=== clk_rate_gen ===
### src/rtl/clk_rate_gen_pkg.sv
// Shared state encoding and default half-period constants for clk_rate_gen.
package clk_rate_pkg;

  typedef enum logic [1:0] {
    IDLE = 2'd0,
    HIGH = 2'd1,
    LOW  = 2'd2
  } state_e;

  localparam int unsigned DIV0_DEF = 10000;
  localparam int unsigned DIV1_DEF = 100000;
  localparam int unsigned DIV2_DEF = 1000000;
  localparam int unsigned DIV3_DEF = 10000000;

endpackage

### src/rtl/clk_rate_gen_edge_detect.sv
// Registered rising-edge detector: rise is high for the cycle where d is 1 but was 0 at the previous edge.
module edge_detect (
  input  logic clk,
  input  logic clr,
  input  logic d,
  output logic rise
);

  logic d_q;
  logic d_d;

  always_comb begin
    d_d = d;
  end

  always_ff @(posedge clk) begin
    if (clr) begin
      d_q <= 1'b0;
    end else begin
      d_q <= d_d;
    end
  end

  assign rise = d & ~d_q;

endmodule

### src/rtl/clk_rate_gen.sv
// Programmable clock divider with IDLE/HIGH/LOW phases, rise tick and rise counter.
// Optional single-step button support is built when CLK_STEP_MODE_EN is defined.
module clk_rate_gen
  import clk_rate_pkg::*;
#(
  parameter int unsigned CNT_W = 32,
  parameter int unsigned DIV0  = DIV0_DEF,
  parameter int unsigned DIV1  = DIV1_DEF,
  parameter int unsigned DIV2  = DIV2_DEF,
  parameter int unsigned DIV3  = DIV3_DEF
) (
  input  logic        clk,
  input  logic        clr,
  input  logic        Go,
  input  logic [1:0]  Hz,
  input  logic        step,
  output logic        clk_N,
  output logic        tick,
  output logic        busy,
  output logic [31:0] period_cnt
);

  state_e             state_q, state_d;
  logic [CNT_W-1:0]   cnt_q, cnt_d;
  logic [CNT_W-1:0]   h_q, h_d;
  logic               clk_n_q, clk_n_d;
  logic               tick_q, tick_d;
  logic [31:0]        period_cnt_q, period_cnt_d;
  logic               step_pend;
  logic               enter_high;
  logic               start;
  logic               phase_last;

  // A zero divisor would never match cnt == H-1, so it is promoted to 1.
  function automatic logic [CNT_W-1:0] half_of(input logic [1:0] sel);
    logic [CNT_W-1:0] h;
    unique case (sel)
      2'd0:    h = CNT_W'(DIV0);
      2'd1:    h = CNT_W'(DIV1);
      2'd2:    h = CNT_W'(DIV2);
      default: h = CNT_W'(DIV3);
    endcase
    return (h == '0) ? CNT_W'(1) : h;
  endfunction

`ifdef CLK_STEP_MODE_EN
  logic step_rise;
  logic step_pend_q, step_pend_d;

  edge_detect u_step_edge (
    .clk  (clk),
    .clr  (clr),
    .d    (step),
    .rise (step_rise)
  );

  // A rise coinciding with the consuming edge re-arms the request; otherwise rises merge.
  always_comb begin
    step_pend_d = step_pend_q | step_rise;
    if (enter_high && !Go) begin
      step_pend_d = step_rise;
    end
  end

  always_ff @(posedge clk) begin
    if (clr) begin
      step_pend_q <= 1'b0;
    end else begin
      step_pend_q <= step_pend_d;
    end
  end

  assign step_pend = step_pend_q;
`else
  logic unused_step;
  assign unused_step = step;
  assign step_pend   = 1'b0;
`endif

  assign start      = Go | step_pend;
  assign phase_last = (cnt_q == (h_q - CNT_W'(1)));

  always_comb begin
    state_d      = state_q;
    cnt_d        = cnt_q;
    h_d          = h_q;
    clk_n_d      = clk_n_q;
    tick_d       = 1'b0;
    period_cnt_d = period_cnt_q;
    enter_high   = 1'b0;

    unique case (state_q)
      IDLE: begin
        enter_high = start;
      end
      HIGH: begin
        if (phase_last) begin
          state_d = LOW;
          cnt_d   = '0;
          clk_n_d = 1'b0;
        end else begin
          cnt_d = cnt_q + CNT_W'(1);
        end
      end
      LOW: begin
        if (phase_last) begin
          cnt_d = '0;
          if (start) begin
            enter_high = 1'b1;
          end else begin
            state_d = IDLE;
          end
        end else begin
          cnt_d = cnt_q + CNT_W'(1);
        end
      end
      default: begin
        state_d = IDLE;
        cnt_d   = '0;
        clk_n_d = 1'b0;
      end
    endcase

    // Every entry to HIGH relatches H, so Hz changes only apply at period boundaries.
    if (enter_high) begin
      state_d      = HIGH;
      cnt_d        = '0;
      clk_n_d      = 1'b1;
      tick_d       = 1'b1;
      h_d          = half_of(Hz);
      period_cnt_d = period_cnt_q + 32'd1;
    end
  end

  always_ff @(posedge clk) begin
    if (clr) begin
      state_q      <= IDLE;
      cnt_q        <= '0;
      h_q          <= half_of(2'd0);
      clk_n_q      <= 1'b0;
      tick_q       <= 1'b0;
      period_cnt_q <= '0;
    end else begin
      state_q      <= state_d;
      cnt_q        <= cnt_d;
      h_q          <= h_d;
      clk_n_q      <= clk_n_d;
      tick_q       <= tick_d;
      period_cnt_q <= period_cnt_d;
    end
  end

  assign clk_N      = clk_n_q;
  assign tick       = tick_q;
  assign busy       = (state_q != IDLE);
  assign period_cnt = period_cnt_q;

endmodule

### config.mk
export PLATFORM = sky130hd
export DESIGN_NAME = clk_rate_gen
export DESIGN_NICKNAME = d
export VERILOG_FILES = /design/src/rtl/clk_rate_gen_pkg.sv /design/src/rtl/clk_rate_gen_edge_detect.sv /design/src/rtl/clk_rate_gen.sv
export SDC_FILE = /design/constraint.sdc
export NUM_CORES = 1
export LEC_CHECK = 0
export CAP_MARGIN = 10
export CORE_ASPECT_RATIO = 0.9
export CORE_UTILIZATION = 53
export CTS_CLUSTER_SIZE = 10
export DETAILED_ROUTE_END_ITERATION = 16
export PLACE_DENSITY = 0.74
export REMOVE_ABC_BUFFERS = 1
export SYNTH_ARGS = -nofsm -noshare
export SYNTH_HDL_FRONTEND = slang
export SYNTH_SLANG_ARGS = --single-unit
export TNS_END_PERCENT = 100
### constraint.sdc
create_clock -name clk -period 3.41 [get_ports clk]
set_clock_uncertainty 0.15 [all_clocks]
set_input_delay 0.5115 -clock clk [delete_from_list [all_inputs] [get_ports clk]]
set_output_delay 0.5115 -clock clk [all_outputs]
set_load 0.1 [all_outputs]
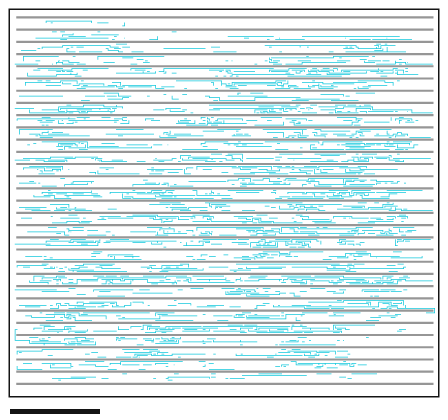
**Above:** clk_rate_gen (met1 routing).
Scale bar: 20 um. Supply wires on this layer in gray.
main direction: horizontal
share of all routed wire: 45%
wire length on this layer: 4590 um
longest straight run: 24.4 um
nets with wire on the layer: 519

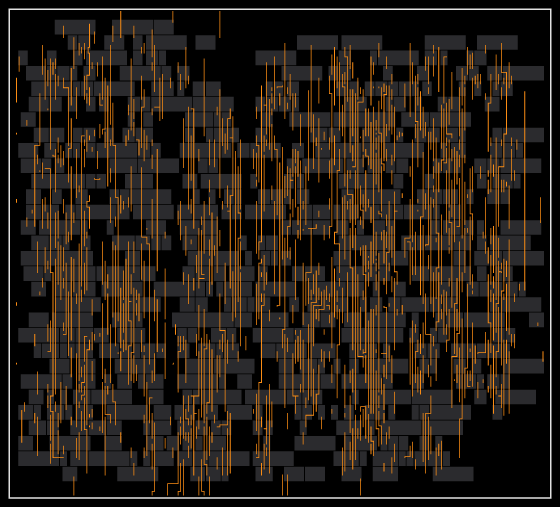
**Above:** clk_rate_gen (signal wires on met2).
longest straight run: 35.0 um
nets with wire on the layer: 469
share of all routed wire: 47%
main direction: vertical
wire length on this layer: 4810 um

==> results.cfg <==
; synthesis and place-and-route metrics
[status]
status = completed

[cells_and_area]
drive_above_1_share = 0.106
syn_to_final_growth_pct = 15.7

[job]
openroad.warnings = 32

[power]
static-leakage-power_nw = 1.58

[worst_hold_path]
hp-class = flop to flop

[setup_path]
cp_slowest_cell = a2111o_1
r2r_cells = 10
worstPathCellList = inv_1 -> ha_1 -> xor2_1 -> nand4_1 -> nor4_4 -> nand4_2 -> buf_4 -> a2111o_1 -> or3_1 -> a21oi_1

[logic_synthesis]
ys_seq_frac = 0.366
fa_ha_area_frac = 0.0331
synth.most_common_cell = dfxtp_1
synth.avg_cell_area_um2 = 7.84
synthTopCellsByArea = dfxtp_1, nand2_1, xnor2_1

[placed_design]
portBuffers = 39

[global_route]
top_usage_layer = met2
grt_antenna_before_repair = 0

[sta]
worst_slew_pin_slew_ns = 0.980
slew_headroom = 0.344

[clock_tree]
root_buffer = clkbuf_8

[drt]
ant_nets = 0
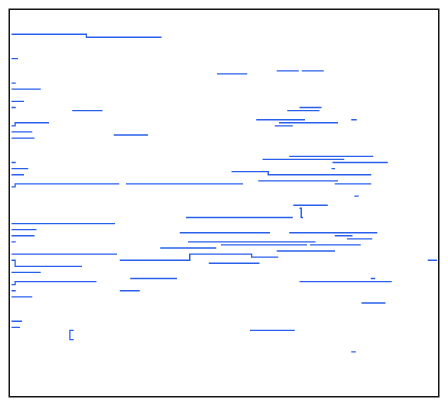
**Above:** clk_rate_gen (signal wires on met3).
share of all routed wire: 6.6%
wire length on this layer: 671 um
main direction: horizontal


=== multi_point_tracker ===
**src/rtl/multi_point_tracker.sv**
```systemverilog
// Per-channel centroid tracker: accumulates hit counts and coordinate sums over a frame,
// then resolves every channel's centre with one shared restoring divider.
//
// state  | meaning
// IDLE   | waiting for start of frame; results held
// ACCUM  | summing masked pixels per channel
// DIV    | per channel: load, COORD_W x-bits, COORD_W y-bits, store
module multi_point_tracker #(
  parameter int COORD_W    = 10,
  parameter int N_CH       = 3,
  parameter int CNT_W      = 19,
  parameter int MIN_PIXELS = 16
) (
  input  logic                      clk,
  input  logic                      rst,
  input  logic                      i_sof,
  input  logic                      i_eof,
  input  logic                      i_valid,
  input  logic [COORD_W-1:0]        i_x,
  input  logic [COORD_W-1:0]        i_y,
  input  logic [N_CH-1:0]           i_mask,
  output logic                      o_busy,
  output logic                      o_done,
  output logic [N_CH-1:0]           o_found,
  output logic [N_CH*COORD_W-1:0]   o_center_x,
  output logic [N_CH*COORD_W-1:0]   o_center_y
);

  localparam int SUM_W = CNT_W + COORD_W;
  localparam int CH_W  = (N_CH > 1) ? $clog2(N_CH) : 1;
  localparam int BIT_W = $clog2(COORD_W + 1);

  localparam logic [1:0] S_IDLE  = 2'd0;
  localparam logic [1:0] S_ACCUM = 2'd1;
  localparam logic [1:0] S_DIV   = 2'd2;

  localparam logic [1:0] P_LOAD  = 2'd0;
  localparam logic [1:0] P_X     = 2'd1;
  localparam logic [1:0] P_Y     = 2'd2;
  localparam logic [1:0] P_STORE = 2'd3;

  logic [1:0]         state_q, state_d;
  logic [CNT_W-1:0]   cnt_q  [N_CH];
  logic [CNT_W-1:0]   cnt_d  [N_CH];
  logic [SUM_W-1:0]   sumx_q [N_CH];
  logic [SUM_W-1:0]   sumx_d [N_CH];
  logic [SUM_W-1:0]   sumy_q [N_CH];
  logic [SUM_W-1:0]   sumy_d [N_CH];
  logic [N_CH-1:0]    ovf_q, ovf_d;

  logic [1:0]         phase_q, phase_d;
  logic [CH_W-1:0]    ch_q, ch_d;
  logic [BIT_W-1:0]   bit_q, bit_d;
  logic [CNT_W-1:0]   rem_q, rem_d;
  logic [COORD_W-1:0] low_q, low_d;
  logic [COORD_W-1:0] quo_q, quo_d;
  logic [COORD_W-1:0] qx_q, qx_d;
  logic [CNT_W-1:0]   div_q, div_d;
  logic               ok_q, ok_d;

  logic [COORD_W-1:0] resx_q [N_CH];
  logic [COORD_W-1:0] resx_d [N_CH];
  logic [COORD_W-1:0] resy_q [N_CH];
  logic [COORD_W-1:0] resy_d [N_CH];
  logic [N_CH-1:0]    fnd_q, fnd_d;

  logic                    done_q, done_d;
  logic [N_CH-1:0]         found_q, found_d;
  logic [N_CH*COORD_W-1:0] cx_q, cx_d;
  logic [N_CH*COORD_W-1:0] cy_q, cy_d;

  logic                    restart;
  logic                    accum_en;
  logic [CNT_W:0]          trial;
  logic                    trial_ge;
  logic [CNT_W-1:0]        rem_step;
  logic [COORD_W-1:0]      quo_step;
  logic [COORD_W-1:0]      low_step;
  logic                    ch_ok;

  // A new frame may start from IDLE or abort an ACCUM in progress; DIV ignores it.
  assign restart  = i_sof && (state_q != S_DIV);
  assign accum_en = restart || (state_q == S_ACCUM);

  // Remainder stays below the divisor, so one extra bit holds the trial value.
  assign trial    = {rem_q, low_q[COORD_W-1]};
  assign trial_ge = (trial >= {1'b0, div_q});
  assign rem_step = trial_ge ? CNT_W'(trial - {1'b0, div_q}) : trial[CNT_W-1:0];
  assign quo_step = {quo_q[COORD_W-2:0], trial_ge};
  assign low_step = {low_q[COORD_W-2:0], 1'b0};
  assign ch_ok    = (32'(cnt_q[ch_q]) >= 32'(MIN_PIXELS)) && !ovf_q[ch_q];

  always_comb begin
    state_d = state_q;
    cnt_d   = cnt_q;
    sumx_d  = sumx_q;
    sumy_d  = sumy_q;
    ovf_d   = ovf_q;
    phase_d = phase_q;
    ch_d    = ch_q;
    bit_d   = bit_q;
    rem_d   = rem_q;
    low_d   = low_q;
    quo_d   = quo_q;
    qx_d    = qx_q;
    div_d   = div_q;
    ok_d    = ok_q;
    resx_d  = resx_q;
    resy_d  = resy_q;
    fnd_d   = fnd_q;
    found_d = found_q;
    cx_d    = cx_q;
    cy_d    = cy_q;
    done_d  = 1'b0;

    for (int c = 0; c < N_CH; c++) begin
      if (restart) begin
        cnt_d[c]  = '0;
        sumx_d[c] = '0;
        sumy_d[c] = '0;
        ovf_d[c]  = 1'b0;
      end
      if (accum_en && i_valid && i_mask[c]) begin
        if (cnt_d[c] == '1) begin
          ovf_d[c] = 1'b1;
        end else begin
          cnt_d[c]  = cnt_d[c] + CNT_W'(1);
          sumx_d[c] = sumx_d[c] + SUM_W'(i_x);
          sumy_d[c] = sumy_d[c] + SUM_W'(i_y);
        end
      end
    end

    case (state_q)
      S_IDLE: begin
        if (i_sof) state_d = S_ACCUM;
      end
      S_ACCUM: begin
        if (i_eof && !i_sof) begin
          state_d = S_DIV;
          phase_d = P_LOAD;
          ch_d    = '0;
        end
      end
      S_DIV: begin
        case (phase_q)
          P_LOAD: begin
            ok_d    = ch_ok;
            div_d   = ch_ok ? cnt_q[ch_q] : CNT_W'(1);
            rem_d   = ch_ok ? sumx_q[ch_q][SUM_W-1:COORD_W] : '0;
            low_d   = sumx_q[ch_q][COORD_W-1:0];
            quo_d   = '0;
            bit_d   = BIT_W'(COORD_W);
            phase_d = P_X;
          end
          P_X: begin
            rem_d = rem_step;
            low_d = low_step;
            quo_d = quo_step;
            bit_d = bit_q - BIT_W'(1);
            // Last x bit: latch x quotient and preload y so y also takes exactly COORD_W cycles.
            if (bit_q == BIT_W'(1)) begin
              qx_d    = quo_step;
              rem_d   = ok_q ? sumy_q[ch_q][SUM_W-1:COORD_W] : '0;
              low_d   = sumy_q[ch_q][COORD_W-1:0];
              quo_d   = '0;
              bit_d   = BIT_W'(COORD_W);
              phase_d = P_Y;
            end
          end
          P_Y: begin
            rem_d = rem_step;
            low_d = low_step;
            quo_d = quo_step;
            bit_d = bit_q - BIT_W'(1);
            if (bit_q == BIT_W'(1)) phase_d = P_STORE;
          end
          default: begin
            resx_d[ch_q] = ok_q ? qx_q : '0;
            resy_d[ch_q] = ok_q ? quo_q : '0;
            fnd_d[ch_q]  = ok_q;
            if (ch_q == CH_W'(N_CH - 1)) begin
              state_d = S_IDLE;
              done_d  = 1'b1;
              found_d = fnd_d;
              for (int c = 0; c < N_CH; c++) begin
                cx_d[c*COORD_W +: COORD_W] = resx_d[c];
                cy_d[c*COORD_W +: COORD_W] = resy_d[c];
              end
            end else begin
              ch_d    = ch_q + CH_W'(1);
              phase_d = P_LOAD;
            end
          end
        endcase
      end
      default: state_d = S_IDLE;
    endcase
  end

  always_ff @(posedge clk) begin
    if (rst) begin
      state_q <= S_IDLE;
      ovf_q   <= '0;
      phase_q <= P_LOAD;
      ch_q    <= '0;
      bit_q   <= '0;
      rem_q   <= '0;
      low_q   <= '0;
      quo_q   <= '0;
      qx_q    <= '0;
      div_q   <= '0;
      ok_q    <= 1'b0;
      fnd_q   <= '0;
      done_q  <= 1'b0;
      found_q <= '0;
      cx_q    <= '0;
      cy_q    <= '0;
      for (int c = 0; c < N_CH; c++) begin
        cnt_q[c]  <= '0;
        sumx_q[c] <= '0;
        sumy_q[c] <= '0;
        resx_q[c] <= '0;
        resy_q[c] <= '0;
      end
    end else begin
      state_q <= state_d;
      ovf_q   <= ovf_d;
      phase_q <= phase_d;
      ch_q    <= ch_d;
      bit_q   <= bit_d;
      rem_q   <= rem_d;
      low_q   <= low_d;
      quo_q   <= quo_d;
      qx_q    <= qx_d;
      div_q   <= div_d;
      ok_q    <= ok_d;
      fnd_q   <= fnd_d;
      done_q  <= done_d;
      found_q <= found_d;
      cx_q    <= cx_d;
      cy_q    <= cy_d;
      for (int c = 0; c < N_CH; c++) begin
        cnt_q[c]  <= cnt_d[c];
        sumx_q[c] <= sumx_d[c];
        sumy_q[c] <= sumy_d[c];
        resx_q[c] <= resx_d[c];
        resy_q[c] <= resy_d[c];
      end
    end
  end

  assign o_busy     = (state_q == S_DIV);
  assign o_done     = done_q;
  assign o_found    = found_q;
  assign o_center_x = cx_q;
  assign o_center_y = cy_q;

endmodule

```
**config.mk**
```make
export PLATFORM = sky130hd
export DESIGN_NAME = multi_point_tracker
export DESIGN_NICKNAME = d
export VERILOG_FILES = /design/src/rtl/multi_point_tracker.sv
export SDC_FILE = /design/constraint.sdc
export NUM_CORES = 1
export LEC_CHECK = 0
export CAP_MARGIN = 20
export CORE_MARGIN = 2
export CORE_UTILIZATION = 35
export DETAILED_ROUTE_END_ITERATION = 8
export GPL_TIMING_DRIVEN = 1
export HOLD_SLACK_MARGIN = 0.05
export PLACE_DENSITY = 0.5
export SLEW_MARGIN = 20
export SYNTH_ARGS = -nofsm -noshare
export SYNTH_HDL_FRONTEND = slang
export SYNTH_SLANG_ARGS = --single-unit
export TNS_END_PERCENT = 1
```
**constraint.sdc**
```tcl
create_clock -name clk -period 5.4 [get_ports clk]
set_input_delay 0.54 -clock clk [delete_from_list [all_inputs] [get_ports clk]]
set_output_delay 0.54 -clock clk [all_outputs]
set_load 0.005 [all_outputs]
```
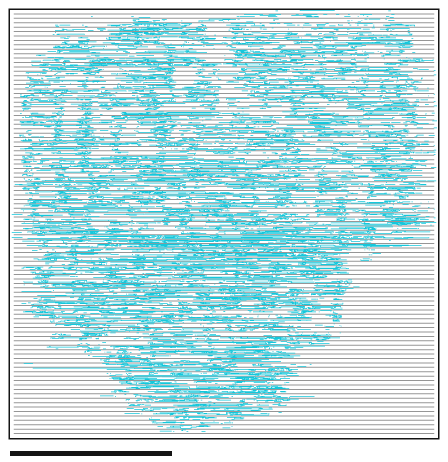
**Above:** multi_point_tracker (met1 routing).
Scale bar: 100 um. Supply wires on this layer in gray.
nets with wire on the layer: 2970
wire length on this layer: 34.2 mm
main direction: horizontal
longest straight run: 65.3 um

==> results.cfg <==
; synthesis and place-and-route metrics
[drt]
detail_route.first_pass.iterations = 7
ant_nets = 0
wl_met2_mm = 32.7
vias_per_cell = 5.40
drt-total-wl_mm = 72.1
num_vias = 21200

[die]
ios = 93
fp_util = 0.352
rows = 95
die_w_um = 264
tapCellCount = 873

[cells_and_area]
syn_to_final_growth_pct = 13.9
reg_top3 = sumx_q (87), sumy_q (87), cnt_q (57)
nets = 3146
nonClkBufAreaFrac = 0.0465
n_all_inverters = 70
flops = 419
final_core_util = 0.401
flop_area_um2 = 8390
fillerInstances = 6780
logic_gate_count = 2346
drive_above_1_share = 0.0569
fin_cells = 3929

[placed_design]
dpl-instance-area_um2 = 25100
portBuffers = 92
dp_slack_ns = 0.825

[status]
status = completed

[clock_tree]
cts_setup_buffers = 0
root_buffer = clkbuf_16
cts.htree.levels = 2
numCtsBuffers = 50
cts_hold_buf = 0
post_cts_resized = 0

[power]
p_seq_mw = 3.14
static-leakage-power_nw = 9.18

[global_route]
grtUsageMet3 = 0.0266
grtUsageMet2 = 0.328
grt-ovfl-total = 0
use_met1 = 0.277
grt_max_degree = 124
grt_antenna_before_repair = 1
grt_pass1_wl_mm = 113

[setup_path]
rr_endpoint = sumy_q[41]$_SDFF_PP0_
path_class = flop to flop
ff2ff_setup_slack_ns = 1.29
critPathArrivalTime_ns = 4.56
cp_num_buf_inv = 1

[logic_synthesis]
syn_nets = 3153
ys_async_sr_fraction = 0
postSynthCellCount = 3024
numSynthFlops = 419
yosysWarnings = 0
ys.flop_type = dfxtp_1
ys_seq_frac = 0.356
edf_count = 0
yosysCellCount = 3024
common_cells = nor2_1, dfxtp_1, nand2_1

[sta]
fin_ws_ns = 1.29
hold_viol = 0
worst_slew_pin_slew_ns = 1.06
setup_viol = 0

[worst_hold_path]
min_to = cnt_q[29]$_SDFF_PP0_
holdPathStages = 2

[job]
maxCapViolCount = 0
openroad.warnings = 36

=== matrix_ctrl ===
===== config.mk =====
export PLATFORM = sky130hd
export DESIGN_NAME = matrix_ctrl
export DESIGN_NICKNAME = d
export VERILOG_FILES = /design/src/rtl/matrix_ctrl.sv
export SDC_FILE = /design/constraint.sdc
export NUM_CORES = 1
export LEC_CHECK = 0
export CELL_PAD_IN_SITES_DETAIL_PLACEMENT = 2
export CELL_PAD_IN_SITES_GLOBAL_PLACEMENT = 2
export CORE_MARGIN = 2
export CORE_UTILIZATION = 25
export DETAILED_ROUTE_END_ITERATION = 12
export DONT_BUFFER_PORTS = 1
export GPL_TIMING_DRIVEN = 0
export PLACE_DENSITY = 0.64
export RECOVER_POWER = 100
export SETUP_SLACK_MARGIN = 0.4
export SYNTH_ARGS = -nofsm -noshare
export SYNTH_HDL_FRONTEND = slang
export SYNTH_SLANG_ARGS = --single-unit

===== constraint.sdc =====
create_clock -name clk -period 3.4 [get_ports clk]
set_input_delay 0.68 -clock clk [delete_from_list [all_inputs] [get_ports clk]]
set_output_delay 0.68 -clock clk [all_outputs]
set_load 0.01 [all_outputs]

===== src/rtl/matrix_ctrl.sv =====
// matrix_ctrl: job sequencer for the matrix datapath (X load, four ALU column
// passes with a per-pass watchdog) plus the host SRAM read arbiter between jobs.
module matrix_ctrl #(
   parameter int APB_ADDR_WIDTH = 12,
   parameter int TIMEOUT        = 1023
) (
   input  logic                      clk,
   input  logic                      rst,
   input  logic                      start,
   input  logic                      abort,
   input  logic                      wr_valid,
   output logic                      wr_ready,
   output logic                      load_en,
   output logic                      valid_input,
   input  logic                      load_done,
   output logic                      ALU_en,
   output logic [1:0]                col_counter,
   input  logic                      cal_finish,
   input  logic                      rd_req,
   input  logic [APB_ADDR_WIDTH-1:0] rd_addr,
   output logic                      rd_ready,
   output logic                      read_n,
   output logic [APB_ADDR_WIDTH-1:0] r_addr,
   input  logic                      ry,
   output logic                      rd_valid,
   output logic                      busy,
   output logic                      done,
   output logic                      err
);

   localparam int CW = $clog2(TIMEOUT + 1);
   localparam logic [CW-1:0] WD_LAST = CW'(TIMEOUT - 1);
   localparam logic [CW-1:0] WD_ONE  = CW'(1);

   localparam logic [2:0] S_IDLE = 3'd0;
   localparam logic [2:0] S_LOAD = 3'd1;
   localparam logic [2:0] S_RUN  = 3'd2;
   localparam logic [2:0] S_GAP  = 3'd3;
   localparam logic [2:0] S_DONE = 3'd4;
   localparam logic [2:0] S_ERR  = 3'd5;

   localparam logic R_IDLE = 1'b0;
   localparam logic R_WAIT = 1'b1;

   logic [2:0]                state_q, state_d;
   logic [1:0]                col_q, col_d;
   logic [CW-1:0]             wd_q, wd_d;
   logic                      err_q, err_d;
   logic                      rstate_q, rstate_d;
   logic [CW-1:0]             rwd_q, rwd_d;
   logic [APB_ADDR_WIDTH-1:0] r_addr_q, r_addr_d;
   logic                      read_n_q, read_n_d;
   logic                      rd_valid_q, rd_valid_d;
   logic                      load_en_q, alu_en_q, busy_q, done_q;
   logic                      job_idle;

   assign job_idle    = (state_q == S_IDLE) || (state_q == S_DONE) || (state_q == S_ERR);
   assign wr_ready    = (state_q == S_LOAD);
   assign valid_input = wr_valid & wr_ready;
   // start takes priority over a simultaneous read request
   assign rd_ready    = (rstate_q == R_IDLE) && job_idle && !start;

   assign load_en     = load_en_q;
   assign ALU_en      = alu_en_q;
   assign col_counter = col_q;
   assign busy        = busy_q;
   assign done        = done_q;
   assign err         = err_q;
   assign read_n      = read_n_q;
   assign r_addr      = r_addr_q;
   assign rd_valid    = rd_valid_q;

   always_comb begin
      state_d    = state_q;
      col_d      = col_q;
      wd_d       = wd_q;
      err_d      = err_q;
      rstate_d   = rstate_q;
      rwd_d      = rwd_q;
      r_addr_d   = r_addr_q;
      read_n_d   = read_n_q;
      rd_valid_d = 1'b0;

      case (state_q)
         S_IDLE, S_DONE, S_ERR: begin
            if (start) begin
               state_d = S_LOAD;
               col_d   = 2'd0;
               err_d   = 1'b0;
            end else begin
               state_d = state_q;
            end
         end
         S_LOAD: begin
            if (load_done) begin
               state_d = S_RUN;
               wd_d    = '0;
            end else begin
               state_d = S_LOAD;
            end
         end
         S_RUN: begin
            if (cal_finish) begin
               wd_d    = '0;
               state_d = (col_q == 2'd3) ? S_DONE : S_GAP;
            end else if (wd_q == WD_LAST) begin
               state_d = S_ERR;
               err_d   = 1'b1;
            end else begin
               wd_d = wd_q + WD_ONE;
            end
         end
         S_GAP: begin
            state_d = S_RUN;
            col_d   = col_q + 2'd1;
            wd_d    = '0;
         end
         default: begin
            state_d = S_IDLE;
         end
      endcase

      case (rstate_q)
         R_IDLE: begin
            if (rd_req && rd_ready) begin
               rstate_d = R_WAIT;
               r_addr_d = rd_addr;
               read_n_d = 1'b0;
               rwd_d    = '0;
            end else begin
               rstate_d = R_IDLE;
            end
         end
         R_WAIT: begin
            if (ry) begin
               rstate_d   = R_IDLE;
               rd_valid_d = 1'b1;
               read_n_d   = 1'b1;
            end else if (rwd_q == WD_LAST) begin
               rstate_d = R_IDLE;
               read_n_d = 1'b1;
               err_d    = 1'b1;
            end else begin
               rwd_d = rwd_q + WD_ONE;
            end
         end
         default: begin
            rstate_d = R_IDLE;
            read_n_d = 1'b1;
         end
      endcase

      // abort overrides every other transition and drops any outstanding read
      if (abort) begin
         state_d    = S_IDLE;
         col_d      = 2'd0;
         wd_d       = '0;
         err_d      = 1'b0;
         rstate_d   = R_IDLE;
         rwd_d      = '0;
         read_n_d   = 1'b1;
         rd_valid_d = 1'b0;
      end else begin
         rd_valid_d = rd_valid_d;
      end
   end

   always_ff @(posedge clk or posedge rst) begin
      if (rst) begin
         state_q    <= S_IDLE;
         col_q      <= 2'd0;
         wd_q       <= '0;
         err_q      <= 1'b0;
         rstate_q   <= R_IDLE;
         rwd_q      <= '0;
         r_addr_q   <= '0;
         read_n_q   <= 1'b1;
         rd_valid_q <= 1'b0;
         load_en_q  <= 1'b0;
         alu_en_q   <= 1'b0;
         busy_q     <= 1'b0;
         done_q     <= 1'b0;
      end else begin
         state_q    <= state_d;
         col_q      <= col_d;
         wd_q       <= wd_d;
         err_q      <= err_d;
         rstate_q   <= rstate_d;
         rwd_q      <= rwd_d;
         r_addr_q   <= r_addr_d;
         read_n_q   <= read_n_d;
         rd_valid_q <= rd_valid_d;
         load_en_q  <= (state_d == S_LOAD);
         alu_en_q   <= (state_d == S_RUN);
         busy_q     <= (state_d == S_LOAD) || (state_d == S_RUN) || (state_d == S_GAP);
         done_q     <= (state_d == S_DONE);
      end
   end

endmodule


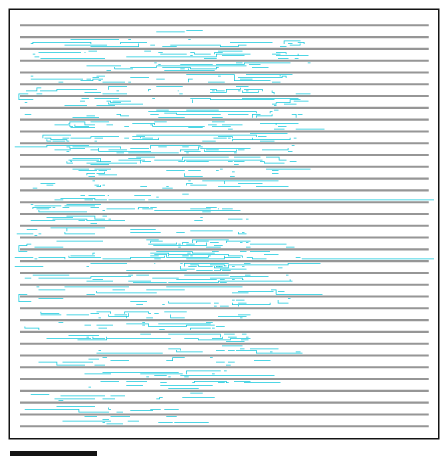
**Above:** matrix_ctrl (met1 routing).
Scale bar: 20 um. Supply wires on this layer in gray.
share of all routed wire: 46%
longest straight run: 65.8 um

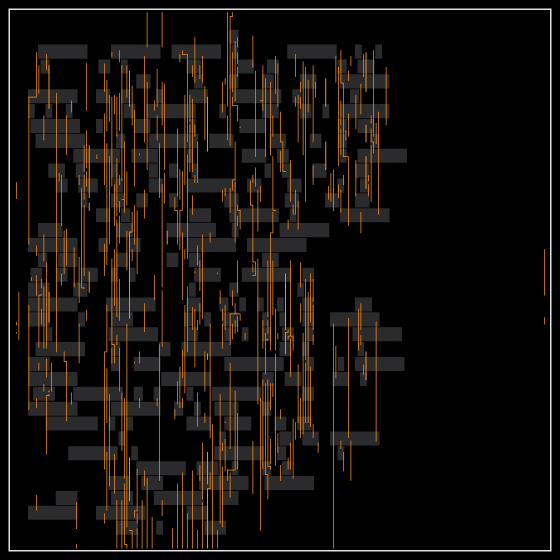
**Above:** matrix_ctrl (signal wires on met2).
share of all routed wire: 49%
longest straight run: 47.3 um
nets with wire on the layer: 225
main direction: vertical
wire length on this layer: 2790 um

==> results.cfg <==
; synthesis and place-and-route metrics
[status]
status = complete, but fails checks
violations = max-capacitance violations, max-slew violations

[sta]
max_freq_ghz = 0.385
setup_tns_ns = 0
holdWs_ns = 0.331
setup_viol = 0
finalCriticalPeriod_ns = 2.60
final-max-slew-violation-count = 30
fin_ws_ns = 0.802
fin_crit_sh = 0.764

[cells_and_area]
final_layout_top_logic_cells = dfrtp_1, nand2_1, nor2_1
nets = 246
nonClkBufAreaFrac = 0.0157
final_core_util = 0.284
comb_area_um2 = 1000
drive_above_1_share = 0.109
postLayoutCellArea_um2 = 2470
largest_register_ffs = 12
n_all_inverters = 10
flops = 45
clock_buffers = 5
clk_share = 0.0541

[logic_synthesis]
yosys.cell_types.count = 44
ys_async_sr_fraction = 1.00
yosys.area.top_type_share = 0.491
fa_ha_area_frac = 0.0279
synth.most_common_cell = dfrtp_1
syn_nets = 238
postSynthCellCount = 212
synthTopCellsByArea = dfrtp_1, mux2_2, nand2_1
numSynthFlops = 45
synth.area.mux_share = 0.0736
aoi_share = 0.121
edf_count = 0
syn_area_um2 = 2240
ys_seq_frac = 0.503
ys_sh_xor = 0.0234
synth.avg_cell_area_um2 = 10.6
top_area_cell = dfrtp_1

[global_route]
grt_antenna_before_repair = 0
grt-ovfl-total = 0
use_met1 = 0.163
top_usage_layer = met2
grtUsageMet3 = 0.0234
grt_pass1_vias = 1890

[die]
die-area_um2 = 9750
tapCellCount = 108
die_w_um = 98.7
rows = 34
fp_util = 0.257
ios = 45

[drt]
drtIter0Drc = 47
num_vias = 1679
avgRoutedWirePerCell_um = 17.4
detail_route.first_pass.iterations = 4

[setup_path]
critPathArrivalTime_ns = 2.84
ff2ff_setup_slack_ns = 0.80
cp-start-kind = flop
r2r-start = state_q[2]$_DFF_PP0_
slowest_delay_ns = 0.52
path_depth = 6

[clock_tree]
clk_pin_slew_ns = 0.09
numCtsBuffers = 5
root_buffer = clkbuf_8

[placed_design]
portBuffers = 0

[job]
maxCapViolCount = 1

[power]
top_power_group = registers
comb_cell_power_mw = 0.118
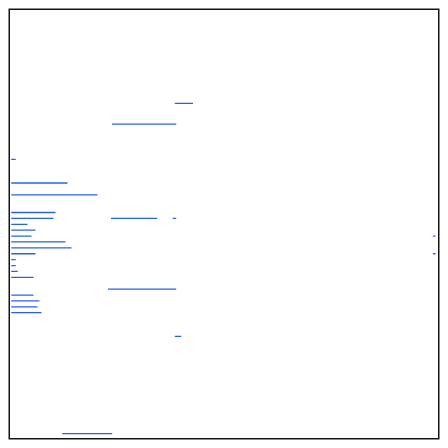
**Above:** matrix_ctrl (signal wires on met3).
longest straight run: 19.6 um
wire length on this layer: 185 um


=== dpsram_stream_reader ===
## config.mk

```make
export PLATFORM = sky130hd
export DESIGN_NAME = dpsram_stream_reader
export DESIGN_NICKNAME = d
export VERILOG_FILES = /design/src/rtl/dpsram_stream_reader.sv
export SDC_FILE = /design/constraint.sdc
export NUM_CORES = 1
export LEC_CHECK = 0
export CAP_MARGIN = 20
export CORE_AREA = 4 4 157 159
export CTS_BUF_LIST = sky130_fd_sc_hd__clkbuf_16
export DETAILED_ROUTE_END_ITERATION = 12
export DIE_AREA = 0 0 161 163
export PLACE_DENSITY = 0.68
export SKIP_LAST_GASP = 1
export SLEW_MARGIN = 40
export SYNTH_ARGS = -nofsm -noshare
export SYNTH_HDL_FRONTEND = slang
export SYNTH_SLANG_ARGS = --single-unit
```

## constraint.sdc

```tcl
create_clock -name CLK -period 2.3 [get_ports CLK]
set_input_delay 0.23 -clock CLK [delete_from_list [all_inputs] [get_ports CLK]]
set_output_delay 0.23 -clock CLK [all_outputs]
set_load 0.05 [all_outputs]
```

## src/rtl/dpsram_stream_reader.sv

```systemverilog
`default_nettype none
// ============================================================================
// Module   : dpsram_stream_reader
// Brief    : Drains a START_ADDR/LENGTH window from the dual-port sample RAM
//            (port B) onto a valid/ready stream through a 2-entry skid buffer.
// Revision : 1.0 - initial release
// ============================================================================
module dpsram_stream_reader #(
    parameter int ADDR_WIDTH = 10,
    parameter int DATA_WIDTH = 64
) (
    input  logic                  CLK,
    input  logic                  RST_N,
    input  logic                  START,
    input  logic [ADDR_WIDTH-1:0] START_ADDR,
    input  logic [ADDR_WIDTH:0]   LENGTH,
    input  logic                  ABORT,
    output logic                  BUSY,
    output logic                  DONE,
    output logic [ADDR_WIDTH-1:0] RAM_ADDR,
    input  logic [DATA_WIDTH-1:0] RAM_DOUT,
    output logic [DATA_WIDTH-1:0] M_DATA,
    output logic                  M_VALID,
    input  logic                  M_READY,
    output logic                  M_LAST
);

    localparam logic [ADDR_WIDTH:0] c_DEPTH = {1'b1, {ADDR_WIDTH{1'b0}}};
    localparam logic [ADDR_WIDTH:0] c_ONE   = {{ADDR_WIDTH{1'b0}}, 1'b1};

    typedef enum logic [0:0] {
        S_IDLE = 1'b0,
        S_RUN  = 1'b1
    } state_t;

    state_t                state_q, state_d;
    logic                  busy_q, busy_d;
    logic                  done_q, done_d;
    logic [ADDR_WIDTH-1:0] addr_q, addr_d;
    logic [ADDR_WIDTH-1:0] ram_addr_q, ram_addr_d;
    logic [ADDR_WIDTH:0]   rem_iss_q, rem_iss_d;
    logic [ADDR_WIDTH:0]   rem_del_q, rem_del_d;
    logic                  inflight_q, inflight_d;
    logic [1:0]            cnt_q, cnt_d;
    logic [DATA_WIDTH-1:0] buf0_q, buf0_d;
    logic [DATA_WIDTH-1:0] buf1_q, buf1_d;

    logic                  w_pop;
    logic                  w_issue;
    logic [1:0]            w_cnt_pop;
    logic [ADDR_WIDTH:0]   w_len;

    assign w_pop     = (cnt_q != 2'd0) && M_READY;
    assign w_cnt_pop = cnt_q - {1'b0, w_pop};
    assign w_len     = (LENGTH > c_DEPTH) ? c_DEPTH : LENGTH;

    // Buffer slots already owed (held words plus the read in flight) must
    // leave room for the new word after this cycle's pop.
    assign w_issue = (state_q == S_RUN) && !ABORT && (rem_iss_q != '0) &&
                     ((cnt_q + {1'b0, inflight_q}) < (2'd2 + {1'b0, w_pop}));

    always_comb begin
        state_d    = state_q;
        busy_d     = busy_q;
        done_d     = 1'b0;
        addr_d     = addr_q;
        ram_addr_d = ram_addr_q;
        rem_iss_d  = rem_iss_q;
        rem_del_d  = rem_del_q;
        inflight_d = inflight_q;
        cnt_d      = cnt_q;
        buf0_d     = buf0_q;
        buf1_d     = buf1_q;
        case (state_q)
            S_IDLE: begin
                if (START) begin
                    if (w_len != '0) begin
                        state_d   = S_RUN;
                        busy_d    = 1'b1;
                        addr_d    = START_ADDR;
                        rem_iss_d = w_len;
                        rem_del_d = w_len;
                    end else begin
                        done_d = 1'b1;
                    end
                end
            end
            S_RUN: begin
                if (ABORT) begin
                    state_d    = S_IDLE;
                    busy_d     = 1'b0;
                    done_d     = 1'b1;
                    cnt_d      = 2'd0;
                    inflight_d = 1'b0;
                    rem_iss_d  = '0;
                    rem_del_d  = '0;
                end else begin
                    if (w_issue) begin
                        ram_addr_d = addr_q;
                        addr_d     = addr_q + 1'b1;
                        rem_iss_d  = rem_iss_q - 1'b1;
                    end
                    inflight_d = w_issue;
                    if (w_pop) begin
                        buf0_d = buf1_q;
                    end
                    // Returning read lands in the first slot free after the pop.
                    if (inflight_q) begin
                        if (w_cnt_pop == 2'd0) begin
                            buf0_d = RAM_DOUT;
                        end else begin
                            buf1_d = RAM_DOUT;
                        end
                    end
                    cnt_d = w_cnt_pop + {1'b0, inflight_q};
                    if (w_pop) begin
                        rem_del_d = rem_del_q - 1'b1;
                        if (rem_del_q == c_ONE) begin
                            state_d = S_IDLE;
                            busy_d  = 1'b0;
                            done_d  = 1'b1;
                        end
                    end
                end
            end
            default: state_d = S_IDLE;
        endcase
    end

    always_ff @(posedge CLK or negedge RST_N) begin
        if (!RST_N) begin
            state_q    <= S_IDLE;
            busy_q     <= 1'b0;
            done_q     <= 1'b0;
            addr_q     <= '0;
            ram_addr_q <= '0;
            rem_iss_q  <= '0;
            rem_del_q  <= '0;
            inflight_q <= 1'b0;
            cnt_q      <= 2'd0;
            buf0_q     <= '0;
            buf1_q     <= '0;
        end else begin
            state_q    <= state_d;
            busy_q     <= busy_d;
            done_q     <= done_d;
            addr_q     <= addr_d;
            ram_addr_q <= ram_addr_d;
            rem_iss_q  <= rem_iss_d;
            rem_del_q  <= rem_del_d;
            inflight_q <= inflight_d;
            cnt_q      <= cnt_d;
            buf0_q     <= buf0_d;
            buf1_q     <= buf1_d;
        end
    end

    assign BUSY     = busy_q;
    assign DONE     = done_q;
    assign RAM_ADDR = w_issue ? addr_q : ram_addr_q;
    assign M_DATA   = buf0_q;
    assign M_VALID  = (cnt_q != 2'd0);
    assign M_LAST   = (cnt_q != 2'd0) && (rem_del_q == c_ONE);

endmodule
`default_nettype wire

```

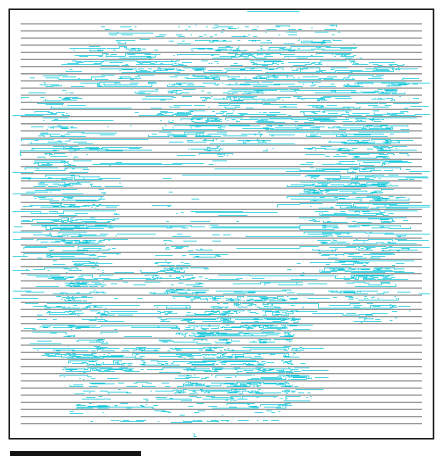
**Above:** dpsram_stream_reader (met1 routing).
Scale bar: 50 um. Supply wires on this layer in gray.
wire length on this layer: 11200 um
main direction: horizontal
share of all routed wire: 45%
longest straight run: 45.1 um
nets with wire on the layer: 947

==> results.cfg <==
; synthesis and place-and-route metrics
[logic_synthesis]
yosysChipArea_um2 = 8030
yosys.area.top_type_share = 0.549
ys_seq_frac = 0.549
yosysCellCount = 739
yosysWarnings = 0
postSynthCellCount = 739
synthTopCellsByArea = dfrtp_1, mux2_2, a21oi_1
common_cells = dfrtp_1, nor2_1, a21oi_1
yosys.cell_types.count = 51
numSynthFlops = 176
top_logic_kind = AND-OR/OR-AND gates
ys.flop_type = dfrtp_1
synth.most_common_cell = dfrtp_1
fa_ha_area_frac = 0.0125
syn_area_um2 = 8030

[sta]
fin_ws_ns = -0.242
setup_viol = 140
finalCriticalPeriod_ns = 2.54
setup_tns_ns = -15.18
clock-skew-final_ns = 0.0135
max_freq_ghz = 0.393
final-max-slew-violation-count = 0

[drt]
drc = 0
top_layer = met4
wl_met1_mm = 11.2
num_vias = 6811
drtIter0Drc = 465

[cells_and_area]
flops = 176
nonClkBufAreaFrac = 0.231
comb_area_um2 = 4310
clock_buffers = 17
final_common_cell = dfrtp_1
signal_buffers = 245
flop_area_um2 = 4410

[power]
p_clk_mw = 3.02
top_power_group = combinational cells
p_int_mw = 11.4
static-leakage-power_nw = 5.12
p_sw_mw = 9.15

[job]
maxCapViolCount = 0

[clock_tree]
clock_sink_count = 176
cts_setup_buffers = 3
cts_hold_buf = 1

[setup_path]
cp-end-kind = output port
cp-startpoint = cnt_q[0]$_DFFE_PN0P_
critPathArrivalTime_ns = 2.31
cp_slowest_cell = dfrtp_1
worstPathCellList = ha_1 -> nand3b_1 -> a22oi_2 -> nand3_2 -> buf_12 -> mux2_2 -> buf_12
r2r-start = cnt_q[0]$_DFFE_PN0P_

[global_route]
grtUsageMet2 = 0.264
grt_pass1_wl_mm = 35.3

[status]
violations = negative setup slack
status = complete, but fails checks

[placed_design]
place.gp.congestion = 0.820
hpwl_mm = 14.0

[die]
die_h_um = 163

[worst_hold_path]
hp-class = primary input to async pin

=== usart_tx_fifo_engine ===
==> config.mk <==
export PLATFORM = sky130hd
export DESIGN_NAME = usart_tx_fifo_engine
export DESIGN_NICKNAME = d
export VERILOG_FILES = /design/src/rtl/usart_pkg.sv /design/src/rtl/usart_tx_fifo.sv /design/src/rtl/usart_tx_fifo_engine.sv
export SDC_FILE = /design/constraint.sdc
export NUM_CORES = 1
export LEC_CHECK = 0
export ABC_AREA = 1
export CAP_MARGIN = 20
export CORE_MARGIN = 3
export CORE_UTILIZATION = 40
export DETAILED_ROUTE_END_ITERATION = 16
export PLACE_DENSITY_LB_ADDON = 0.08
export SLEW_MARGIN = 20
export SYNTH_ARGS = -nofsm -noshare
export SYNTH_HDL_FRONTEND = slang
export SYNTH_SLANG_ARGS = --single-unit
==> constraint.sdc <==
create_clock -name i_fosk -period 2.07 [get_ports i_fosk]
set_input_delay 0.207 -clock i_fosk [delete_from_list [all_inputs] [get_ports i_fosk]]
set_output_delay 0.207 -clock i_fosk [all_outputs]
set_load 0.005 [all_outputs]
==> src/rtl/usart_pkg.sv <==
// Shared definitions for the USART transmitter: frame FSM state codes,
// parity-mode encodings, the minimum character length and a helper that
// clamps a requested character length into the supported range.
package usart_pkg;

    // Shortest character the transmitter will send
    localparam logic [3:0] CHAR_LEN_MIN = 4'd5;

    // Parity mode encodings; 2'b01 also means "no parity"
    localparam logic [1:0] UPM_NONE = 2'b00;
    localparam logic [1:0] UPM_EVEN = 2'b10;
    localparam logic [1:0] UPM_ODD  = 2'b11;

    // Frame FSM states; each state names the bit currently on the TxD line
    typedef logic [2:0] tx_state_t;
    localparam tx_state_t ST_IDLE   = 3'd0;
    localparam tx_state_t ST_START  = 3'd1;
    localparam tx_state_t ST_DATA   = 3'd2;
    localparam tx_state_t ST_PARITY = 3'd3;
    localparam tx_state_t ST_STOP1  = 3'd4;
    localparam tx_state_t ST_STOP2  = 3'd5;

    // Clamp a requested character length into CHAR_LEN_MIN..len_max
    function automatic logic [3:0] clamp_char_len(input logic [3:0] len,
                                                  input logic [3:0] len_max);
        if (len < CHAR_LEN_MIN) begin
            return CHAR_LEN_MIN;
        end else if (len > len_max) begin
            return len_max;
        end else begin
            return len;
        end
    endfunction

endpackage

==> src/rtl/usart_tx_fifo.sv <==
// Synchronous TX FIFO for the USART transmitter. Pushes while full and pops
// while empty are ignored; a simultaneous push and pop is legal. The head
// word is presented combinationally so the frame FSM can latch it on pop.
module usart_tx_fifo #(
    parameter int WIDTH = 9,
    parameter int DEPTH = 4
) (
    input  logic                       clk,
    input  logic                       rst,
    input  logic                       push,
    input  logic [WIDTH-1:0]           push_data,
    input  logic                       pop,
    output logic [WIDTH-1:0]           head,
    output logic [$clog2(DEPTH):0]     count,
    output logic                       full,
    output logic                       empty
);
    import usart_pkg::*;

    localparam int AW = $clog2(DEPTH);
    localparam int CW = AW + 1;

    logic [WIDTH-1:0] mem [DEPTH];
    logic [AW-1:0]    wr_ptr;
    logic [AW-1:0]    rd_ptr;
    logic             push_ok;
    logic             pop_ok;

    // Qualify push/pop against the current occupancy
    always_comb begin
        full    = (count == CW'(DEPTH));
        empty   = (count == '0);
        push_ok = push && !full;
        pop_ok  = pop && !empty;
        head    = mem[rd_ptr];
    end

    // Storage array; no reset needed since count guards every read
    always_ff @(posedge clk) begin
        if (push_ok) begin
            mem[wr_ptr] <= push_data;
        end
    end

    // Pointers wrap naturally because DEPTH is a power of two
    always_ff @(posedge clk) begin
        if (rst) begin
            wr_ptr <= '0;
            rd_ptr <= '0;
            count  <= '0;
        end else begin
            if (push_ok) begin
                wr_ptr <= wr_ptr + 1'b1;
            end
            if (pop_ok) begin
                rd_ptr <= rd_ptr + 1'b1;
            end
            count <= count + CW'(push_ok) - CW'(pop_ok);
        end
    end

endmodule

==> src/rtl/usart_tx_fifo_engine.sv <==
// USART transmitter: FIFO-buffered frame engine producing start, 5..DATA_MAX
// data bits (LSB first), optional even/odd parity and one or two stop bits.
// One bit period per i_txclk pulse. Frame settings are latched when a word is
// popped so register writes mid-frame never corrupt the frame on the wire.
// Optional feature macro: USART_TX_BREAK_EN adds the i_break port, which
// holds TxD low while the FSM is idle.
module usart_tx_fifo_engine #(
    parameter int DATA_MAX   = 9,
    parameter int FIFO_DEPTH = 4
) (
    input  logic                          i_fosk,
    input  logic                          i_rst,
    input  logic                          i_txclk,
    input  logic                          i_txen,
    input  logic                          i_we_udr,
    input  logic [DATA_MAX-1:0]           i_tx_data,
    input  logic [3:0]                    i_char_len,
    input  logic [1:0]                    i_upm,
    input  logic                          i_usbs,
    input  logic                          i_txc_clr,
`ifdef USART_TX_BREAK_EN
    input  logic                          i_break,
`endif
    output logic                          o_TxD,
    output logic                          o_udre,
    output logic                          o_txc,
    output logic                          o_busy,
    output logic [$clog2(FIFO_DEPTH):0]   o_level
);
    import usart_pkg::*;

    localparam logic [3:0] LEN_MAX = 4'(DATA_MAX);

    tx_state_t             state;
    logic [DATA_MAX-1:0]   shift_reg;
    logic [3:0]            bit_cnt;
    logic [3:0]            len_l;
    logic [1:0]            upm_l;
    logic                  usbs_l;
    logic                  parity_acc;
    logic                  txd_q;
    logic                  txc_q;

    logic [DATA_MAX-1:0]   fifo_head;
    logic                  fifo_full;
    logic                  fifo_empty;
    logic                  wr_accepted;
    logic                  can_start;
    logic                  frame_end;
    logic                  pop;
    logic                  txc_set;
    logic                  parity_en;

    usart_tx_fifo #(
        .WIDTH (DATA_MAX),
        .DEPTH (FIFO_DEPTH)
    ) u_fifo (
        .clk       (i_fosk),
        .rst       (i_rst),
        .push      (i_we_udr),
        .push_data (i_tx_data),
        .pop       (pop),
        .head      (fifo_head),
        .count     (o_level),
        .full      (fifo_full),
        .empty     (fifo_empty)
    );

    // Decide when a new frame may start and when the current one is ending
    always_comb begin
        wr_accepted = i_we_udr && !fifo_full;
`ifdef USART_TX_BREAK_EN
        can_start   = i_txen && !fifo_empty && !i_break;
`else
        can_start   = i_txen && !fifo_empty;
`endif
        frame_end   = ((state == ST_STOP1) && !usbs_l) || (state == ST_STOP2);
        pop         = i_txclk && can_start && ((state == ST_IDLE) || frame_end);
        txc_set     = i_txclk && frame_end && !can_start;
        parity_en   = (upm_l == UPM_EVEN) || (upm_l == UPM_ODD);
    end

    // Frame FSM, shift register and registered TxD; advances only on i_txclk
    always_ff @(posedge i_fosk) begin
        if (i_rst) begin
            state      <= ST_IDLE;
            shift_reg  <= '0;
            bit_cnt    <= '0;
            len_l      <= CHAR_LEN_MIN;
            upm_l      <= UPM_NONE;
            usbs_l     <= 1'b0;
            parity_acc <= 1'b0;
            txd_q      <= 1'b1;
        end else if (i_txclk) begin
            if (pop) begin
                shift_reg <= fifo_head;
                len_l     <= clamp_char_len(i_char_len, LEN_MAX);
                upm_l     <= i_upm;
                usbs_l    <= i_usbs;
                txd_q     <= 1'b0;
                state     <= ST_START;
            end else begin
                case (state)
                    ST_IDLE: begin
`ifdef USART_TX_BREAK_EN
                        txd_q <= !i_break;
`else
                        txd_q <= 1'b1;
`endif
                    end
                    ST_START: begin
                        txd_q      <= shift_reg[0];
                        parity_acc <= upm_l[0] ^ shift_reg[0];
                        shift_reg  <= {1'b0, shift_reg[DATA_MAX-1:1]};
                        bit_cnt    <= 4'd1;
                        state      <= ST_DATA;
                    end
                    ST_DATA: begin
                        if (bit_cnt < len_l) begin
                            txd_q      <= shift_reg[0];
                            parity_acc <= parity_acc ^ shift_reg[0];
                            shift_reg  <= {1'b0, shift_reg[DATA_MAX-1:1]};
                            bit_cnt    <= bit_cnt + 4'd1;
                        end else if (parity_en) begin
                            txd_q <= parity_acc;
                            state <= ST_PARITY;
                        end else begin
                            txd_q <= 1'b1;
                            state <= ST_STOP1;
                        end
                    end
                    ST_PARITY: begin
                        txd_q <= 1'b1;
                        state <= ST_STOP1;
                    end
                    ST_STOP1: begin
                        txd_q <= 1'b1;
                        state <= usbs_l ? ST_STOP2 : ST_IDLE;
                    end
                    ST_STOP2: begin
                        txd_q <= 1'b1;
                        state <= ST_IDLE;
                    end
                    default: begin
                        txd_q <= 1'b1;
                        state <= ST_IDLE;
                    end
                endcase
            end
        end
    end

    // Sticky transmit-complete flag; a frame-end set beats any clear
    always_ff @(posedge i_fosk) begin
        if (i_rst) begin
            txc_q <= 1'b0;
        end else if (txc_set) begin
            txc_q <= 1'b1;
        end else if (i_txc_clr || wr_accepted) begin
            txc_q <= 1'b0;
        end
    end

    // Drive outputs from the registered state
    always_comb begin
        o_TxD  = txd_q;
        o_txc  = txc_q;
        o_udre = !fifo_full;
        o_busy = (state != ST_IDLE);
    end

endmodule

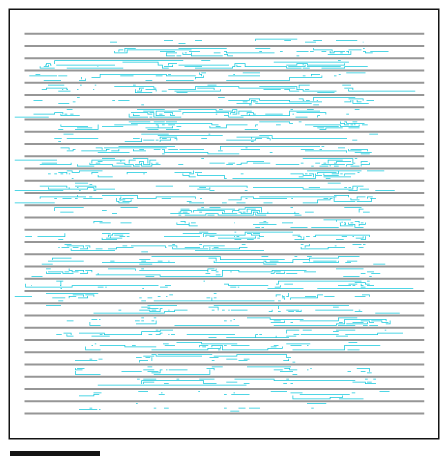
**Above:** usart_tx_fifo_engine (met1 routing).
Scale bar: 20 um. Supply wires on this layer in gray.
main direction: horizontal
share of all routed wire: 49%
nets with wire on the layer: 400
longest straight run: 32.9 um

==> results.cfg <==
; synthesis and place-and-route metrics
[status]
status = completed

[setup_path]
critical_path.top_delay_family = adder cells
critPathRequiredTime_ns = 2.34
slowest_delay_ns = 0.35
crit_path_max_fanout = 4
cp_slowest_cell = dfxtp_1
path_class = flop to flop
cp-startpoint = state[0]$_SDFFE_PP0P_

[global_route]
top_usage_layer = met2
grt_pass1_vias = 2212
grt_usage = 0.152
grt_max_degree = 24
grtUsageMet3 = 0.0268
grtUsageMet2 = 0.233
grt_pass1_wl_mm = 10.4

[drt]
drtIter0Drc = 125
vias_per_cell = 4.81
detail_route.first_pass.iterations = 4
num_vias = 2400
drt-total-wl_mm = 6.35
wl_met2_mm = 2.87

[logic_synthesis]
yosysWarnings = 0
ys_sh_xor = 0.0110
ys.flop_type = edfxtp_1
edf_count = 36
yosysCellCount = 351
ys_sh_simple = 0.197
fa_ha_area_frac = 0.0458
syn_nets = 384

[sta]
fin_crit_sh = 0.904
final-max-slew-violation-count = 0
clock-skew-final_ns = 0.00821
worst_slew_pin_slew_ns = 0.473
setup_tns_ns = 0
setup_viol = 0

[die]
die_w_um = 95.0
fp_util = 0.424
die-area_um2 = 9030

[cells_and_area]
syn_to_final_growth_pct = 22.2
final_core_util = 0.517
logic_gate_count = 228
clock_buffers = 10
n_all_inverters = 43
final_common_cell = nand2_1
fin_cells = 499
nets = 428
drive_above_1_share = 0.105
largest_register_ffs = 36
seq_share = 0.460
sh_comb_area = 0.306

[power]
vdd_drop_max_mv = 0.480
p_int_mw = 2.92
switching_share = 0.298
p_clk_mw = 1.29
clockPowerShare = 0.310
top_power_group = registers

[clock_tree]
cts_tree = done
post_cts_resized = 0
clock_sink_count = 71
cts.htree.levels = 3
cts_hold_buf = 0

[placed_design]
dpl-instance-area_um2 = 3630
place.gp.congestion = 0.806

[job]
openroad.warnings = 29

[worst_hold_path]
hp-class = flop to flop

=== tag_alloc_ctrl ===
==> src/rtl/tag_alloc_ctrl.sv <==
// Tag allocation controller: tracks N in-use IDs, grants the next free one
// round-robin with zero latency, and supports drain/flush plus hard clear.
module tag_alloc_ctrl #(
  parameter int unsigned N = 16
) (
  input  logic                 clk,
  input  logic                 rst,
  input  logic                 alloc_req,
  output logic                 alloc_gnt,
  output logic [$clog2(N)-1:0] alloc_id,
  input  logic                 free_vld,
  input  logic [$clog2(N)-1:0] free_id,
  input  logic                 flush_req,
  output logic                 flush_done,
  input  logic                 clear,
  output logic [N-1:0]         busy_r,
  output logic [$clog2(N):0]   count_r,
  output logic                 empty_r,
  output logic                 full_r,
  output logic                 err_r
);

  localparam int unsigned W  = $clog2(N);
  localparam int unsigned CW = W + 1;

  typedef enum logic [1:0] {S_RUN, S_DRAIN, S_DONE} state_e;

  state_e          state_q, state_d;
  logic [N-1:0]    busy_q, busy_d;
  logic [CW-1:0]   count_q, count_d;
  logic [W-1:0]    ptr_q, ptr_d;
  logic            empty_q, empty_d;
  logic            full_q, full_d;
  logic            err_q, err_d;
  logic            flush_done_q, flush_done_d;

  logic [W-1:0]    sel_id;
  logic            sel_found;
  int unsigned     scan_idx;
  logic [N-1:0]    free_dec;
  logic            free_ok;
  logic            free_err;

  // Scan ptr, ptr+1, ... wrapping modulo N rather than modulo 2^W.
  always_comb begin
    sel_found = 1'b0;
    sel_id    = '0;
    scan_idx  = 0;
    for (int unsigned k = 0; k < N; k++) begin
      scan_idx = 32'(ptr_q) + k;
      if (scan_idx >= N) scan_idx = scan_idx - N;
      if (!sel_found && !busy_q[W'(scan_idx)]) begin
        sel_found = 1'b1;
        sel_id    = W'(scan_idx);
      end
    end
  end

  // Out-of-range free IDs decode to all-zero and so count as a bad free.
  always_comb begin
    free_dec = '0;
    for (int unsigned k = 0; k < N; k++) begin
      free_dec[k] = (free_id == W'(k));
    end
    free_ok  = free_vld & ~clear & (|(free_dec & busy_q));
    free_err = free_vld & ~clear & ~(|(free_dec & busy_q));
  end

  always_comb begin
    busy_d = busy_q;
    if (clear) begin
      busy_d = '0;
    end else begin
      if (free_ok)   busy_d = busy_q & ~free_dec;
      if (alloc_gnt) busy_d[sel_id] = 1'b1;
    end
    count_d = clear ? '0 : (count_q + CW'(alloc_gnt) - CW'(free_ok));
    empty_d = (count_d == '0);
    full_d  = (count_d == CW'(N));
    err_d   = err_q | free_err;
    ptr_d   = ptr_q;
    if (clear || state_q == S_DONE) begin
      ptr_d = '0;
    end else if (alloc_gnt) begin
      ptr_d = (sel_id == W'(N - 1)) ? '0 : sel_id + 1'b1;
    end
  end

  always_comb begin
    state_d = state_q;
    case (state_q)
      S_RUN:   if (flush_req) state_d = S_DRAIN;
      S_DRAIN: if (count_d == '0) state_d = S_DONE;
      S_DONE:  state_d = S_RUN;
      default: state_d = S_RUN;
    endcase
    if (clear) state_d = S_RUN;
  end

  always_comb begin
    alloc_gnt    = alloc_req & ~full_q & (state_q == S_RUN) & ~clear;
    alloc_id     = sel_id;
    flush_done_d = (state_d == S_DONE);
  end

  always_ff @(posedge clk) begin
    if (rst) begin
      state_q      <= S_RUN;
      busy_q       <= '0;
      count_q      <= '0;
      ptr_q        <= '0;
      empty_q      <= 1'b1;
      full_q       <= 1'b0;
      err_q        <= 1'b0;
      flush_done_q <= 1'b0;
    end else begin
      state_q      <= state_d;
      busy_q       <= busy_d;
      count_q      <= count_d;
      ptr_q        <= ptr_d;
      empty_q      <= empty_d;
      full_q       <= full_d;
      err_q        <= err_d;
      flush_done_q <= flush_done_d;
    end
  end

  assign busy_r     = busy_q;
  assign count_r    = count_q;
  assign empty_r    = empty_q;
  assign full_r     = full_q;
  assign err_r      = err_q;
  assign flush_done = flush_done_q;

endmodule

==> config.mk <==
export PLATFORM = sky130hd
export DESIGN_NAME = tag_alloc_ctrl
export DESIGN_NICKNAME = d
export VERILOG_FILES = /design/src/rtl/tag_alloc_ctrl.sv
export SDC_FILE = /design/constraint.sdc
export NUM_CORES = 1
export LEC_CHECK = 0
export CAP_MARGIN = 5
export CELL_PAD_IN_SITES_DETAIL_PLACEMENT = 0
export CELL_PAD_IN_SITES_GLOBAL_PLACEMENT = 1
export CORE_UTILIZATION = 48
export CTS_CLUSTER_DIAMETER = 60
export DETAILED_ROUTE_END_ITERATION = 12
export GPL_ROUTABILITY_DRIVEN = 0
export PLACE_DENSITY_LB_ADDON = 0.1
export SYNTH_ARGS = -nofsm -noshare
export SYNTH_HDL_FRONTEND = slang
export SYNTH_SLANG_ARGS = --single-unit
==> constraint.sdc <==
create_clock -name clk -period 10.7 [get_ports clk]
set_input_delay 1.07 -clock clk [delete_from_list [all_inputs] [get_ports clk]]
set_output_delay 1.07 -clock clk [all_outputs]
set_load 0.01 [all_outputs]
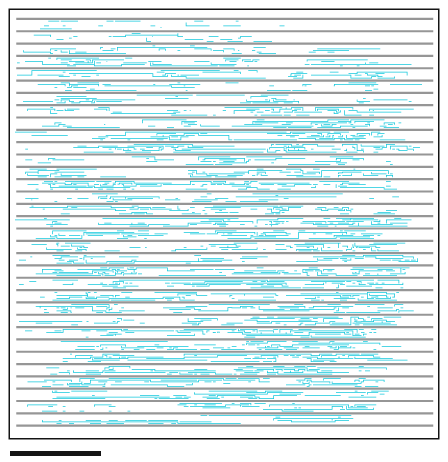
**Above:** tag_alloc_ctrl (met1 routing).
Scale bar: 20 um. Supply wires on this layer in gray.
longest straight run: 35.4 um
wire length on this layer: 5320 um

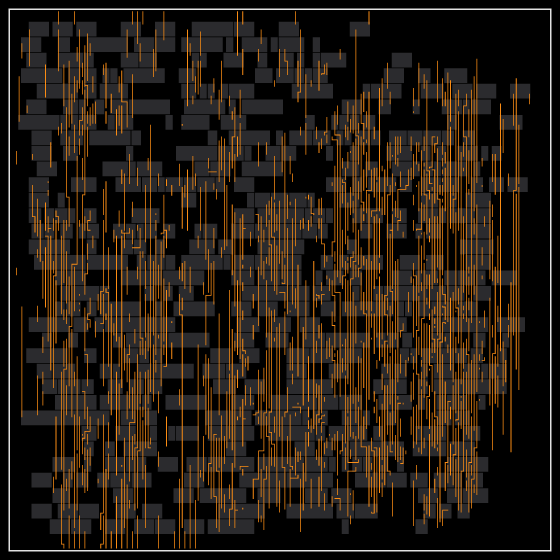
**Above:** tag_alloc_ctrl (signal wires on met2).
longest straight run: 46.6 um
wire length on this layer: 5830 um
main direction: vertical
nets with wire on the layer: 455
share of all routed wire: 47%

==> results.cfg <==
; synthesis and place-and-route metrics
[status]
status = completed

[logic_synthesis]
aoi_share = 0.228
synth.most_common_cell = mux2i_1
synth.area.mux_share = 0.285
syn_area_um2 = 4100
numSynthFlops = 31
ys.flop_type = dfxtp_1
synth.avg_cell_area_um2 = 8.57
syn_nets = 506
synthTopCellsByArea = dfxtp_1, mux4_2, mux2i_1

[cells_and_area]
largest_register_ffs = 16
n_all_inverters = 27
drive_above_1_share = 0.150
clock_buffers = 7
postLayoutCellArea_um2 = 4610
comb_area_um2 = 3240
largest_cell_class = multi-input combinational cells
n_antenna_cell = 0
final_core_util = 0.559
final_layout_top_logic_cells = clkdlybuf4s50_1, mux2i_1, nand2_1
logic_gate_count = 395

[setup_path]
critPathArrivalTime_ns = 5.25
cp_num_buf_inv = 3
path_class = flop to output port
critPathMostFrequentCell = mux2i_1
critPathRequiredTime_ns = 9.63
r2r_cells = 14
path_depth = 12

[power]
comb_cell_power_mw = 0.0876
vdd_drop_max_mv = 0.0935
p_seq_mw = 0.122
switching_share = 0.319
clockPowerShare = 0.291
top_power_group = registers

[clock_tree]
clock.latency.late_pin_ns = 0.28
clock_path_buffers = 2
clk_pin_slew_ns = 0.06
cts_setup_buffers = 0
post_cts_resized = 0
clock_sink_count = 31

[drt]
wl_met1_mm = 5.32
detail_route.first_pass.iterations = 5
wl_met3_um = 829
num_vias = 4000
wl_met2_mm = 5.83
top_layer = met4
drtIter0Drc = 271

[die]
fp_util = 0.497
ios = 40

[global_route]
use_met1 = 0.379
grt_max_degree = 30
grt_pass1_vias = 3705
grt_usage = 0.287
grt_antenna_before_repair = 0

[sta]
holdWs_ns = 0.476
slew_headroom = 0.258
clock-skew-final_ns = 0.00302

[placed_design]
hpwl_mm = 9.31

[worst_hold_path]
hp-start = err_r$_SDFF_PP0_

=== return_addr_stack ===
**return_addr_stack: met1 routing**

Scale bar: 50 um. Supply wires on this layer in gray.
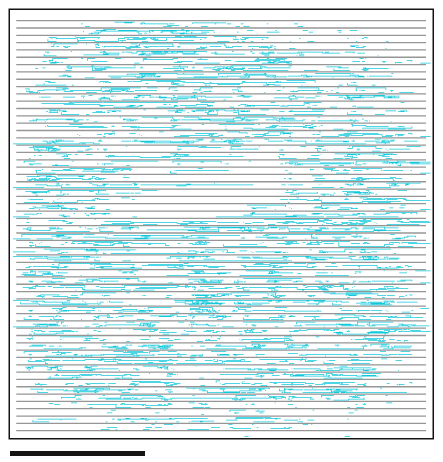
**return_addr_stack: signal wires on met2**

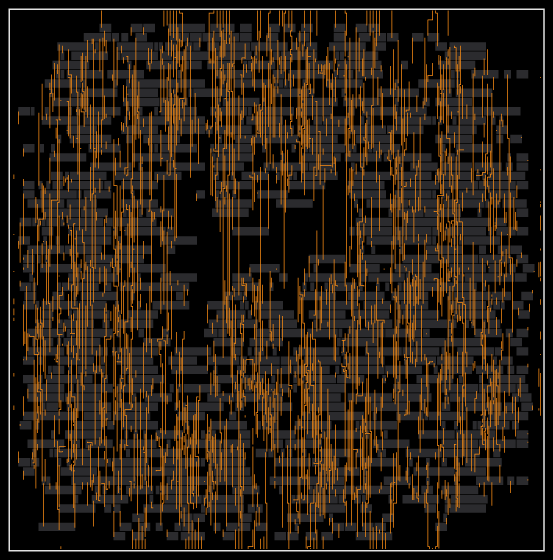
**return_addr_stack: signal wires on met3**

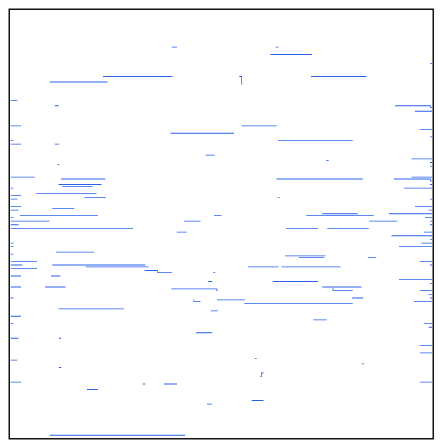
==> src/rtl/return_addr_stack.sv <==
// Return address stack for the fetch-stage branch predictor.
// Calls push their return address, returns pop it, and the current top entry
// is always presented as the predicted return target. Storage is circular:
// pushing onto a full stack overwrites the oldest entry so the newest return
// addresses survive deep call chains.
module return_addr_stack #(
  parameter  int unsigned DEPTH = 4,
  localparam int unsigned PTR_W = $clog2(DEPTH)
) (
  input  logic        clk_i,
  input  logic        rst_i,
  input  logic        ras_pop_i,
  input  logic        ras_push_i,
  input  logic [63:0] ras_addr_i,
  output logic        ras_empty_o,
  output logic        ras_full_o,
  output logic [63:0] ras_addr_o
);

  localparam int unsigned CNT_W = PTR_W + 1;
  localparam logic [CNT_W-1:0] CNT_MAX  = CNT_W'(DEPTH);
  localparam logic [PTR_W-1:0] TP_RESET = PTR_W'(DEPTH - 1);

  typedef enum logic [1:0] {
    OP_IDLE     = 2'b00,
    OP_POP      = 2'b01,
    OP_PUSH     = 2'b10,
    OP_PUSH_POP = 2'b11
  } op_e;

  // Registered state
  logic [63:0]      mem_q [DEPTH];
  logic [PTR_W-1:0] tp_q, tp_d;
  logic [CNT_W-1:0] cnt_q, cnt_d;

  // Write port for the entry array
  logic             wr_en;
  logic [PTR_W-1:0] wr_idx;

  logic is_empty;
  logic is_full;
  op_e  op;

  assign is_empty = (cnt_q == '0);
  assign is_full  = (cnt_q == CNT_MAX);
  assign op       = op_e'({ras_push_i, ras_pop_i});

  // Next-state logic: decide pointer/count movement and which slot to write.
  always_comb begin
    // NOTE: every signal gets a default first so no path leaves it unassigned, which would infer a latch.
    tp_d   = tp_q;
    cnt_d  = cnt_q;
    wr_en  = 1'b0;
    wr_idx = tp_q;

    unique case (op)
      OP_PUSH: begin
        // Pointer wraps at PTR_W bits; on a full stack this lands on the oldest entry.
        tp_d   = tp_q + PTR_W'(1);
        wr_idx = tp_q + PTR_W'(1);
        wr_en  = 1'b1;
        cnt_d  = is_full ? cnt_q : cnt_q + CNT_W'(1);
      end
      OP_POP: begin
        // Popping an empty stack is a no-op: no underflow, no pointer wrap.
        // The popped slot keeps its contents; only the pointer moves.
        if (!is_empty) begin
          tp_d  = tp_q - PTR_W'(1);
          cnt_d = cnt_q - CNT_W'(1);
        end
      end
      OP_PUSH_POP: begin
        if (is_empty) begin
          // Nothing to return from, so behave as a plain push.
          tp_d   = tp_q + PTR_W'(1);
          wr_idx = tp_q + PTR_W'(1);
          wr_en  = 1'b1;
          cnt_d  = cnt_q + CNT_W'(1);
        end else begin
          // Call-and-return: replace the top entry in place.
          wr_idx = tp_q;
          wr_en  = 1'b1;
        end
      end
      default: ;
    endcase
  end

  // Pointer and count registers; reset parks tp so the first push hits slot 0.
  always_ff @(posedge clk_i) begin
    if (rst_i) begin
      // NOTE: sequential state is updated with non-blocking assignments so all registers see pre-edge values.
      tp_q  <= TP_RESET;
      cnt_q <= '0;
    end else begin
      tp_q  <= tp_d;
      cnt_q <= cnt_d;
    end
  end

  // Entry array; cleared on reset so stale addresses can never be predicted.
  always_ff @(posedge clk_i) begin
    if (rst_i) begin
      // NOTE: the array is reset deliberately; it is small and a clean state is required after reset.
      for (int i = 0; i < DEPTH; i++) begin
        mem_q[i] <= '0;
      end
    end else if (wr_en) begin
      mem_q[wr_idx] <= ras_addr_i;
    end
  end

  // Outputs are decoded straight from registered state.
  assign ras_empty_o = is_empty;
  assign ras_full_o  = is_full;
  assign ras_addr_o  = is_empty ? 64'd0 : mem_q[tp_q];

endmodule

==> config.mk <==
export PLATFORM = sky130hd
export DESIGN_NAME = return_addr_stack
export DESIGN_NICKNAME = d
export VERILOG_FILES = /design/src/rtl/return_addr_stack.sv
export SDC_FILE = /design/constraint.sdc
export NUM_CORES = 1
export LEC_CHECK = 0
export ABC_AREA = 0
export ABC_CLOCK_PERIOD_IN_PS = 8800
export CORE_AREA = 2 2 155 157
export CTS_BUF_LIST = sky130_fd_sc_hd__clkbuf_4 sky130_fd_sc_hd__clkbuf_8 sky130_fd_sc_hd__clkbuf_16
export CTS_CLUSTER_SIZE = 14
export DETAILED_ROUTE_END_ITERATION = 12
export DIE_AREA = 0 0 157 159
export PLACE_DENSITY = 0.72
export SLEW_MARGIN = 20
export SYNTH_ARGS = -nofsm -noshare
export SYNTH_HDL_FRONTEND = slang
export SYNTH_SLANG_ARGS = --single-unit
export TNS_END_PERCENT = 1
==> constraint.sdc <==
create_clock -name clk_i -period 8.8 [get_ports clk_i]
set_input_delay 1.76 -clock clk_i [delete_from_list [all_inputs] [get_ports clk_i]]
set_output_delay 1.76 -clock clk_i [all_outputs]
set_load 0.03 [all_outputs]
==> results.cfg <==
; synthesis and place-and-route metrics
[status]
status = completed

[cells_and_area]
final_core_util = 0.601
nets = 1002
logic_gate_count = 427
flops = 263
seq_share = 0.562
clk_share = 0.0587
largest_register = mem_q
syn_to_final_growth_pct = 21.0
flop_area_um2 = 7840
final_layout_top_logic_cells = edfxtp_1, nor2_1, clkdlybuf4s50_1
n_antenna_cell = 0
sh_comb_area = 0.229
largest_cell_class = flip-flops and latches
n_all_inverters = 70

[drt]
top_layer = met5
wl_met3_mm = 1.06
detail_route.first_pass.iterations = 4
ant_nets = 0
wl_met2_mm = 12.9
avgRoutedWirePerCell_um = 19.0
num_vias = 6619

[global_route]
use_met1 = 0.258
grtUsageMet2 = 0.360
grt_pass1_vias = 7111

[sta]
final-max-slew-violation-count = 0
holdWs_ns = 0.641
setup_viol = 0
worst_slew_pin_slew_ns = 1.00
fin_crit_sh = 0.580

[logic_synthesis]
yosys.area.top_type_share = 0.667
synthTopCellsByArea = edfxtp_1, mux4_2, nor2_1
edf_count = 256
yosysChipArea_um2 = 11500
yosysWarnings = 0
top_logic_kind = simple AND/OR/NAND/NOR gates
top_area_cell = edfxtp_1
ys_seq_frac = 0.679

[setup_path]
rr_endpoint = mem_q[0][5]$_SDFFCE_PN0P_
crit_path_max_fanout = 41
path_class = flop to output port
r2r_cells = 5
cp_num_buf_inv = 2
cp-end-kind = output port
slowest_delay_ns = 0.76

[power]
p_per_area_nw_per_um2 = 265
p_seq_mw = 1.67
p_clk_mw = 1.06
p_sw_mw = 1.11
power_frac_comb = 0.263
power.total_mw = 3.70

[clock_tree]
clk_pin_slew_ns = 0.06
cts_setup_buffers = 0
clock.latency.late_pin_ns = 0.52
cts_hold_buf = 0

[die]
ios = 134
rows = 56
fp_util = 0.497

[worst_hold_path]
holdPathStages = 2

[placed_design]
dp_slack_ns = 4.09
## Picture notes: 'met1 routing' of return_addr_stack
share of all routed wire: 40%
nets with wire on the layer: 935
main direction: horizontal

## Picture notes: 'signal wires on met2' of return_addr_stack
longest straight run: 65.3 um
nets with wire on the layer: 876
wire length on this layer: 12900 um
share of all routed wire: 53%

## Picture notes: 'signal wires on met3' of return_addr_stack
longest straight run: 49.9 um
share of all routed wire: 4.4%
nets with wire on the layer: 94


=== lcd_ctrl ===
**lcd_ctrl: met1 routing**

Scale bar: 20 um. Supply wires on this layer in gray.
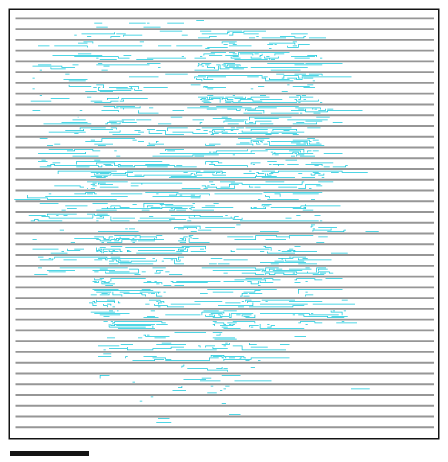
**lcd_ctrl: signal wires on met2**

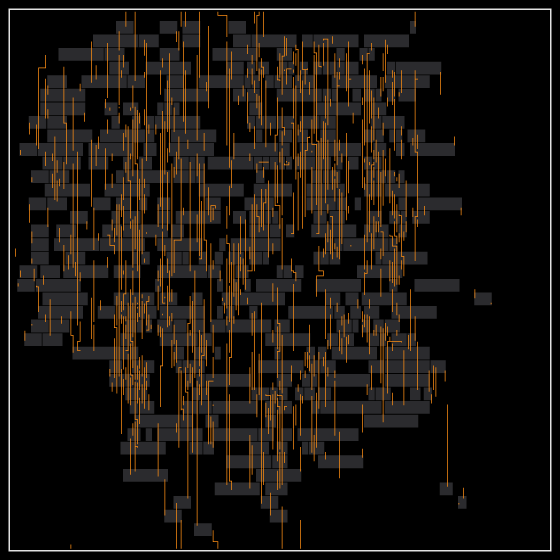
`config.mk`:
```
export PLATFORM = sky130hd
export DESIGN_NAME = lcd_ctrl
export DESIGN_NICKNAME = d
export VERILOG_FILES = /design/src/rtl/lcd_ctrl_pkg.sv /design/src/rtl/lcd_bus_write.sv /design/src/rtl/lcd_ctrl.sv
export SDC_FILE = /design/constraint.sdc
export NUM_CORES = 1
export LEC_CHECK = 0
export CORE_UTILIZATION = 32
export CTS_CLUSTER_DIAMETER = 40
export DETAILED_ROUTE_END_ITERATION = 12
export SYNTH_ARGS = -nofsm -noshare
export SYNTH_HDL_FRONTEND = slang
export SYNTH_SLANG_ARGS = --single-unit
```
`constraint.sdc`:
```
create_clock -name clk -period 3 [get_ports clk]
set_clock_uncertainty 0.05 [all_clocks]
set_input_delay 0.45 -clock clk [delete_from_list [all_inputs] [get_ports clk]]
set_output_delay 0.45 -clock clk [all_outputs]
set_load 0.02 [all_outputs]
```
`src/rtl/lcd_ctrl_pkg.sv`:
```
// Shared definitions for the HD44780 LCD controller: command bytes, FSM encodings, counter sizing.
// No logic; imported by lcd_ctrl and lcd_bus_write.
package lcd_ctrl_pkg;

    localparam logic [7:0] CMD_FUNC_SET  = 8'h38;
    localparam logic [7:0] CMD_DISP_ON   = 8'h0C;
    localparam logic [7:0] CMD_CLEAR     = 8'h01;
    localparam logic [7:0] CMD_ENTRY     = 8'h06;
    localparam logic [7:0] CMD_SET_DDRAM = 8'h80;

    typedef enum logic [3:0] {
        ST_PWRUP,
        ST_INIT0,
        ST_INIT1,
        ST_INIT2,
        ST_INIT3,
        ST_IDLE,
        ST_SETADDR,
        ST_WRCHAR,
        ST_DONE
    } ctrl_state_e;

    typedef enum logic [1:0] {
        BW_IDLE,
        BW_SETUP,
        BW_PULSE,
        BW_WAIT
    } bw_state_e;

    function automatic int cnt_width(input int a, input int b);
        int m;
        m = (a > b) ? a : b;
        return $clog2(m + 1);
    endfunction

endpackage

```
`src/rtl/lcd_bus_write.sv`:
```
// One LCD bus write: 1 setup cycle, E_PULSE_CYC cycles of en, then the settle wait; wdone pulses on the last wait cycle.
// A go presented with wdone starts the next write back-to-back; go while busy otherwise is ignored.
module lcd_bus_write
    import lcd_ctrl_pkg::*;
#(
    parameter int E_PULSE_CYC  = 8,
    parameter int CMD_WAIT_CYC = 2000,
    parameter int CLR_WAIT_CYC = 80000,
    parameter int CW           = 17
) (
    input  logic       clk,
    input  logic       sys_rst_n,
    input  logic       go_i,
    input  logic       rs_i,
    input  logic [7:0] byte_i,
    input  logic       long_wait_i,
    output logic       en_o,
    output logic       rs_o,
    output logic [7:0] db_o,
    output logic       wdone_o
);

    localparam logic [CW-1:0] E_LAST   = CW'(E_PULSE_CYC - 1);
    localparam logic [CW-1:0] CMD_LAST = CW'(CMD_WAIT_CYC - 1);
    localparam logic [CW-1:0] CLR_LAST = CW'(CLR_WAIT_CYC - 1);

    bw_state_e     st_q, st_d;
    logic [CW-1:0] cnt_q, cnt_d;
    logic          en_q;
    logic          rs_q, rs_d;
    logic [7:0]    db_q, db_d;
    logic          long_q, long_d;
    logic [CW-1:0] wait_last;
    logic          wdone;

    assign wait_last = long_q ? CLR_LAST : CMD_LAST;

    always_comb begin
        st_d   = st_q;
        cnt_d  = cnt_q;
        rs_d   = rs_q;
        db_d   = db_q;
        long_d = long_q;
        wdone  = 1'b0;
        case (st_q)
            BW_IDLE: ;
            BW_SETUP: begin
                st_d  = BW_PULSE;
                cnt_d = '0;
            end
            BW_PULSE: begin
                if (cnt_q == E_LAST) begin
                    st_d  = BW_WAIT;
                    cnt_d = '0;
                end else begin
                    cnt_d = cnt_q + 1'b1;
                end
            end
            BW_WAIT: begin
                if (cnt_q == wait_last) begin
                    wdone = 1'b1;
                    st_d  = BW_IDLE;
                    rs_d  = 1'b0;
                    db_d  = 8'h00;
                end else begin
                    cnt_d = cnt_q + 1'b1;
                end
            end
            default: st_d = BW_IDLE;
        endcase
        // Chained start: the next write's setup cycle directly follows the last wait cycle.
        if (go_i && (st_q == BW_IDLE || wdone)) begin
            st_d   = BW_SETUP;
            cnt_d  = '0;
            rs_d   = rs_i;
            db_d   = byte_i;
            long_d = long_wait_i;
        end
    end

    always_ff @(posedge clk or negedge sys_rst_n) begin
        if (!sys_rst_n) begin
            st_q   <= BW_IDLE;
            cnt_q  <= '0;
            en_q   <= 1'b0;
            rs_q   <= 1'b0;
            db_q   <= 8'h00;
            long_q <= 1'b0;
        end else begin
            st_q   <= st_d;
            cnt_q  <= cnt_d;
            en_q   <= (st_d == BW_PULSE);
            rs_q   <= rs_d;
            db_q   <= db_d;
            long_q <= long_d;
        end
    end

    assign en_o    = en_q;
    assign rs_o    = rs_q;
    assign db_o    = db_q;
    assign wdone_o = wdone;

endmodule

```
`src/rtl/lcd_ctrl.sv`:
```
// LCD power-up/init sequencer and decoder request responder; lcd_en rises 2 cycles after strt is taken, done after 1+L (1+2L with address set).
// Decoder handshake is 4-phase: strt held until lcd_done, lcd_done held until strt drops; strt ignored until init completes.
module lcd_ctrl
    import lcd_ctrl_pkg::*;
#(
    parameter int PWRUP_WAIT_CYC = 20000,
    parameter int E_PULSE_CYC    = 8,
    parameter int CMD_WAIT_CYC   = 2000,
    parameter int CLR_WAIT_CYC   = 80000
) (
    input  logic       clk,
    input  logic       sys_rst_n,
    input  logic       strt,
    input  logic [7:0] lcd_data,
    input  logic [7:0] data_loc,
    input  logic       loc_req,
    output logic       lcd_done,
    output logic       ready,
    output logic       lcd_rs,
    output logic       lcd_rw,
    output logic       lcd_en,
    output logic [7:0] lcd_db
);

    localparam int            CW       = cnt_width(PWRUP_WAIT_CYC, CLR_WAIT_CYC);
    localparam logic [CW-1:0] PWR_LAST = CW'(PWRUP_WAIT_CYC - 1);

    ctrl_state_e   st_q, st_d;
    logic [CW-1:0] pwr_cnt_q, pwr_cnt_d;
    logic [7:0]    data_q, data_d;
    logic [6:0]    loc_q, loc_d;
    logic          issue_q, issue_d;
    logic          done_q, ready_q;

    logic          bw_go, bw_rs, bw_long, bw_wdone;
    logic [7:0]    bw_byte;
    logic          unused_loc_msb;

    assign unused_loc_msb = data_loc[7];

    always_comb begin
        st_d      = st_q;
        pwr_cnt_d = pwr_cnt_q;
        data_d    = data_q;
        loc_d     = loc_q;
        issue_d   = 1'b0;
        bw_go     = 1'b0;
        bw_rs     = 1'b0;
        bw_byte   = 8'h00;
        case (st_q)
            ST_PWRUP: begin
                if (pwr_cnt_q == PWR_LAST) begin
                    st_d    = ST_INIT0;
                    bw_go   = 1'b1;
                    bw_byte = CMD_FUNC_SET;
                end else begin
                    pwr_cnt_d = pwr_cnt_q + 1'b1;
                end
            end
            ST_INIT0: begin
                if (bw_wdone) begin
                    st_d    = ST_INIT1;
                    bw_go   = 1'b1;
                    bw_byte = CMD_DISP_ON;
                end
            end
            ST_INIT1: begin
                if (bw_wdone) begin
                    st_d    = ST_INIT2;
                    bw_go   = 1'b1;
                    bw_byte = CMD_CLEAR;
                end
            end
            ST_INIT2: begin
                if (bw_wdone) begin
                    st_d    = ST_INIT3;
                    bw_go   = 1'b1;
                    bw_byte = CMD_ENTRY;
                end
            end
            ST_INIT3: begin
                if (bw_wdone) st_d = ST_IDLE;
            end
            ST_IDLE: begin
                // The request is snapshotted here so later input changes cannot disturb it.
                if (strt) begin
                    data_d  = lcd_data;
                    loc_d   = data_loc[6:0];
                    issue_d = 1'b1;
                    st_d    = loc_req ? ST_SETADDR : ST_WRCHAR;
                end
            end
            ST_SETADDR: begin
                if (issue_q) begin
                    bw_go   = 1'b1;
                    bw_byte = CMD_SET_DDRAM | {1'b0, loc_q};
                end
                if (bw_wdone) begin
                    st_d    = ST_WRCHAR;
                    bw_go   = 1'b1;
                    bw_rs   = 1'b1;
                    bw_byte = data_q;
                end
            end
            ST_WRCHAR: begin
                if (issue_q) begin
                    bw_go   = 1'b1;
                    bw_rs   = 1'b1;
                    bw_byte = data_q;
                end
                if (bw_wdone) st_d = ST_DONE;
            end
            ST_DONE: begin
                if (!strt) st_d = ST_IDLE;
            end
            default: st_d = ST_PWRUP;
        endcase
        bw_long = !bw_rs && (bw_byte == CMD_CLEAR);
    end

    always_ff @(posedge clk or negedge sys_rst_n) begin
        if (!sys_rst_n) begin
            st_q      <= ST_PWRUP;
            pwr_cnt_q <= '0;
            data_q    <= 8'h00;
            loc_q     <= 7'h00;
            issue_q   <= 1'b0;
            done_q    <= 1'b0;
            ready_q   <= 1'b0;
        end else begin
            st_q      <= st_d;
            pwr_cnt_q <= pwr_cnt_d;
            data_q    <= data_d;
            loc_q     <= loc_d;
            issue_q   <= issue_d;
            done_q    <= (st_d == ST_DONE);
            ready_q   <= (st_d == ST_IDLE);
        end
    end

    lcd_bus_write #(
        .E_PULSE_CYC (E_PULSE_CYC),
        .CMD_WAIT_CYC(CMD_WAIT_CYC),
        .CLR_WAIT_CYC(CLR_WAIT_CYC),
        .CW          (CW)
    ) u_bus_write (
        .clk        (clk),
        .sys_rst_n  (sys_rst_n),
        .go_i       (bw_go),
        .rs_i       (bw_rs),
        .byte_i     (bw_byte),
        .long_wait_i(bw_long),
        .en_o       (lcd_en),
        .rs_o       (lcd_rs),
        .db_o       (lcd_db),
        .wdone_o    (bw_wdone)
    );

    assign lcd_done = done_q;
    assign ready    = ready_q;
    assign lcd_rw   = 1'b0;

endmodule

```
==> results.cfg <==
; synthesis and place-and-route metrics
[sta]
max_freq_ghz = 0.376
setup_viol = 0
worst_slew_pin_slew_ns = 0.855
final-max-slew-violation-count = 0
hold_viol = 0
slew_headroom = 0.430
rsz0062_at_grt = no

[logic_synthesis]
yosysWarnings = 0
ys_sh_simple = 0.200
synth.avg_cell_area_um2 = 10.1
yosysChipArea_um2 = 3610
synth.area.mux_share = 0.0638
ys_async_sr_fraction = 1.00
common_cells = dfrtp_1, nand2_1, a21oi_1, o21ai_0, nand3_1
synthTopCellsByArea = dfrtp_1, mux2_2, xnor2_1

[setup_path]
r2r_cells = 7
crit_path_max_fanout = 8
path_depth = 7
cp-start-kind = flop

[power]
p_clk_mw = 1.06
switching_share = 0.216
clockPowerShare = 0.514
top_power_group = clock
pwr-share-seq = 0.460
p_per_area_nw_per_um2 = 469

[status]
status = completed

[clock_tree]
cts_setup_buffers = 0

[drt]
drtIter0Drc = 146
top_layer = met4

[global_route]
grt_pass1_wl_mm = 13.3
grtUsageMet2 = 0.233
grt-ovfl-total = 0

[placed_design]
numPlacedInstances = 523

[worst_hold_path]
hp-class = primary input to async pin

[die]
core_um2 = 10900

[cells_and_area]
logic_gate_count = 255
flop_area_um2 = 1730
syn_to_final_growth_pct = 21.6
Notes on 'met1 routing' of lcd_ctrl above:
share of all routed wire: 47%
main direction: horizontal
wire length on this layer: 3680 um

Notes on 'signal wires on met2' of lcd_ctrl above:
nets with wire on the layer: 354
main direction: vertical
longest straight run: 40.1 um


=== input_debounce ===
**input_debounce: met1 routing**

Scale bar: 50 um. Supply wires on this layer in gray.
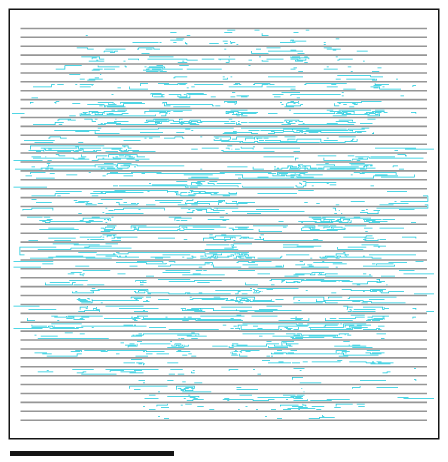
`config.mk`:
```
export PLATFORM = sky130hd
export DESIGN_NAME = input_debounce
export DESIGN_NICKNAME = d
export VERILOG_FILES = /design/src/rtl/input_debounce_pkg.sv /design/src/rtl/input_debounce_lane.sv /design/src/rtl/input_debounce.sv
export SDC_FILE = /design/constraint.sdc
export NUM_CORES = 1
export LEC_CHECK = 0
export CORE_MARGIN = 3
export CORE_UTILIZATION = 40
export CTS_CLUSTER_DIAMETER = 50
export CTS_CLUSTER_SIZE = 8
export DETAILED_ROUTE_END_ITERATION = 7
export PLACE_DENSITY_LB_ADDON = 0.08
export SKIP_CTS_REPAIR_TIMING = 1
export SLEW_MARGIN = 20
export SYNTH_ARGS = -nofsm -noshare
export SYNTH_HDL_FRONTEND = slang
export SYNTH_SLANG_ARGS = --single-unit
```
`constraint.sdc`:
```
create_clock -name clk -period 4.9 [get_ports clk]
set_clock_uncertainty 0.2 [all_clocks]
set_input_delay 0.98 -clock clk [delete_from_list [all_inputs] [get_ports clk]]
set_output_delay 0.98 -clock clk [all_outputs]
set_load 0.02 [all_outputs]
```
`src/rtl/input_debounce_pkg.sv`:
```
// Shared constants and width helpers for the input debouncer.
package input_debounce_pkg;

  localparam int DEBOUNCE_PRESCALE_DEFAULT = 1000;
  localparam int DEBOUNCE_STABLE_DEFAULT   = 4;

  function automatic int clog2(input int value);
    int r;
    int v;
    r = 0;
    v = value - 1;
    while (v > 0) begin
      r++;
      v = v >> 1;
    end
    return r;
  endfunction

  // Per-bit counter must hold 0..STABLE_SAMPLES-1.
  function automatic int cnt_width(input int stable_samples);
    return clog2(stable_samples + 1);
  endfunction

  function automatic int presc_width(input int prescale);
    return (prescale > 1) ? clog2(prescale) : 1;
  endfunction

endpackage

```
`src/rtl/input_debounce_lane.sv`:
```
// One debounced bit: two-flop synchroniser, stability counter, level and edge pulses.
module input_debounce_lane
  import input_debounce_pkg::*;
#(
  parameter int   STABLE_SAMPLES = DEBOUNCE_STABLE_DEFAULT,
  parameter logic RESET_BIT      = 1'b0
) (
  input  logic i_clk,
  input  logic i_rst_n,
  input  logic i_enable,
  input  logic i_tick,
  input  logic i_data_in,
  output logic o_data_out,
  output logic o_rise,
  output logic o_fall
);

  localparam int             CW   = cnt_width(STABLE_SAMPLES);
  localparam logic [CW-1:0]  LAST = CW'(STABLE_SAMPLES - 1);

  logic          r_sync1;
  logic          r_sync2;
  logic          r_level;
  logic          r_rise;
  logic          r_fall;
  logic [CW-1:0] r_cnt;
  logic          w_differ;

  assign w_differ = r_sync2 ^ r_level;

  always_ff @(posedge i_clk or negedge i_rst_n) begin
    if (!i_rst_n) begin
      r_sync1 <= RESET_BIT;
      r_sync2 <= RESET_BIT;
      r_level <= RESET_BIT;
      r_cnt   <= '0;
      r_rise  <= 1'b0;
      r_fall  <= 1'b0;
    end else begin
      r_sync1 <= i_data_in;
      r_sync2 <= r_sync1;
      r_rise  <= 1'b0;
      r_fall  <= 1'b0;
      if (!i_enable) begin
        r_cnt <= '0;
      end else if (i_tick) begin
        if (!w_differ) begin
          r_cnt <= '0;
        end else if (r_cnt == LAST) begin
          // Accept the new level; pulse lines up with the data_out change.
          r_level <= r_sync2;
          r_cnt   <= '0;
          r_rise  <= r_sync2;
          r_fall  <= ~r_sync2;
        end else begin
          r_cnt <= r_cnt + 1'b1;
        end
      end
    end
  end

  assign o_data_out = r_level;
  assign o_rise     = r_rise;
  assign o_fall     = r_fall;

endmodule

```
`src/rtl/input_debounce.sv`:
```
// Debounced 16-bit input bus: shared sample-tick prescaler feeding WIDTH independent lanes.
module input_debounce
  import input_debounce_pkg::*;
#(
  parameter int               WIDTH          = 16,
  parameter int               PRESCALE       = DEBOUNCE_PRESCALE_DEFAULT,
  parameter int               STABLE_SAMPLES = DEBOUNCE_STABLE_DEFAULT,
  parameter logic [WIDTH-1:0] RESET_VALUE    = '0
) (
  input  logic             clk,
  input  logic             reset,
  input  logic             enable,
  input  logic [WIDTH-1:0] data_in,
  output logic [WIDTH-1:0] data_out,
  output logic [WIDTH-1:0] rise_mask,
  output logic [WIDTH-1:0] fall_mask,
  output logic             tick
);

  localparam int            PW     = presc_width(PRESCALE);
  localparam logic [PW-1:0] P_LAST = PW'(PRESCALE - 1);

  logic [PW-1:0] r_pcnt;
  logic          w_tick;

  // Gated by reset so tick stays low while held in reset even when PRESCALE==1.
  assign w_tick = reset & enable & (r_pcnt == P_LAST);
  assign tick   = w_tick;

  always_ff @(posedge clk or negedge reset) begin
    if (!reset) begin
      r_pcnt <= '0;
    end else if (!enable || w_tick) begin
      r_pcnt <= '0;
    end else begin
      r_pcnt <= r_pcnt + 1'b1;
    end
  end

  for (genvar g = 0; g < WIDTH; g++) begin : g_lane
    input_debounce_lane #(
      .STABLE_SAMPLES(STABLE_SAMPLES),
      .RESET_BIT     (RESET_VALUE[g])
    ) u_lane (
      .i_clk     (clk),
      .i_rst_n   (reset),
      .i_enable  (enable),
      .i_tick    (w_tick),
      .i_data_in (data_in[g]),
      .o_data_out(data_out[g]),
      .o_rise    (rise_mask[g]),
      .o_fall    (fall_mask[g])
    );
  end

endmodule

```
==> results.cfg <==
; synthesis and place-and-route metrics
[status]
status = completed

[sta]
max_freq_ghz = 0.252
slew_headroom = 0.273
fin_crit_sh = 0.810
holdWs_ns = 0.143

[setup_path]
cp_num_buf_inv = 3
worstSetupEndpoint = tick
cp-startpoint = reset
rr_endpoint = g_lane[7].u_lane.o_rise$_DFF_PN0_
critical_path.top_delay_family = buffers and inverters

[die]
tapCellCount = 184

[power]
p_seq_mw = 1.17
switching_share = 0.203
comb_cell_power_mw = 0.0778
power_frac_comb = 0.030

[clock_tree]
clock.latency.late_pin_ns = 0.42
cts_tree = done
numCtsBuffers = 17
clock_sink_count = 138
cts.htree.levels = 4
clk_pin_slew_ns = 0.06

[cells_and_area]
fillerInstances = 1320
final_layout_top_logic_cells = dfrtp_1, clkdlybuf4s50_1, nand2_1

[logic_synthesis]
synth.most_common_cell = dfrtp_1
top_logic_kind = simple AND/OR/NAND/NOR gates
fa_ha_area_frac = 0.0342

[placed_design]
hpwl_mm = 7.27
Notes on 'met1 routing' of input_debounce above:
share of all routed wire: 46%
wire length on this layer: 5690 um


=== cpu_run_controller_flat ===
**cpu_run_controller_flat: met1 routing**

Scale bar: 50 um. Supply wires on this layer in gray.
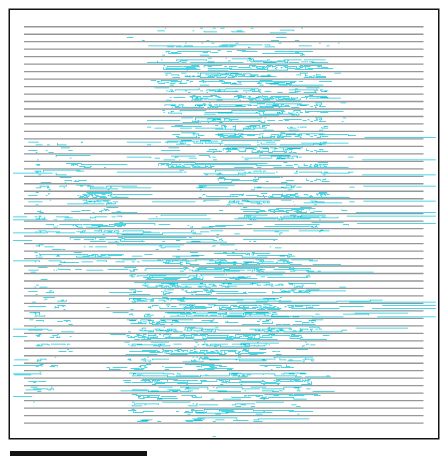
**cpu_run_controller_flat: signal wires on met2**

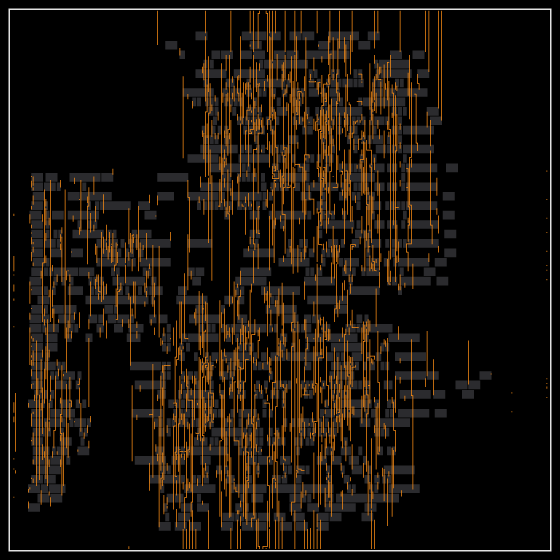
**cpu_run_controller_flat: signal wires on met3**

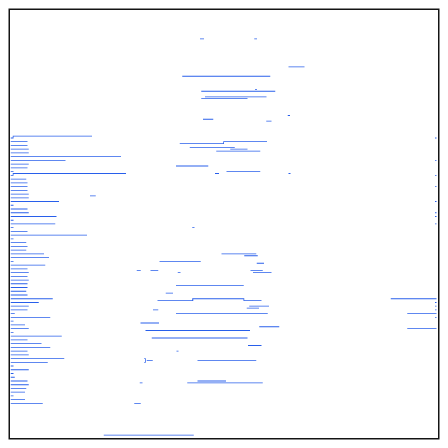
File: src/rtl/cpu_run_controller_if.sv
// cpu_run_controller_if
//   Groups the run-control signals between the CPU datapath glue and the run
//   sequencer. The controller attaches through the slave modport. The block
//   that supplies start/step requests and the datapath observations
//   (instruction, pc) attaches through the master modport.
//
//   Requests / observations (master -> slave):
//     start        run request
//     step_mode    1 = single-step, 0 = free-run
//     step_req     request to retire one instruction in step mode
//     instruction  current instruction-memory output
//     pc           current PC register output
//   Controls / status (slave -> master):
//     dp_en, pc_write, step_ack, running, halted, halt_cause,
//     cycle_count, retired_count
interface cpu_run_controller_if;
  logic        start;
  logic        step_mode;
  logic        step_req;
  logic [31:0] instruction;
  logic [63:0] pc;

  logic        dp_en;
  logic        pc_write;
  logic        step_ack;
  logic        running;
  logic        halted;
  logic [1:0]  halt_cause;
  logic [31:0] cycle_count;
  logic [31:0] retired_count;

  modport master (
    output start, step_mode, step_req, instruction, pc,
    input  dp_en, pc_write, step_ack, running, halted, halt_cause,
           cycle_count, retired_count
  );

  modport slave (
    input  start, step_mode, step_req, instruction, pc,
    output dp_en, pc_write, step_ack, running, halted, halt_cause,
           cycle_count, retired_count
  );
endinterface

File: src/rtl/cpu_run_controller.sv
// cpu_run_controller
//   Run sequencer for the single-cycle CPU datapath. A start request holds
//   the datapath in reset for RESET_CYCLES cycles, then lets it run with PC
//   updates gated either free-running or one instruction per step request.
//   Execution halts on a halt opcode, a PC at/above PC_LIMIT, or after
//   MAX_CYCLES cycles in RUN. Cycle and retired-instruction counts are kept.
//
//   Ports:
//     Clk    rising-edge clock
//     Reset  asynchronous, active-high reset
//     bus    cpu_run_controller_if.slave (requests in, controls/status out)
//
//   pc_write and step_ack are combinational (they must track the current
//   instruction and pc); every other output comes straight from a flop.
module cpu_run_controller #(
  parameter int unsigned RESET_CYCLES = 2,
  parameter logic [31:0] MAX_CYCLES   = 32'd1024,
  parameter logic [63:0] PC_LIMIT     = 64'h400,
  parameter logic [6:0]  HALT_OPCODE  = 7'b1110011
) (
  input  logic                 Clk,
  input  logic                 Reset,
  cpu_run_controller_if.slave  bus
);

  typedef enum logic [1:0] {
    S_IDLE       = 2'd0,
    S_RESET_HOLD = 2'd1,
    S_RUN        = 2'd2,
    S_HALTED     = 2'd3
  } state_e;

  typedef enum logic [1:0] {
    CAUSE_NONE    = 2'd0,
    CAUSE_OPCODE  = 2'd1,
    CAUSE_TIMEOUT = 2'd2,
    CAUSE_PC      = 2'd3
  } cause_e;

  localparam int unsigned       HOLD_W     = (RESET_CYCLES > 1) ? $clog2(RESET_CYCLES) : 1;
  localparam logic [HOLD_W-1:0] HOLD_LAST  = HOLD_W'(RESET_CYCLES - 1);
  localparam logic [31:0]       CYCLE_LAST = MAX_CYCLES - 32'd1;

  state_e              state_q, state_d;
  logic [HOLD_W-1:0]   hold_q, hold_d;
  logic [31:0]         cycle_q, cycle_d;
  logic [31:0]         retired_q, retired_d;
  cause_e              cause_q, cause_d;
  logic                pending_q, pending_d;
  logic                dp_en_q, running_q, halted_q;

  logic                in_run;
  logic                pc_oor;
  logic                halt_op;
  logic                timeout;
  logic                retire_blocked;
  logic                halt_hit;
  cause_e              hit_cause;
  logic                pc_write;
  logic                step_ack;

  // Only the opcode field of the instruction is decoded here.
  logic                unused_instr_bits;
  assign unused_instr_bits = ^bus.instruction[31:7];

  assign in_run  = (state_q == S_RUN);
  assign pc_oor  = (bus.pc >= PC_LIMIT);
  assign halt_op = (bus.instruction[6:0] == HALT_OPCODE);
  assign timeout = (cycle_q == CYCLE_LAST);

  // A bad PC or halt opcode must never retire; the timeout cycle still may.
  assign retire_blocked = pc_oor | halt_op;
  assign halt_hit       = in_run & (retire_blocked | timeout);

  assign pc_write = in_run & ~retire_blocked & (~bus.step_mode | pending_q);
  // A pending step is consumed by the first retire-capable RUN cycle, even if
  // step_mode dropped to 0 in the meantime.
  assign step_ack = in_run & ~retire_blocked & pending_q;

  always_comb begin
    hit_cause = CAUSE_NONE;
    if (pc_oor)       hit_cause = CAUSE_PC;
    else if (halt_op) hit_cause = CAUSE_OPCODE;
    else if (timeout) hit_cause = CAUSE_TIMEOUT;
  end

  always_comb begin
    // NOTE: every _d starts from its _q so that no branch leaves a value
    // unassigned, which would otherwise infer a latch.
    state_d   = state_q;
    hold_d    = hold_q;
    cycle_d   = cycle_q;
    retired_d = retired_q;
    cause_d   = cause_q;
    pending_d = pending_q;

    unique case (state_q)
      S_IDLE, S_HALTED: begin
        if (bus.start) begin
          state_d   = S_RESET_HOLD;
          hold_d    = '0;
          cycle_d   = '0;
          retired_d = '0;
          cause_d   = CAUSE_NONE;
          pending_d = 1'b0;
        end
      end
      S_RESET_HOLD: begin
        if (hold_q == HOLD_LAST) state_d = S_RUN;
        else                     hold_d  = hold_q + 1'b1;
      end
      S_RUN: begin
        if (pc_write) retired_d = retired_q + 32'd1;
        if (halt_hit) begin
          state_d   = S_HALTED;
          cause_d   = hit_cause;
          pending_d = 1'b0;
        end else begin
          // The halting cycle is not counted, so a timeout leaves
          // cycle_count at MAX_CYCLES-1.
          cycle_d = cycle_q + 32'd1;
          // A request arriving while one is pending merges into it.
          if (step_ack)                         pending_d = 1'b0;
          else if (bus.step_mode & bus.step_req) pending_d = 1'b1;
        end
      end
      default: state_d = S_IDLE;
    endcase
  end

  always_ff @(posedge Clk or posedge Reset) begin
    if (Reset) begin
      state_q   <= S_IDLE;
      hold_q    <= '0;
      cycle_q   <= '0;
      retired_q <= '0;
      cause_q   <= CAUSE_NONE;
      pending_q <= 1'b0;
      dp_en_q   <= 1'b0;
      running_q <= 1'b0;
      halted_q  <= 1'b0;
    end else begin
      // NOTE: non-blocking assignments so every flop samples the values of
      // the previous cycle regardless of statement order.
      state_q   <= state_d;
      hold_q    <= hold_d;
      cycle_q   <= cycle_d;
      retired_q <= retired_d;
      cause_q   <= cause_d;
      pending_q <= pending_d;
      // Status outputs are decoded from the next state so they change on the
      // same edge as the state itself.
      dp_en_q   <= (state_d == S_RUN) || (state_d == S_HALTED);
      running_q <= (state_d == S_RUN);
      halted_q  <= (state_d == S_HALTED);
    end
  end

  assign bus.dp_en         = dp_en_q;
  assign bus.pc_write      = pc_write;
  assign bus.step_ack      = step_ack;
  assign bus.running       = running_q;
  assign bus.halted        = halted_q;
  assign bus.halt_cause    = cause_q;
  assign bus.cycle_count   = cycle_q;
  assign bus.retired_count = retired_q;

endmodule

File: src/flat_wrapper.sv
// flat-port wrapper written by rule: the top's interface ports become plain ports
module cpu_run_controller_flat 
#(
  parameter int unsigned RESET_CYCLES = 2,
  parameter logic [31:0] MAX_CYCLES   = 32'd1024,
  parameter logic [63:0] PC_LIMIT     = 64'h400,
  parameter logic [6:0]  HALT_OPCODE  = 7'b1110011
)
  (Clk, Reset, bus_start, bus_step_mode, bus_step_req, bus_instruction, bus_pc, bus_dp_en, bus_pc_write, bus_step_ack, bus_running, bus_halted, bus_halt_cause, bus_cycle_count, bus_retired_count);
  cpu_run_controller_if bus_i ();
  input  logic Clk;
  input  logic Reset;
  input wire logic [$bits(bus_i.start)-1:0] bus_start;
  input wire logic [$bits(bus_i.step_mode)-1:0] bus_step_mode;
  input wire logic [$bits(bus_i.step_req)-1:0] bus_step_req;
  input wire logic [$bits(bus_i.instruction)-1:0] bus_instruction;
  input wire logic [$bits(bus_i.pc)-1:0] bus_pc;
  output wire logic [$bits(bus_i.dp_en)-1:0] bus_dp_en;
  output wire logic [$bits(bus_i.pc_write)-1:0] bus_pc_write;
  output wire logic [$bits(bus_i.step_ack)-1:0] bus_step_ack;
  output wire logic [$bits(bus_i.running)-1:0] bus_running;
  output wire logic [$bits(bus_i.halted)-1:0] bus_halted;
  output wire logic [$bits(bus_i.halt_cause)-1:0] bus_halt_cause;
  output wire logic [$bits(bus_i.cycle_count)-1:0] bus_cycle_count;
  output wire logic [$bits(bus_i.retired_count)-1:0] bus_retired_count;
  assign bus_i.start = bus_start;
  assign bus_i.step_mode = bus_step_mode;
  assign bus_i.step_req = bus_step_req;
  assign bus_i.instruction = bus_instruction;
  assign bus_i.pc = bus_pc;
  assign bus_dp_en = bus_i.dp_en;
  assign bus_pc_write = bus_i.pc_write;
  assign bus_step_ack = bus_i.step_ack;
  assign bus_running = bus_i.running;
  assign bus_halted = bus_i.halted;
  assign bus_halt_cause = bus_i.halt_cause;
  assign bus_cycle_count = bus_i.cycle_count;
  assign bus_retired_count = bus_i.retired_count;
  cpu_run_controller #(.RESET_CYCLES(RESET_CYCLES), .MAX_CYCLES(MAX_CYCLES), .PC_LIMIT(PC_LIMIT), .HALT_OPCODE(HALT_OPCODE)) u_core (.Clk(Clk), .Reset(Reset), .bus(bus_i));
endmodule
File: config.mk
export PLATFORM = sky130hd
export DESIGN_NAME = cpu_run_controller_flat
export DESIGN_NICKNAME = d
export VERILOG_FILES = /design/src/rtl/cpu_run_controller_if.sv /design/src/rtl/cpu_run_controller.sv /design/src/flat_wrapper.sv
export SDC_FILE = /design/constraint.sdc
export NUM_CORES = 1
export LEC_CHECK = 0
export ABC_AREA = 1
export CAP_MARGIN = 40
export CORE_MARGIN = 5
export CORE_UTILIZATION = 25
export CTS_CLUSTER_DIAMETER = 30
export CTS_CLUSTER_SIZE = 8
export DETAILED_ROUTE_END_ITERATION = 6
export SKIP_CTS_REPAIR_TIMING = 1
export SYNTH_ARGS = -nofsm -noshare
export SYNTH_HDL_FRONTEND = slang
export SYNTH_SLANG_ARGS = --single-unit
File: constraint.sdc
create_clock -name Clk -period 2.6 [get_ports Clk]
set_input_delay 0.39 -clock Clk [delete_from_list [all_inputs] [get_ports Clk]]
set_output_delay 0.39 -clock Clk [all_outputs]
set_load 0.02 [all_outputs]
==> results.cfg <==
; synthesis and place-and-route metrics
[cells_and_area]
flops = 73
comb_area_um2 = 3130
fillerInstances = 2295
drive_above_1_share = 0.0498
largest_cell_class = multi-input combinational cells

[drt]
num_vias = 5558
vias_per_cell = 4.41
ant_nets = 0
wl_met3_mm = 1.20
wl_met2_mm = 7.59

[logic_synthesis]
synthTopCellsByArea = dfrtp_1, nand2_1, nor2_1
synth.area.mux_share = 0
ys_seq_frac = 0.344
edf_count = 0
synth.avg_cell_area_um2 = 6.30
yosys.cell_types.count = 33
common_cells = nand2_1, nor2_1, nand3_1

[setup_path]
r2r-start = u_core.bus.cycle_count[1]$_DFFE_PP0P_
cp-start-kind = primary input
critPathArrivalTime_ns = 1.80
crit_path_max_fanout = 2
rr_endpoint = u_core.bus.cycle_count[26]$_DFFE_PP0P_
cp_num_buf_inv = 2
r2r_cells = 11
critPathMostFrequentCell = nor2_1
ff2ff_setup_slack_ns = 0.48

[clock_tree]
clk_pin_slew_ns = 0.06
clock_path_buffers = 2
cts_tree = done

[power]
clockPowerShare = 0.298
p_int_mw = 2.59

[global_route]
grt_max_degree = 35
grt-ovfl-total = 0
grtUsageMet2 = 0.221
grt_pass1_wl_mm = 27.1

[worst_hold_path]
hp-class = primary input to async pin

[sta]
final-max-slew-violation-count = 0
rsz0062_at_grt = no

[placed_design]
numPlacedInstances = 1244
place.gp.congestion = 0.876

[die]
core_um2 = 21000

[status]
status = completed

[job]
openroad.warnings = 62
About 'met1 routing' of cpu_run_controller_flat:
nets with wire on the layer: 933
wire length on this layer: 7480 um
longest straight run: 49.2 um

About 'signal wires on met2' of cpu_run_controller_flat:
share of all routed wire: 46%
main direction: vertical
wire length on this layer: 7590 um
nets with wire on the layer: 748
longest straight run: 59.8 um

About 'signal wires on met3' of cpu_run_controller_flat:
main direction: horizontal
nets with wire on the layer: 120
share of all routed wire: 7.3%


=== rv_trace_monitor ===
**rv_trace_monitor: met1 routing**

Scale bar: 100 um. Supply wires on this layer in gray.
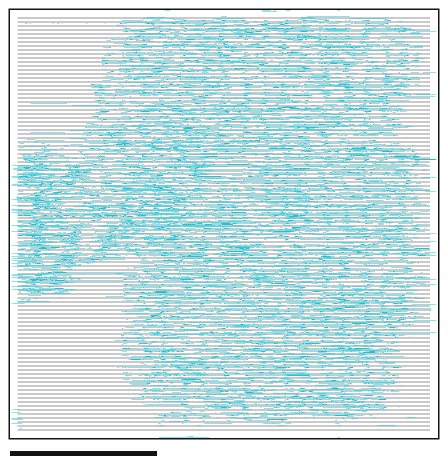
File: src/rtl/rv_trace_pkg.sv
// -----------------------------------------------------------------------------
// rv_trace_pkg
// Shared types for the RISC-V commit trace monitor:
//   trc_state_t   - monitor life-cycle states (IDLE, RUN, PASS, HANG)
//   trace_entry_t - one committed instruction {pc, wb}, sized for the widest
//                   supported core (XLEN_MAX); narrower cores zero-extend.
// -----------------------------------------------------------------------------
package rv_trace_pkg;

    localparam int unsigned XLEN_MAX = 64;

    typedef enum logic [1:0] {
        ST_IDLE = 2'd0,
        ST_RUN  = 2'd1,
        ST_PASS = 2'd2,
        ST_HANG = 2'd3
    } trc_state_t;

    typedef struct packed {
        logic [XLEN_MAX-1:0] pc;
        logic [XLEN_MAX-1:0] wb;
    } trace_entry_t;

endpackage

File: src/rtl/rv_trace_fifo.sv
// -----------------------------------------------------------------------------
// rv_trace_fifo
// First-word-fall-through FIFO holding trace entries. The head entry is always
// presented on rdata while the FIFO is not empty. A push while full is only
// accepted when a pop happens in the same cycle.
// Ports:
//   clk, rst_n      - clock, asynchronous active-low reset
//   push, wdata     - write request and data
//   pop             - remove head entry (ignored when empty)
//   rdata           - head entry
//   full, empty     - occupancy flags
//   count           - number of stored entries (0..DEPTH)
// DEPTH must be a power of two and at least 2.
// -----------------------------------------------------------------------------
module rv_trace_fifo
    import rv_trace_pkg::*;
#(
    parameter int unsigned WIDTH = 64,
    parameter int unsigned DEPTH = 16
) (
    input  logic                     clk,
    input  logic                     rst_n,
    input  logic                     push,
    input  logic                     pop,
    input  logic [WIDTH-1:0]         wdata,
    output logic [WIDTH-1:0]         rdata,
    output logic                     full,
    output logic                     empty,
    output logic [$clog2(DEPTH):0]   count
);

    localparam int unsigned AW = $clog2(DEPTH);

    logic [WIDTH-1:0] mem_r [DEPTH];
    logic [AW-1:0]    wr_ptr_r;
    logic [AW-1:0]    rd_ptr_r;
    logic [AW:0]      count_r;
    logic             push_ok_s;
    logic             pop_ok_s;

    assign empty     = (count_r == {(AW+1){1'b0}});
    assign full      = (count_r == (AW+1)'(DEPTH));
    assign pop_ok_s  = pop && !empty;
    assign push_ok_s = push && (!full || pop_ok_s);
    assign rdata     = mem_r[rd_ptr_r];
    assign count     = count_r;

    // Entry storage; data needs no reset because count gates visibility.
    always_ff @(posedge clk) begin
        if (push_ok_s) begin
            mem_r[wr_ptr_r] <= wdata;
        end
    end

    // Pointers wrap naturally because DEPTH is a power of two.
    always_ff @(posedge clk or negedge rst_n) begin
        if (!rst_n) begin
            wr_ptr_r <= {AW{1'b0}};
            rd_ptr_r <= {AW{1'b0}};
            count_r  <= {(AW+1){1'b0}};
        end else begin
            if (push_ok_s) begin
                wr_ptr_r <= wr_ptr_r + AW'(1'b1);
            end
            if (pop_ok_s) begin
                rd_ptr_r <= rd_ptr_r + AW'(1'b1);
            end
            case ({push_ok_s, pop_ok_s})
                2'b10:   count_r <= count_r + (AW+1)'(1'b1);
                2'b01:   count_r <= count_r - (AW+1)'(1'b1);
                default: count_r <= count_r;
            endcase
        end
    end

endmodule

File: src/rtl/rv_trace_monitor.sv
// -----------------------------------------------------------------------------
// rv_trace_monitor
// Watches a core's next-PC and write-back buses, detects instruction commits
// (NPC changed since last cycle), buffers {pc, wb} trace entries in a FIFO,
// counts commits and drops, and reports test end by PASS_PC commit or hang.
// Ports:
//   clk, RN                 - clock, asynchronous active-low reset
//   npc_i, wb_i             - observed core NPC and write-back value
//   trc_ready_i/trc_valid_o - trace stream handshake, head on trc_pc_o/trc_wb_o
//   retired_o               - commit count (wraps)
//   drop_o, overflow_o      - saturating drop count, sticky overflow flag
//   done_o, pass_o, hang_o  - test status
//   sig_o                   - running write-back signature
// Optional feature: define RV_TRACE_SIG_EN to build the signature register;
// otherwise sig_o is tied to zero.
// -----------------------------------------------------------------------------
module rv_trace_monitor
    import rv_trace_pkg::*;
#(
    parameter int unsigned     XLEN        = 32,
    parameter int unsigned     DEPTH       = 16,
    parameter int unsigned     HANG_CYCLES = 64,
    parameter logic [XLEN-1:0] PASS_PC     = XLEN'(32'h0000_0100)
) (
    input  logic            clk,
    input  logic            RN,
    input  logic [XLEN-1:0] npc_i,
    input  logic [XLEN-1:0] wb_i,
    input  logic            trc_ready_i,
    output logic            trc_valid_o,
    output logic [XLEN-1:0] trc_pc_o,
    output logic [XLEN-1:0] trc_wb_o,
    output logic [31:0]     retired_o,
    output logic [15:0]     drop_o,
    output logic            overflow_o,
    output logic            done_o,
    output logic            pass_o,
    output logic            hang_o,
    output logic [XLEN-1:0] sig_o
);

    localparam int unsigned SW = $clog2(HANG_CYCLES);

    trc_state_t         state_r;
    trc_state_t         state_n_s;
    logic [XLEN-1:0]    prev_pc_r;
    logic [SW-1:0]      stall_r;
    logic [31:0]        retired_r;
    logic [15:0]        drop_r;
    logic               overflow_r;
    logic               done_r;
    logic               pass_r;
    logic               hang_r;

    logic               commit_s;
    logic               push_s;
    logic               pop_s;
    logic               drop_s;
    logic               fifo_full_s;
    logic               fifo_empty_s;
    logic [$clog2(DEPTH):0] fifo_count_s;
    logic [2*XLEN-1:0]  fifo_rdata_s;
    trace_entry_t       head_s;

    // Commits are only recognised while running; the IDLE cycle primes prev_pc.
    assign commit_s = (state_r == ST_RUN) && (npc_i != prev_pc_r);
    assign pop_s    = trc_ready_i && !fifo_empty_s;
    assign push_s   = commit_s && (!fifo_full_s || pop_s);
    assign drop_s   = commit_s && fifo_full_s && !pop_s;

    rv_trace_fifo #(
        .WIDTH (2*XLEN),
        .DEPTH (DEPTH)
    ) u_fifo (
        .clk   (clk),
        .rst_n (RN),
        .push  (push_s),
        .pop   (pop_s),
        .wdata ({npc_i, wb_i}),
        .rdata (fifo_rdata_s),
        .full  (fifo_full_s),
        .empty (fifo_empty_s),
        .count (fifo_count_s)
    );

    // Unpack the head entry into the shared trace-entry layout.
    always_comb begin
        head_s.pc = XLEN_MAX'(fifo_rdata_s[2*XLEN-1:XLEN]);
        head_s.wb = XLEN_MAX'(fifo_rdata_s[XLEN-1:0]);
    end

    assign trc_valid_o = (fifo_count_s != {($clog2(DEPTH)+1){1'b0}});
    assign trc_pc_o    = XLEN'(head_s.pc);
    assign trc_wb_o    = XLEN'(head_s.wb);
    assign retired_o   = retired_r;
    assign drop_o      = drop_r;
    assign overflow_o  = overflow_r;
    assign done_o      = done_r;
    assign pass_o      = pass_r;
    assign hang_o      = hang_r;

    // Next-state logic: PASS and HANG are terminal until reset.
    always_comb begin
        state_n_s = state_r;
        case (state_r)
            ST_IDLE: state_n_s = ST_RUN;
            ST_RUN: begin
                if (commit_s) begin
                    if (npc_i == PASS_PC) begin
                        state_n_s = ST_PASS;
                    end else begin
                        state_n_s = ST_RUN;
                    end
                end else if (stall_r == SW'(HANG_CYCLES - 1)) begin
                    state_n_s = ST_HANG;
                end else begin
                    state_n_s = ST_RUN;
                end
            end
            ST_PASS: state_n_s = ST_PASS;
            ST_HANG: state_n_s = ST_HANG;
            default: state_n_s = ST_IDLE;
        endcase
    end

    // State register and registered status flags derived from the next state.
    always_ff @(posedge clk or negedge RN) begin
        if (!RN) begin
            state_r <= ST_IDLE;
            pass_r  <= 1'b0;
            hang_r  <= 1'b0;
            done_r  <= 1'b0;
        end else begin
            state_r <= state_n_s;
            pass_r  <= (state_n_s == ST_PASS);
            hang_r  <= (state_n_s == ST_HANG);
            done_r  <= (state_n_s == ST_PASS) || (state_n_s == ST_HANG);
        end
    end

    // Previous-PC capture, every cycle regardless of state.
    always_ff @(posedge clk or negedge RN) begin
        if (!RN) begin
            prev_pc_r <= {XLEN{1'b0}};
        end else begin
            prev_pc_r <= npc_i;
        end
    end

    // Commit, drop and stall bookkeeping; nothing moves outside RUN.
    always_ff @(posedge clk or negedge RN) begin
        if (!RN) begin
            retired_r  <= 32'd0;
            drop_r     <= 16'd0;
            overflow_r <= 1'b0;
            stall_r    <= {SW{1'b0}};
        end else begin
            if (commit_s) begin
                retired_r <= retired_r + 32'd1;
                stall_r   <= {SW{1'b0}};
            end else if (state_r == ST_RUN) begin
                stall_r <= stall_r + SW'(1'b1);
            end
            if (drop_s) begin
                overflow_r <= 1'b1;
                if (drop_r != 16'hFFFF) begin
                    drop_r <= drop_r + 16'd1;
                end
            end
        end
    end

`ifdef RV_TRACE_SIG_EN
    logic [XLEN-1:0] sig_r;

    // Rotate-left-by-one then fold in the committed write-back value.
    always_ff @(posedge clk or negedge RN) begin
        if (!RN) begin
            sig_r <= {XLEN{1'b0}};
        end else if (commit_s) begin
            sig_r <= {sig_r[XLEN-2:0], sig_r[XLEN-1]} ^ wb_i;
        end
    end

    assign sig_o = sig_r;
`else
    assign sig_o = {XLEN{1'b0}};
`endif

endmodule
File: config.mk
export PLATFORM = sky130hd
export DESIGN_NAME = rv_trace_monitor
export DESIGN_NICKNAME = d
export VERILOG_FILES = /design/src/rtl/rv_trace_pkg.sv /design/src/rtl/rv_trace_fifo.sv /design/src/rtl/rv_trace_monitor.sv
export SDC_FILE = /design/constraint.sdc
export NUM_CORES = 1
export LEC_CHECK = 0
export CORE_MARGIN = 5
export CORE_UTILIZATION = 55
export CTS_CLUSTER_DIAMETER = 150
export DETAILED_ROUTE_END_ITERATION = 7
export PLACE_DENSITY = 0.81
export SETUP_SLACK_MARGIN = 0.05
export SYNTH_ARGS = -nofsm -noshare
export SYNTH_HDL_FRONTEND = slang
export SYNTH_SLANG_ARGS = --single-unit
File: constraint.sdc
create_clock -name clk -period 13.81 [get_ports clk]
set_input_delay 2.762 -clock clk [delete_from_list [all_inputs] [get_ports clk]]
set_output_delay 2.762 -clock clk [all_outputs]
set_load 0.05 [all_outputs]
==> results.cfg <==
; synthesis and place-and-route metrics
[placed_design]
portBuffers = 183
place.gp.congestion = 0.809

[cells_and_area]
signal_buffers = 226
sh_comb_area = 0.193
logic_gate_count = 674
n_antenna_cell = 6
final_common_cell = edfxtp_1
n_all_inverters = 8
clk_share = 0.0721

[logic_synthesis]
ys_async_sr_fraction = 0.0922
yosys.cell_types.count = 48
top_area_cell = edfxtp_1
top_logic_kind = multiplexers
ys_sh_xor = 0.0181
ys.flop_type = edfxtp_1
synthTopCellsByArea = edfxtp_1, mux4_2, dfrtp_1
syn_area_um2 = 43400
edf_count = 1024
synth.area.mux_share = 0.168
yosysCellCount = 1899
yosys.area.top_type_share = 0.708

[power]
p_seq_mw = 3.90
vdd_drop_max_mv = 0.175
p_clk_mw = 2.98
static-leakage-power_nw = 16.1
power.total_mw = 9.74
clockPowerShare = 0.306

[clock_tree]
post_cts_resized = 0
clock_sink_count = 1128
clk_pin_slew_ns = 0.06
cts_setup_buffers = 0
numCtsBuffers = 107
root_buffer = clkbuf_16
cts_tree = done

[sta]
clock-skew-final_ns = 0.0322
slew_headroom = 0.254
hold_viol = 0

[drt]
drt-total-wl_mm = 99.3
wl_met1_mm = 37.3
vias_per_cell = 6.31
avgRoutedWirePerCell_um = 30.2

[die]
die_h_um = 291
die_w_um = 291
core_um2 = 78600
fp_util = 0.553

[setup_path]
worstPathCellList = buf_4 -> buf_4 -> mux4_2 -> mux4_2 -> clkdlybuf4s50_1
rr_endpoint = u_fifo.count[4]$_DFFE_PN0P_
path_class = flop to output port
r2r-start = prev_pc_r[15]$_DFF_PN0_
crit_path_max_fanout = 75
cp_num_buf_inv = 3
cp_slowest_cell = dfrtp_4
cp-end-kind = output port

[worst_hold_path]
min_to = retired_o[25]$_DFFE_PN0N_

[global_route]
grtUsageMet2 = 0.384

[status]
status = completed

[job]
openroad.warnings = 34
maxCapViolCount = 0
About 'met1 routing' of rv_trace_monitor:
longest straight run: 62.1 um
nets with wire on the layer: 2126
main direction: horizontal
share of all routed wire: 38%
wire length on this layer: 37.3 mm


=== instr_fetch_unit ===
**instr_fetch_unit: met1 routing**

Scale bar: 50 um. Supply wires on this layer in gray.
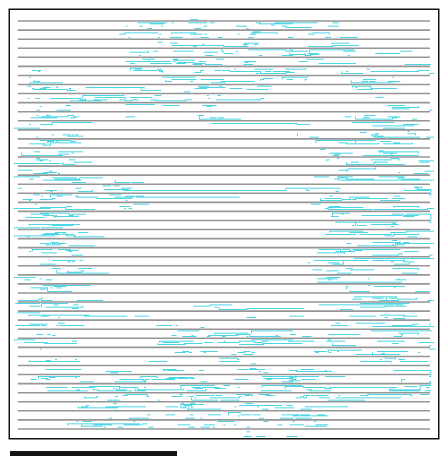
**instr_fetch_unit: signal wires on met2**

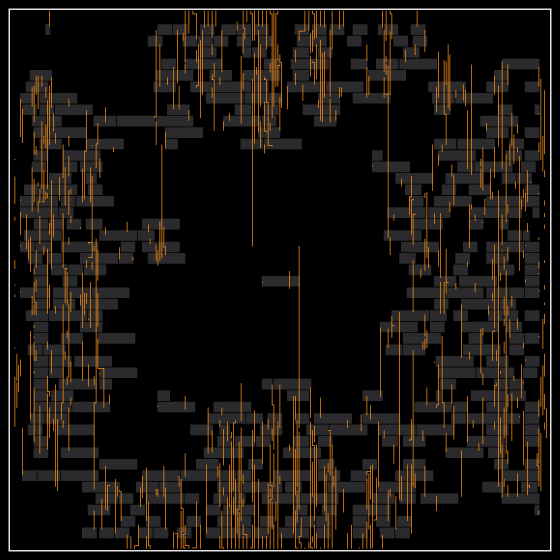
**config.mk**
```make
export PLATFORM = sky130hd
export DESIGN_NAME = instr_fetch_unit
export DESIGN_NICKNAME = d
export VERILOG_FILES = /design/src/rtl/instr_fetch_unit.sv
export SDC_FILE = /design/constraint.sdc
export NUM_CORES = 1
export LEC_CHECK = 0
export ABC_AREA = 0
export CAP_MARGIN = 15
export CORE_MARGIN = 2
export CORE_UTILIZATION = 25
export DETAILED_ROUTE_END_ITERATION = 8
export HOLD_SLACK_MARGIN = 0.08
export SETUP_SLACK_MARGIN = 0.2
export SKIP_LAST_GASP = 1
export SLEW_MARGIN = 10
export SYNTH_ARGS = -nofsm -noshare
export SYNTH_HDL_FRONTEND = slang
export SYNTH_SLANG_ARGS = --single-unit
```
**constraint.sdc**
```tcl
create_clock -name clk -period 8.6 [get_ports clk]
set_input_delay 1.72 -clock clk [delete_from_list [all_inputs] [get_ports clk]]
set_output_delay 1.72 -clock clk [all_outputs]
set_load 0.005 [all_outputs]
```
**src/rtl/instr_fetch_unit.sv**
```systemverilog
// Instruction fetch stage: owns the PC and the instruction register, and runs
// a req/ready handshake with instruction memory on behalf of the control unit.
module instr_fetch_unit #(
  parameter int                XLEN      = 32,
  parameter logic [XLEN-1:0]   RESET_PC  = '0,
  parameter logic [31:0]       NOP_INSTR = 32'h0000_0013
) (
  input  logic            clk,
  input  logic            reset,
  input  logic            imem_read,
  input  logic            pc_write,
  input  logic [XLEN-1:0] pc_next,
  output logic            mem_req,
  output logic [XLEN-1:0] mem_addr,
  input  logic            mem_ready,
  input  logic [31:0]     mem_rdata,
  output logic [31:0]     instru,
  output logic [6:0]      opcode,
  output logic [XLEN-1:0] pc,
  output logic            instr_valid,
  output logic            fetch_busy,
  output logic            fault_misaligned
);

  typedef enum logic {
    IDLE = 1'b0,
    REQ  = 1'b1
  } fetch_state_t;

  fetch_state_t state;
  fetch_state_t state_nxt;
  logic         start_fetch;
  logic         capture;

  always_ff @(posedge clk or posedge reset) begin
    if (reset) begin
      state <= IDLE;
    end else begin
      state <= state_nxt;
    end
  end

  // mem_req is decoded from the state register so that reset drops it immediately.
  always_comb begin
    state_nxt   = state;
    start_fetch = 1'b0;
    capture     = 1'b0;
    mem_req     = 1'b0;
    case (state)
      IDLE: begin
        if (imem_read) begin
          start_fetch = 1'b1;
          state_nxt   = REQ;
        end
      end
      REQ: begin
        mem_req = 1'b1;
        if (mem_ready) begin
          capture   = 1'b1;
          state_nxt = IDLE;
        end
      end
      default: begin
        state_nxt = IDLE;
      end
    endcase
  end

  // The fetch address is latched at request start, so PC writes never disturb an in-flight fetch.
  always_ff @(posedge clk or posedge reset) begin
    if (reset) begin
      mem_addr    <= RESET_PC;
      instru      <= NOP_INSTR;
      instr_valid <= 1'b0;
    end else begin
      if (start_fetch) begin
        mem_addr    <= pc;
        instr_valid <= 1'b0;
      end
      if (capture) begin
        instru      <= mem_rdata;
        instr_valid <= 1'b1;
      end
    end
  end

  always_ff @(posedge clk or posedge reset) begin
    if (reset) begin
      pc               <= RESET_PC;
      fault_misaligned <= 1'b0;
    end else if (pc_write) begin
      pc <= {pc_next[XLEN-1:2], 2'b00};
      if (pc_next[1:0] != 2'b00) begin
        fault_misaligned <= 1'b1;
      end
    end
  end

  assign opcode     = instru[6:0];
  assign fetch_busy = (state == REQ);

endmodule

```
==> results.cfg <==
; synthesis and place-and-route metrics
[die]
die_h_um = 128
die_w_um = 128

[placed_design]
place.gp.congestion = 0.687
dp_slack_ns = 5.09

[cells_and_area]
flop_area_um2 = 2380
final_common_cell = clkdlybuf4s50_1
syn_to_final_growth_pct = 53.6
largest_register = instru

[sta]
clock-skew-final_ns = 0.0127

[drt]
drc = 0
avgRoutedWirePerCell_um = 15.3

[global_route]
use_met1 = 0.137

[clock_tree]
clock_sink_count = 95
cts_setup_buffers = 0

[power]
comb_cell_power_mw = 0.427

[logic_synthesis]
fa_ha_area_frac = 0
yosysCellCount = 218
synth.area.mux_share = 0.325

[status]
status = completed
## Picture notes: 'met1 routing' of instr_fetch_unit
main direction: horizontal
share of all routed wire: 44%
longest straight run: 49.0 um

## Picture notes: 'signal wires on met2' of instr_fetch_unit
longest straight run: 70.4 um
wire length on this layer: 4010 um



==> layout pictures side by side <==
Signal wires on met2.
image #1
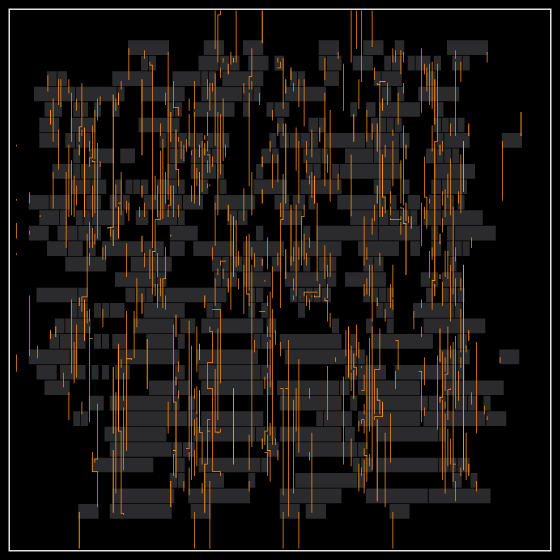
image #2
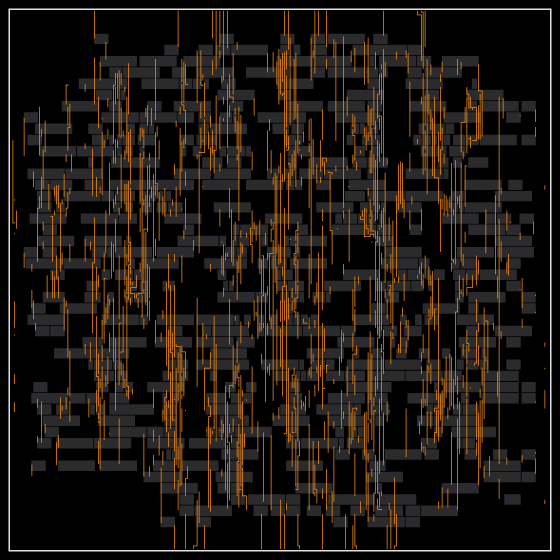
image #3
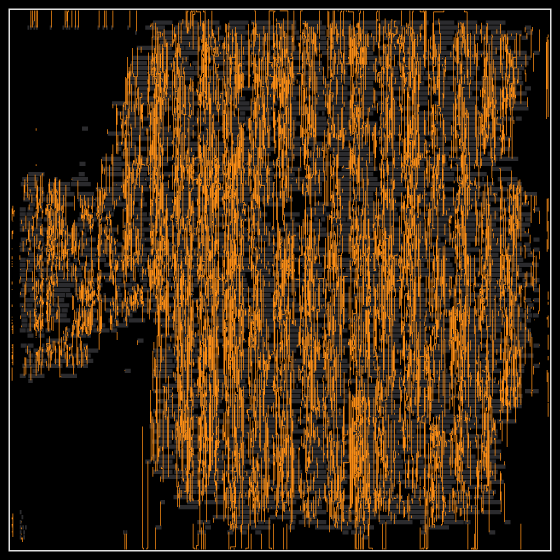
image #4
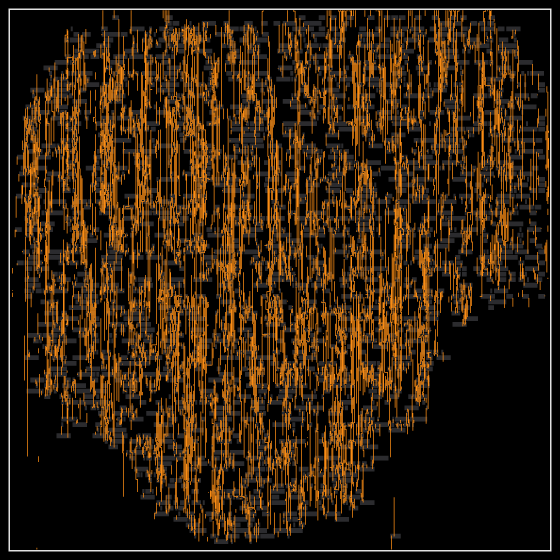
image #5
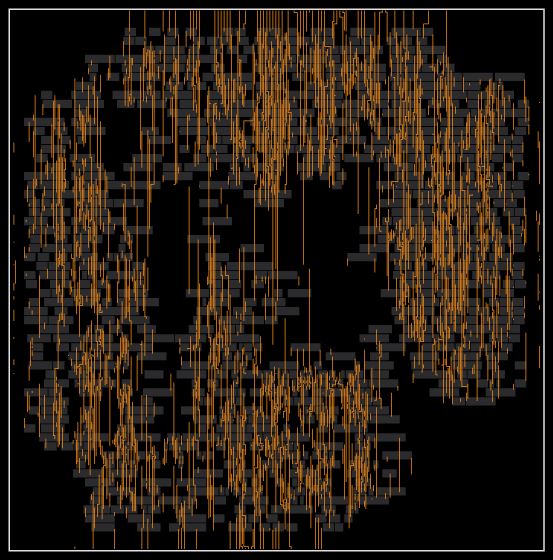
Image #3 is rv_trace_monitor.
Image #5 is dpsram_stream_reader.
Image #1 is usart_tx_fifo_engine.
Image #4 is multi_point_tracker.
Image #2 is input_debounce.


==> layout pictures side by side <==
Signal wires on met3.
panel A
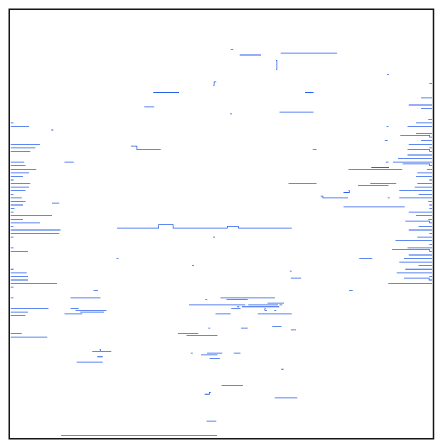
panel B
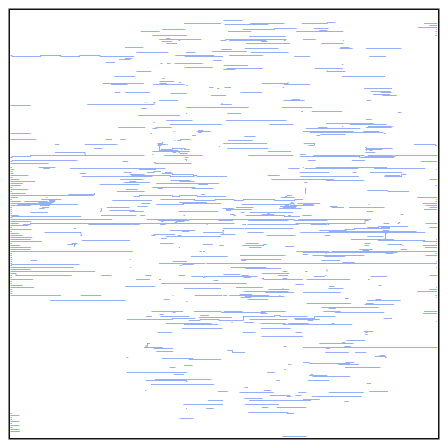
panel C
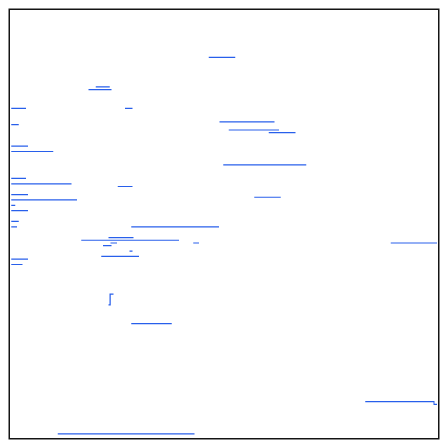
panel D
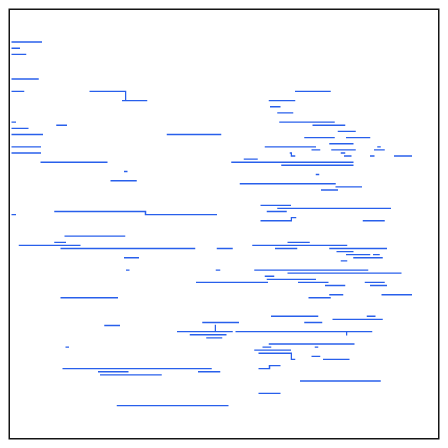
panel E
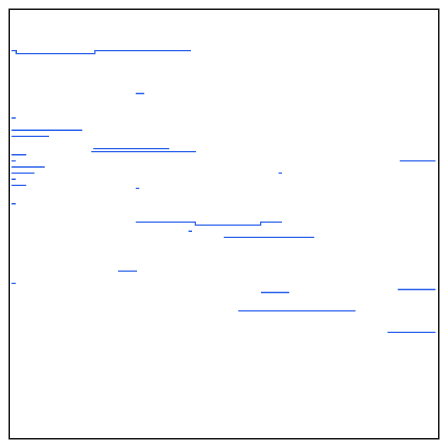
panel F
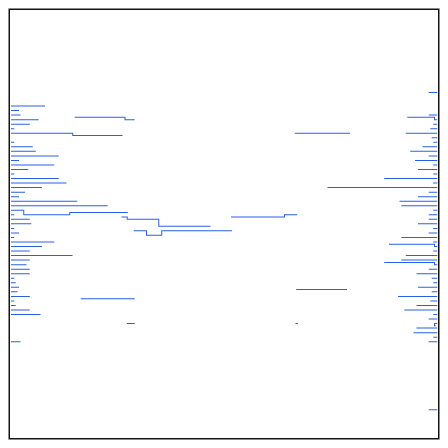
lcd_ctrl: panel C
tag_alloc_ctrl: panel D
rv_trace_monitor: panel B
instr_fetch_unit: panel F
dpsram_stream_reader: panel A
usart_tx_fifo_engine: panel E

Power and IR drop assume default switching activity.
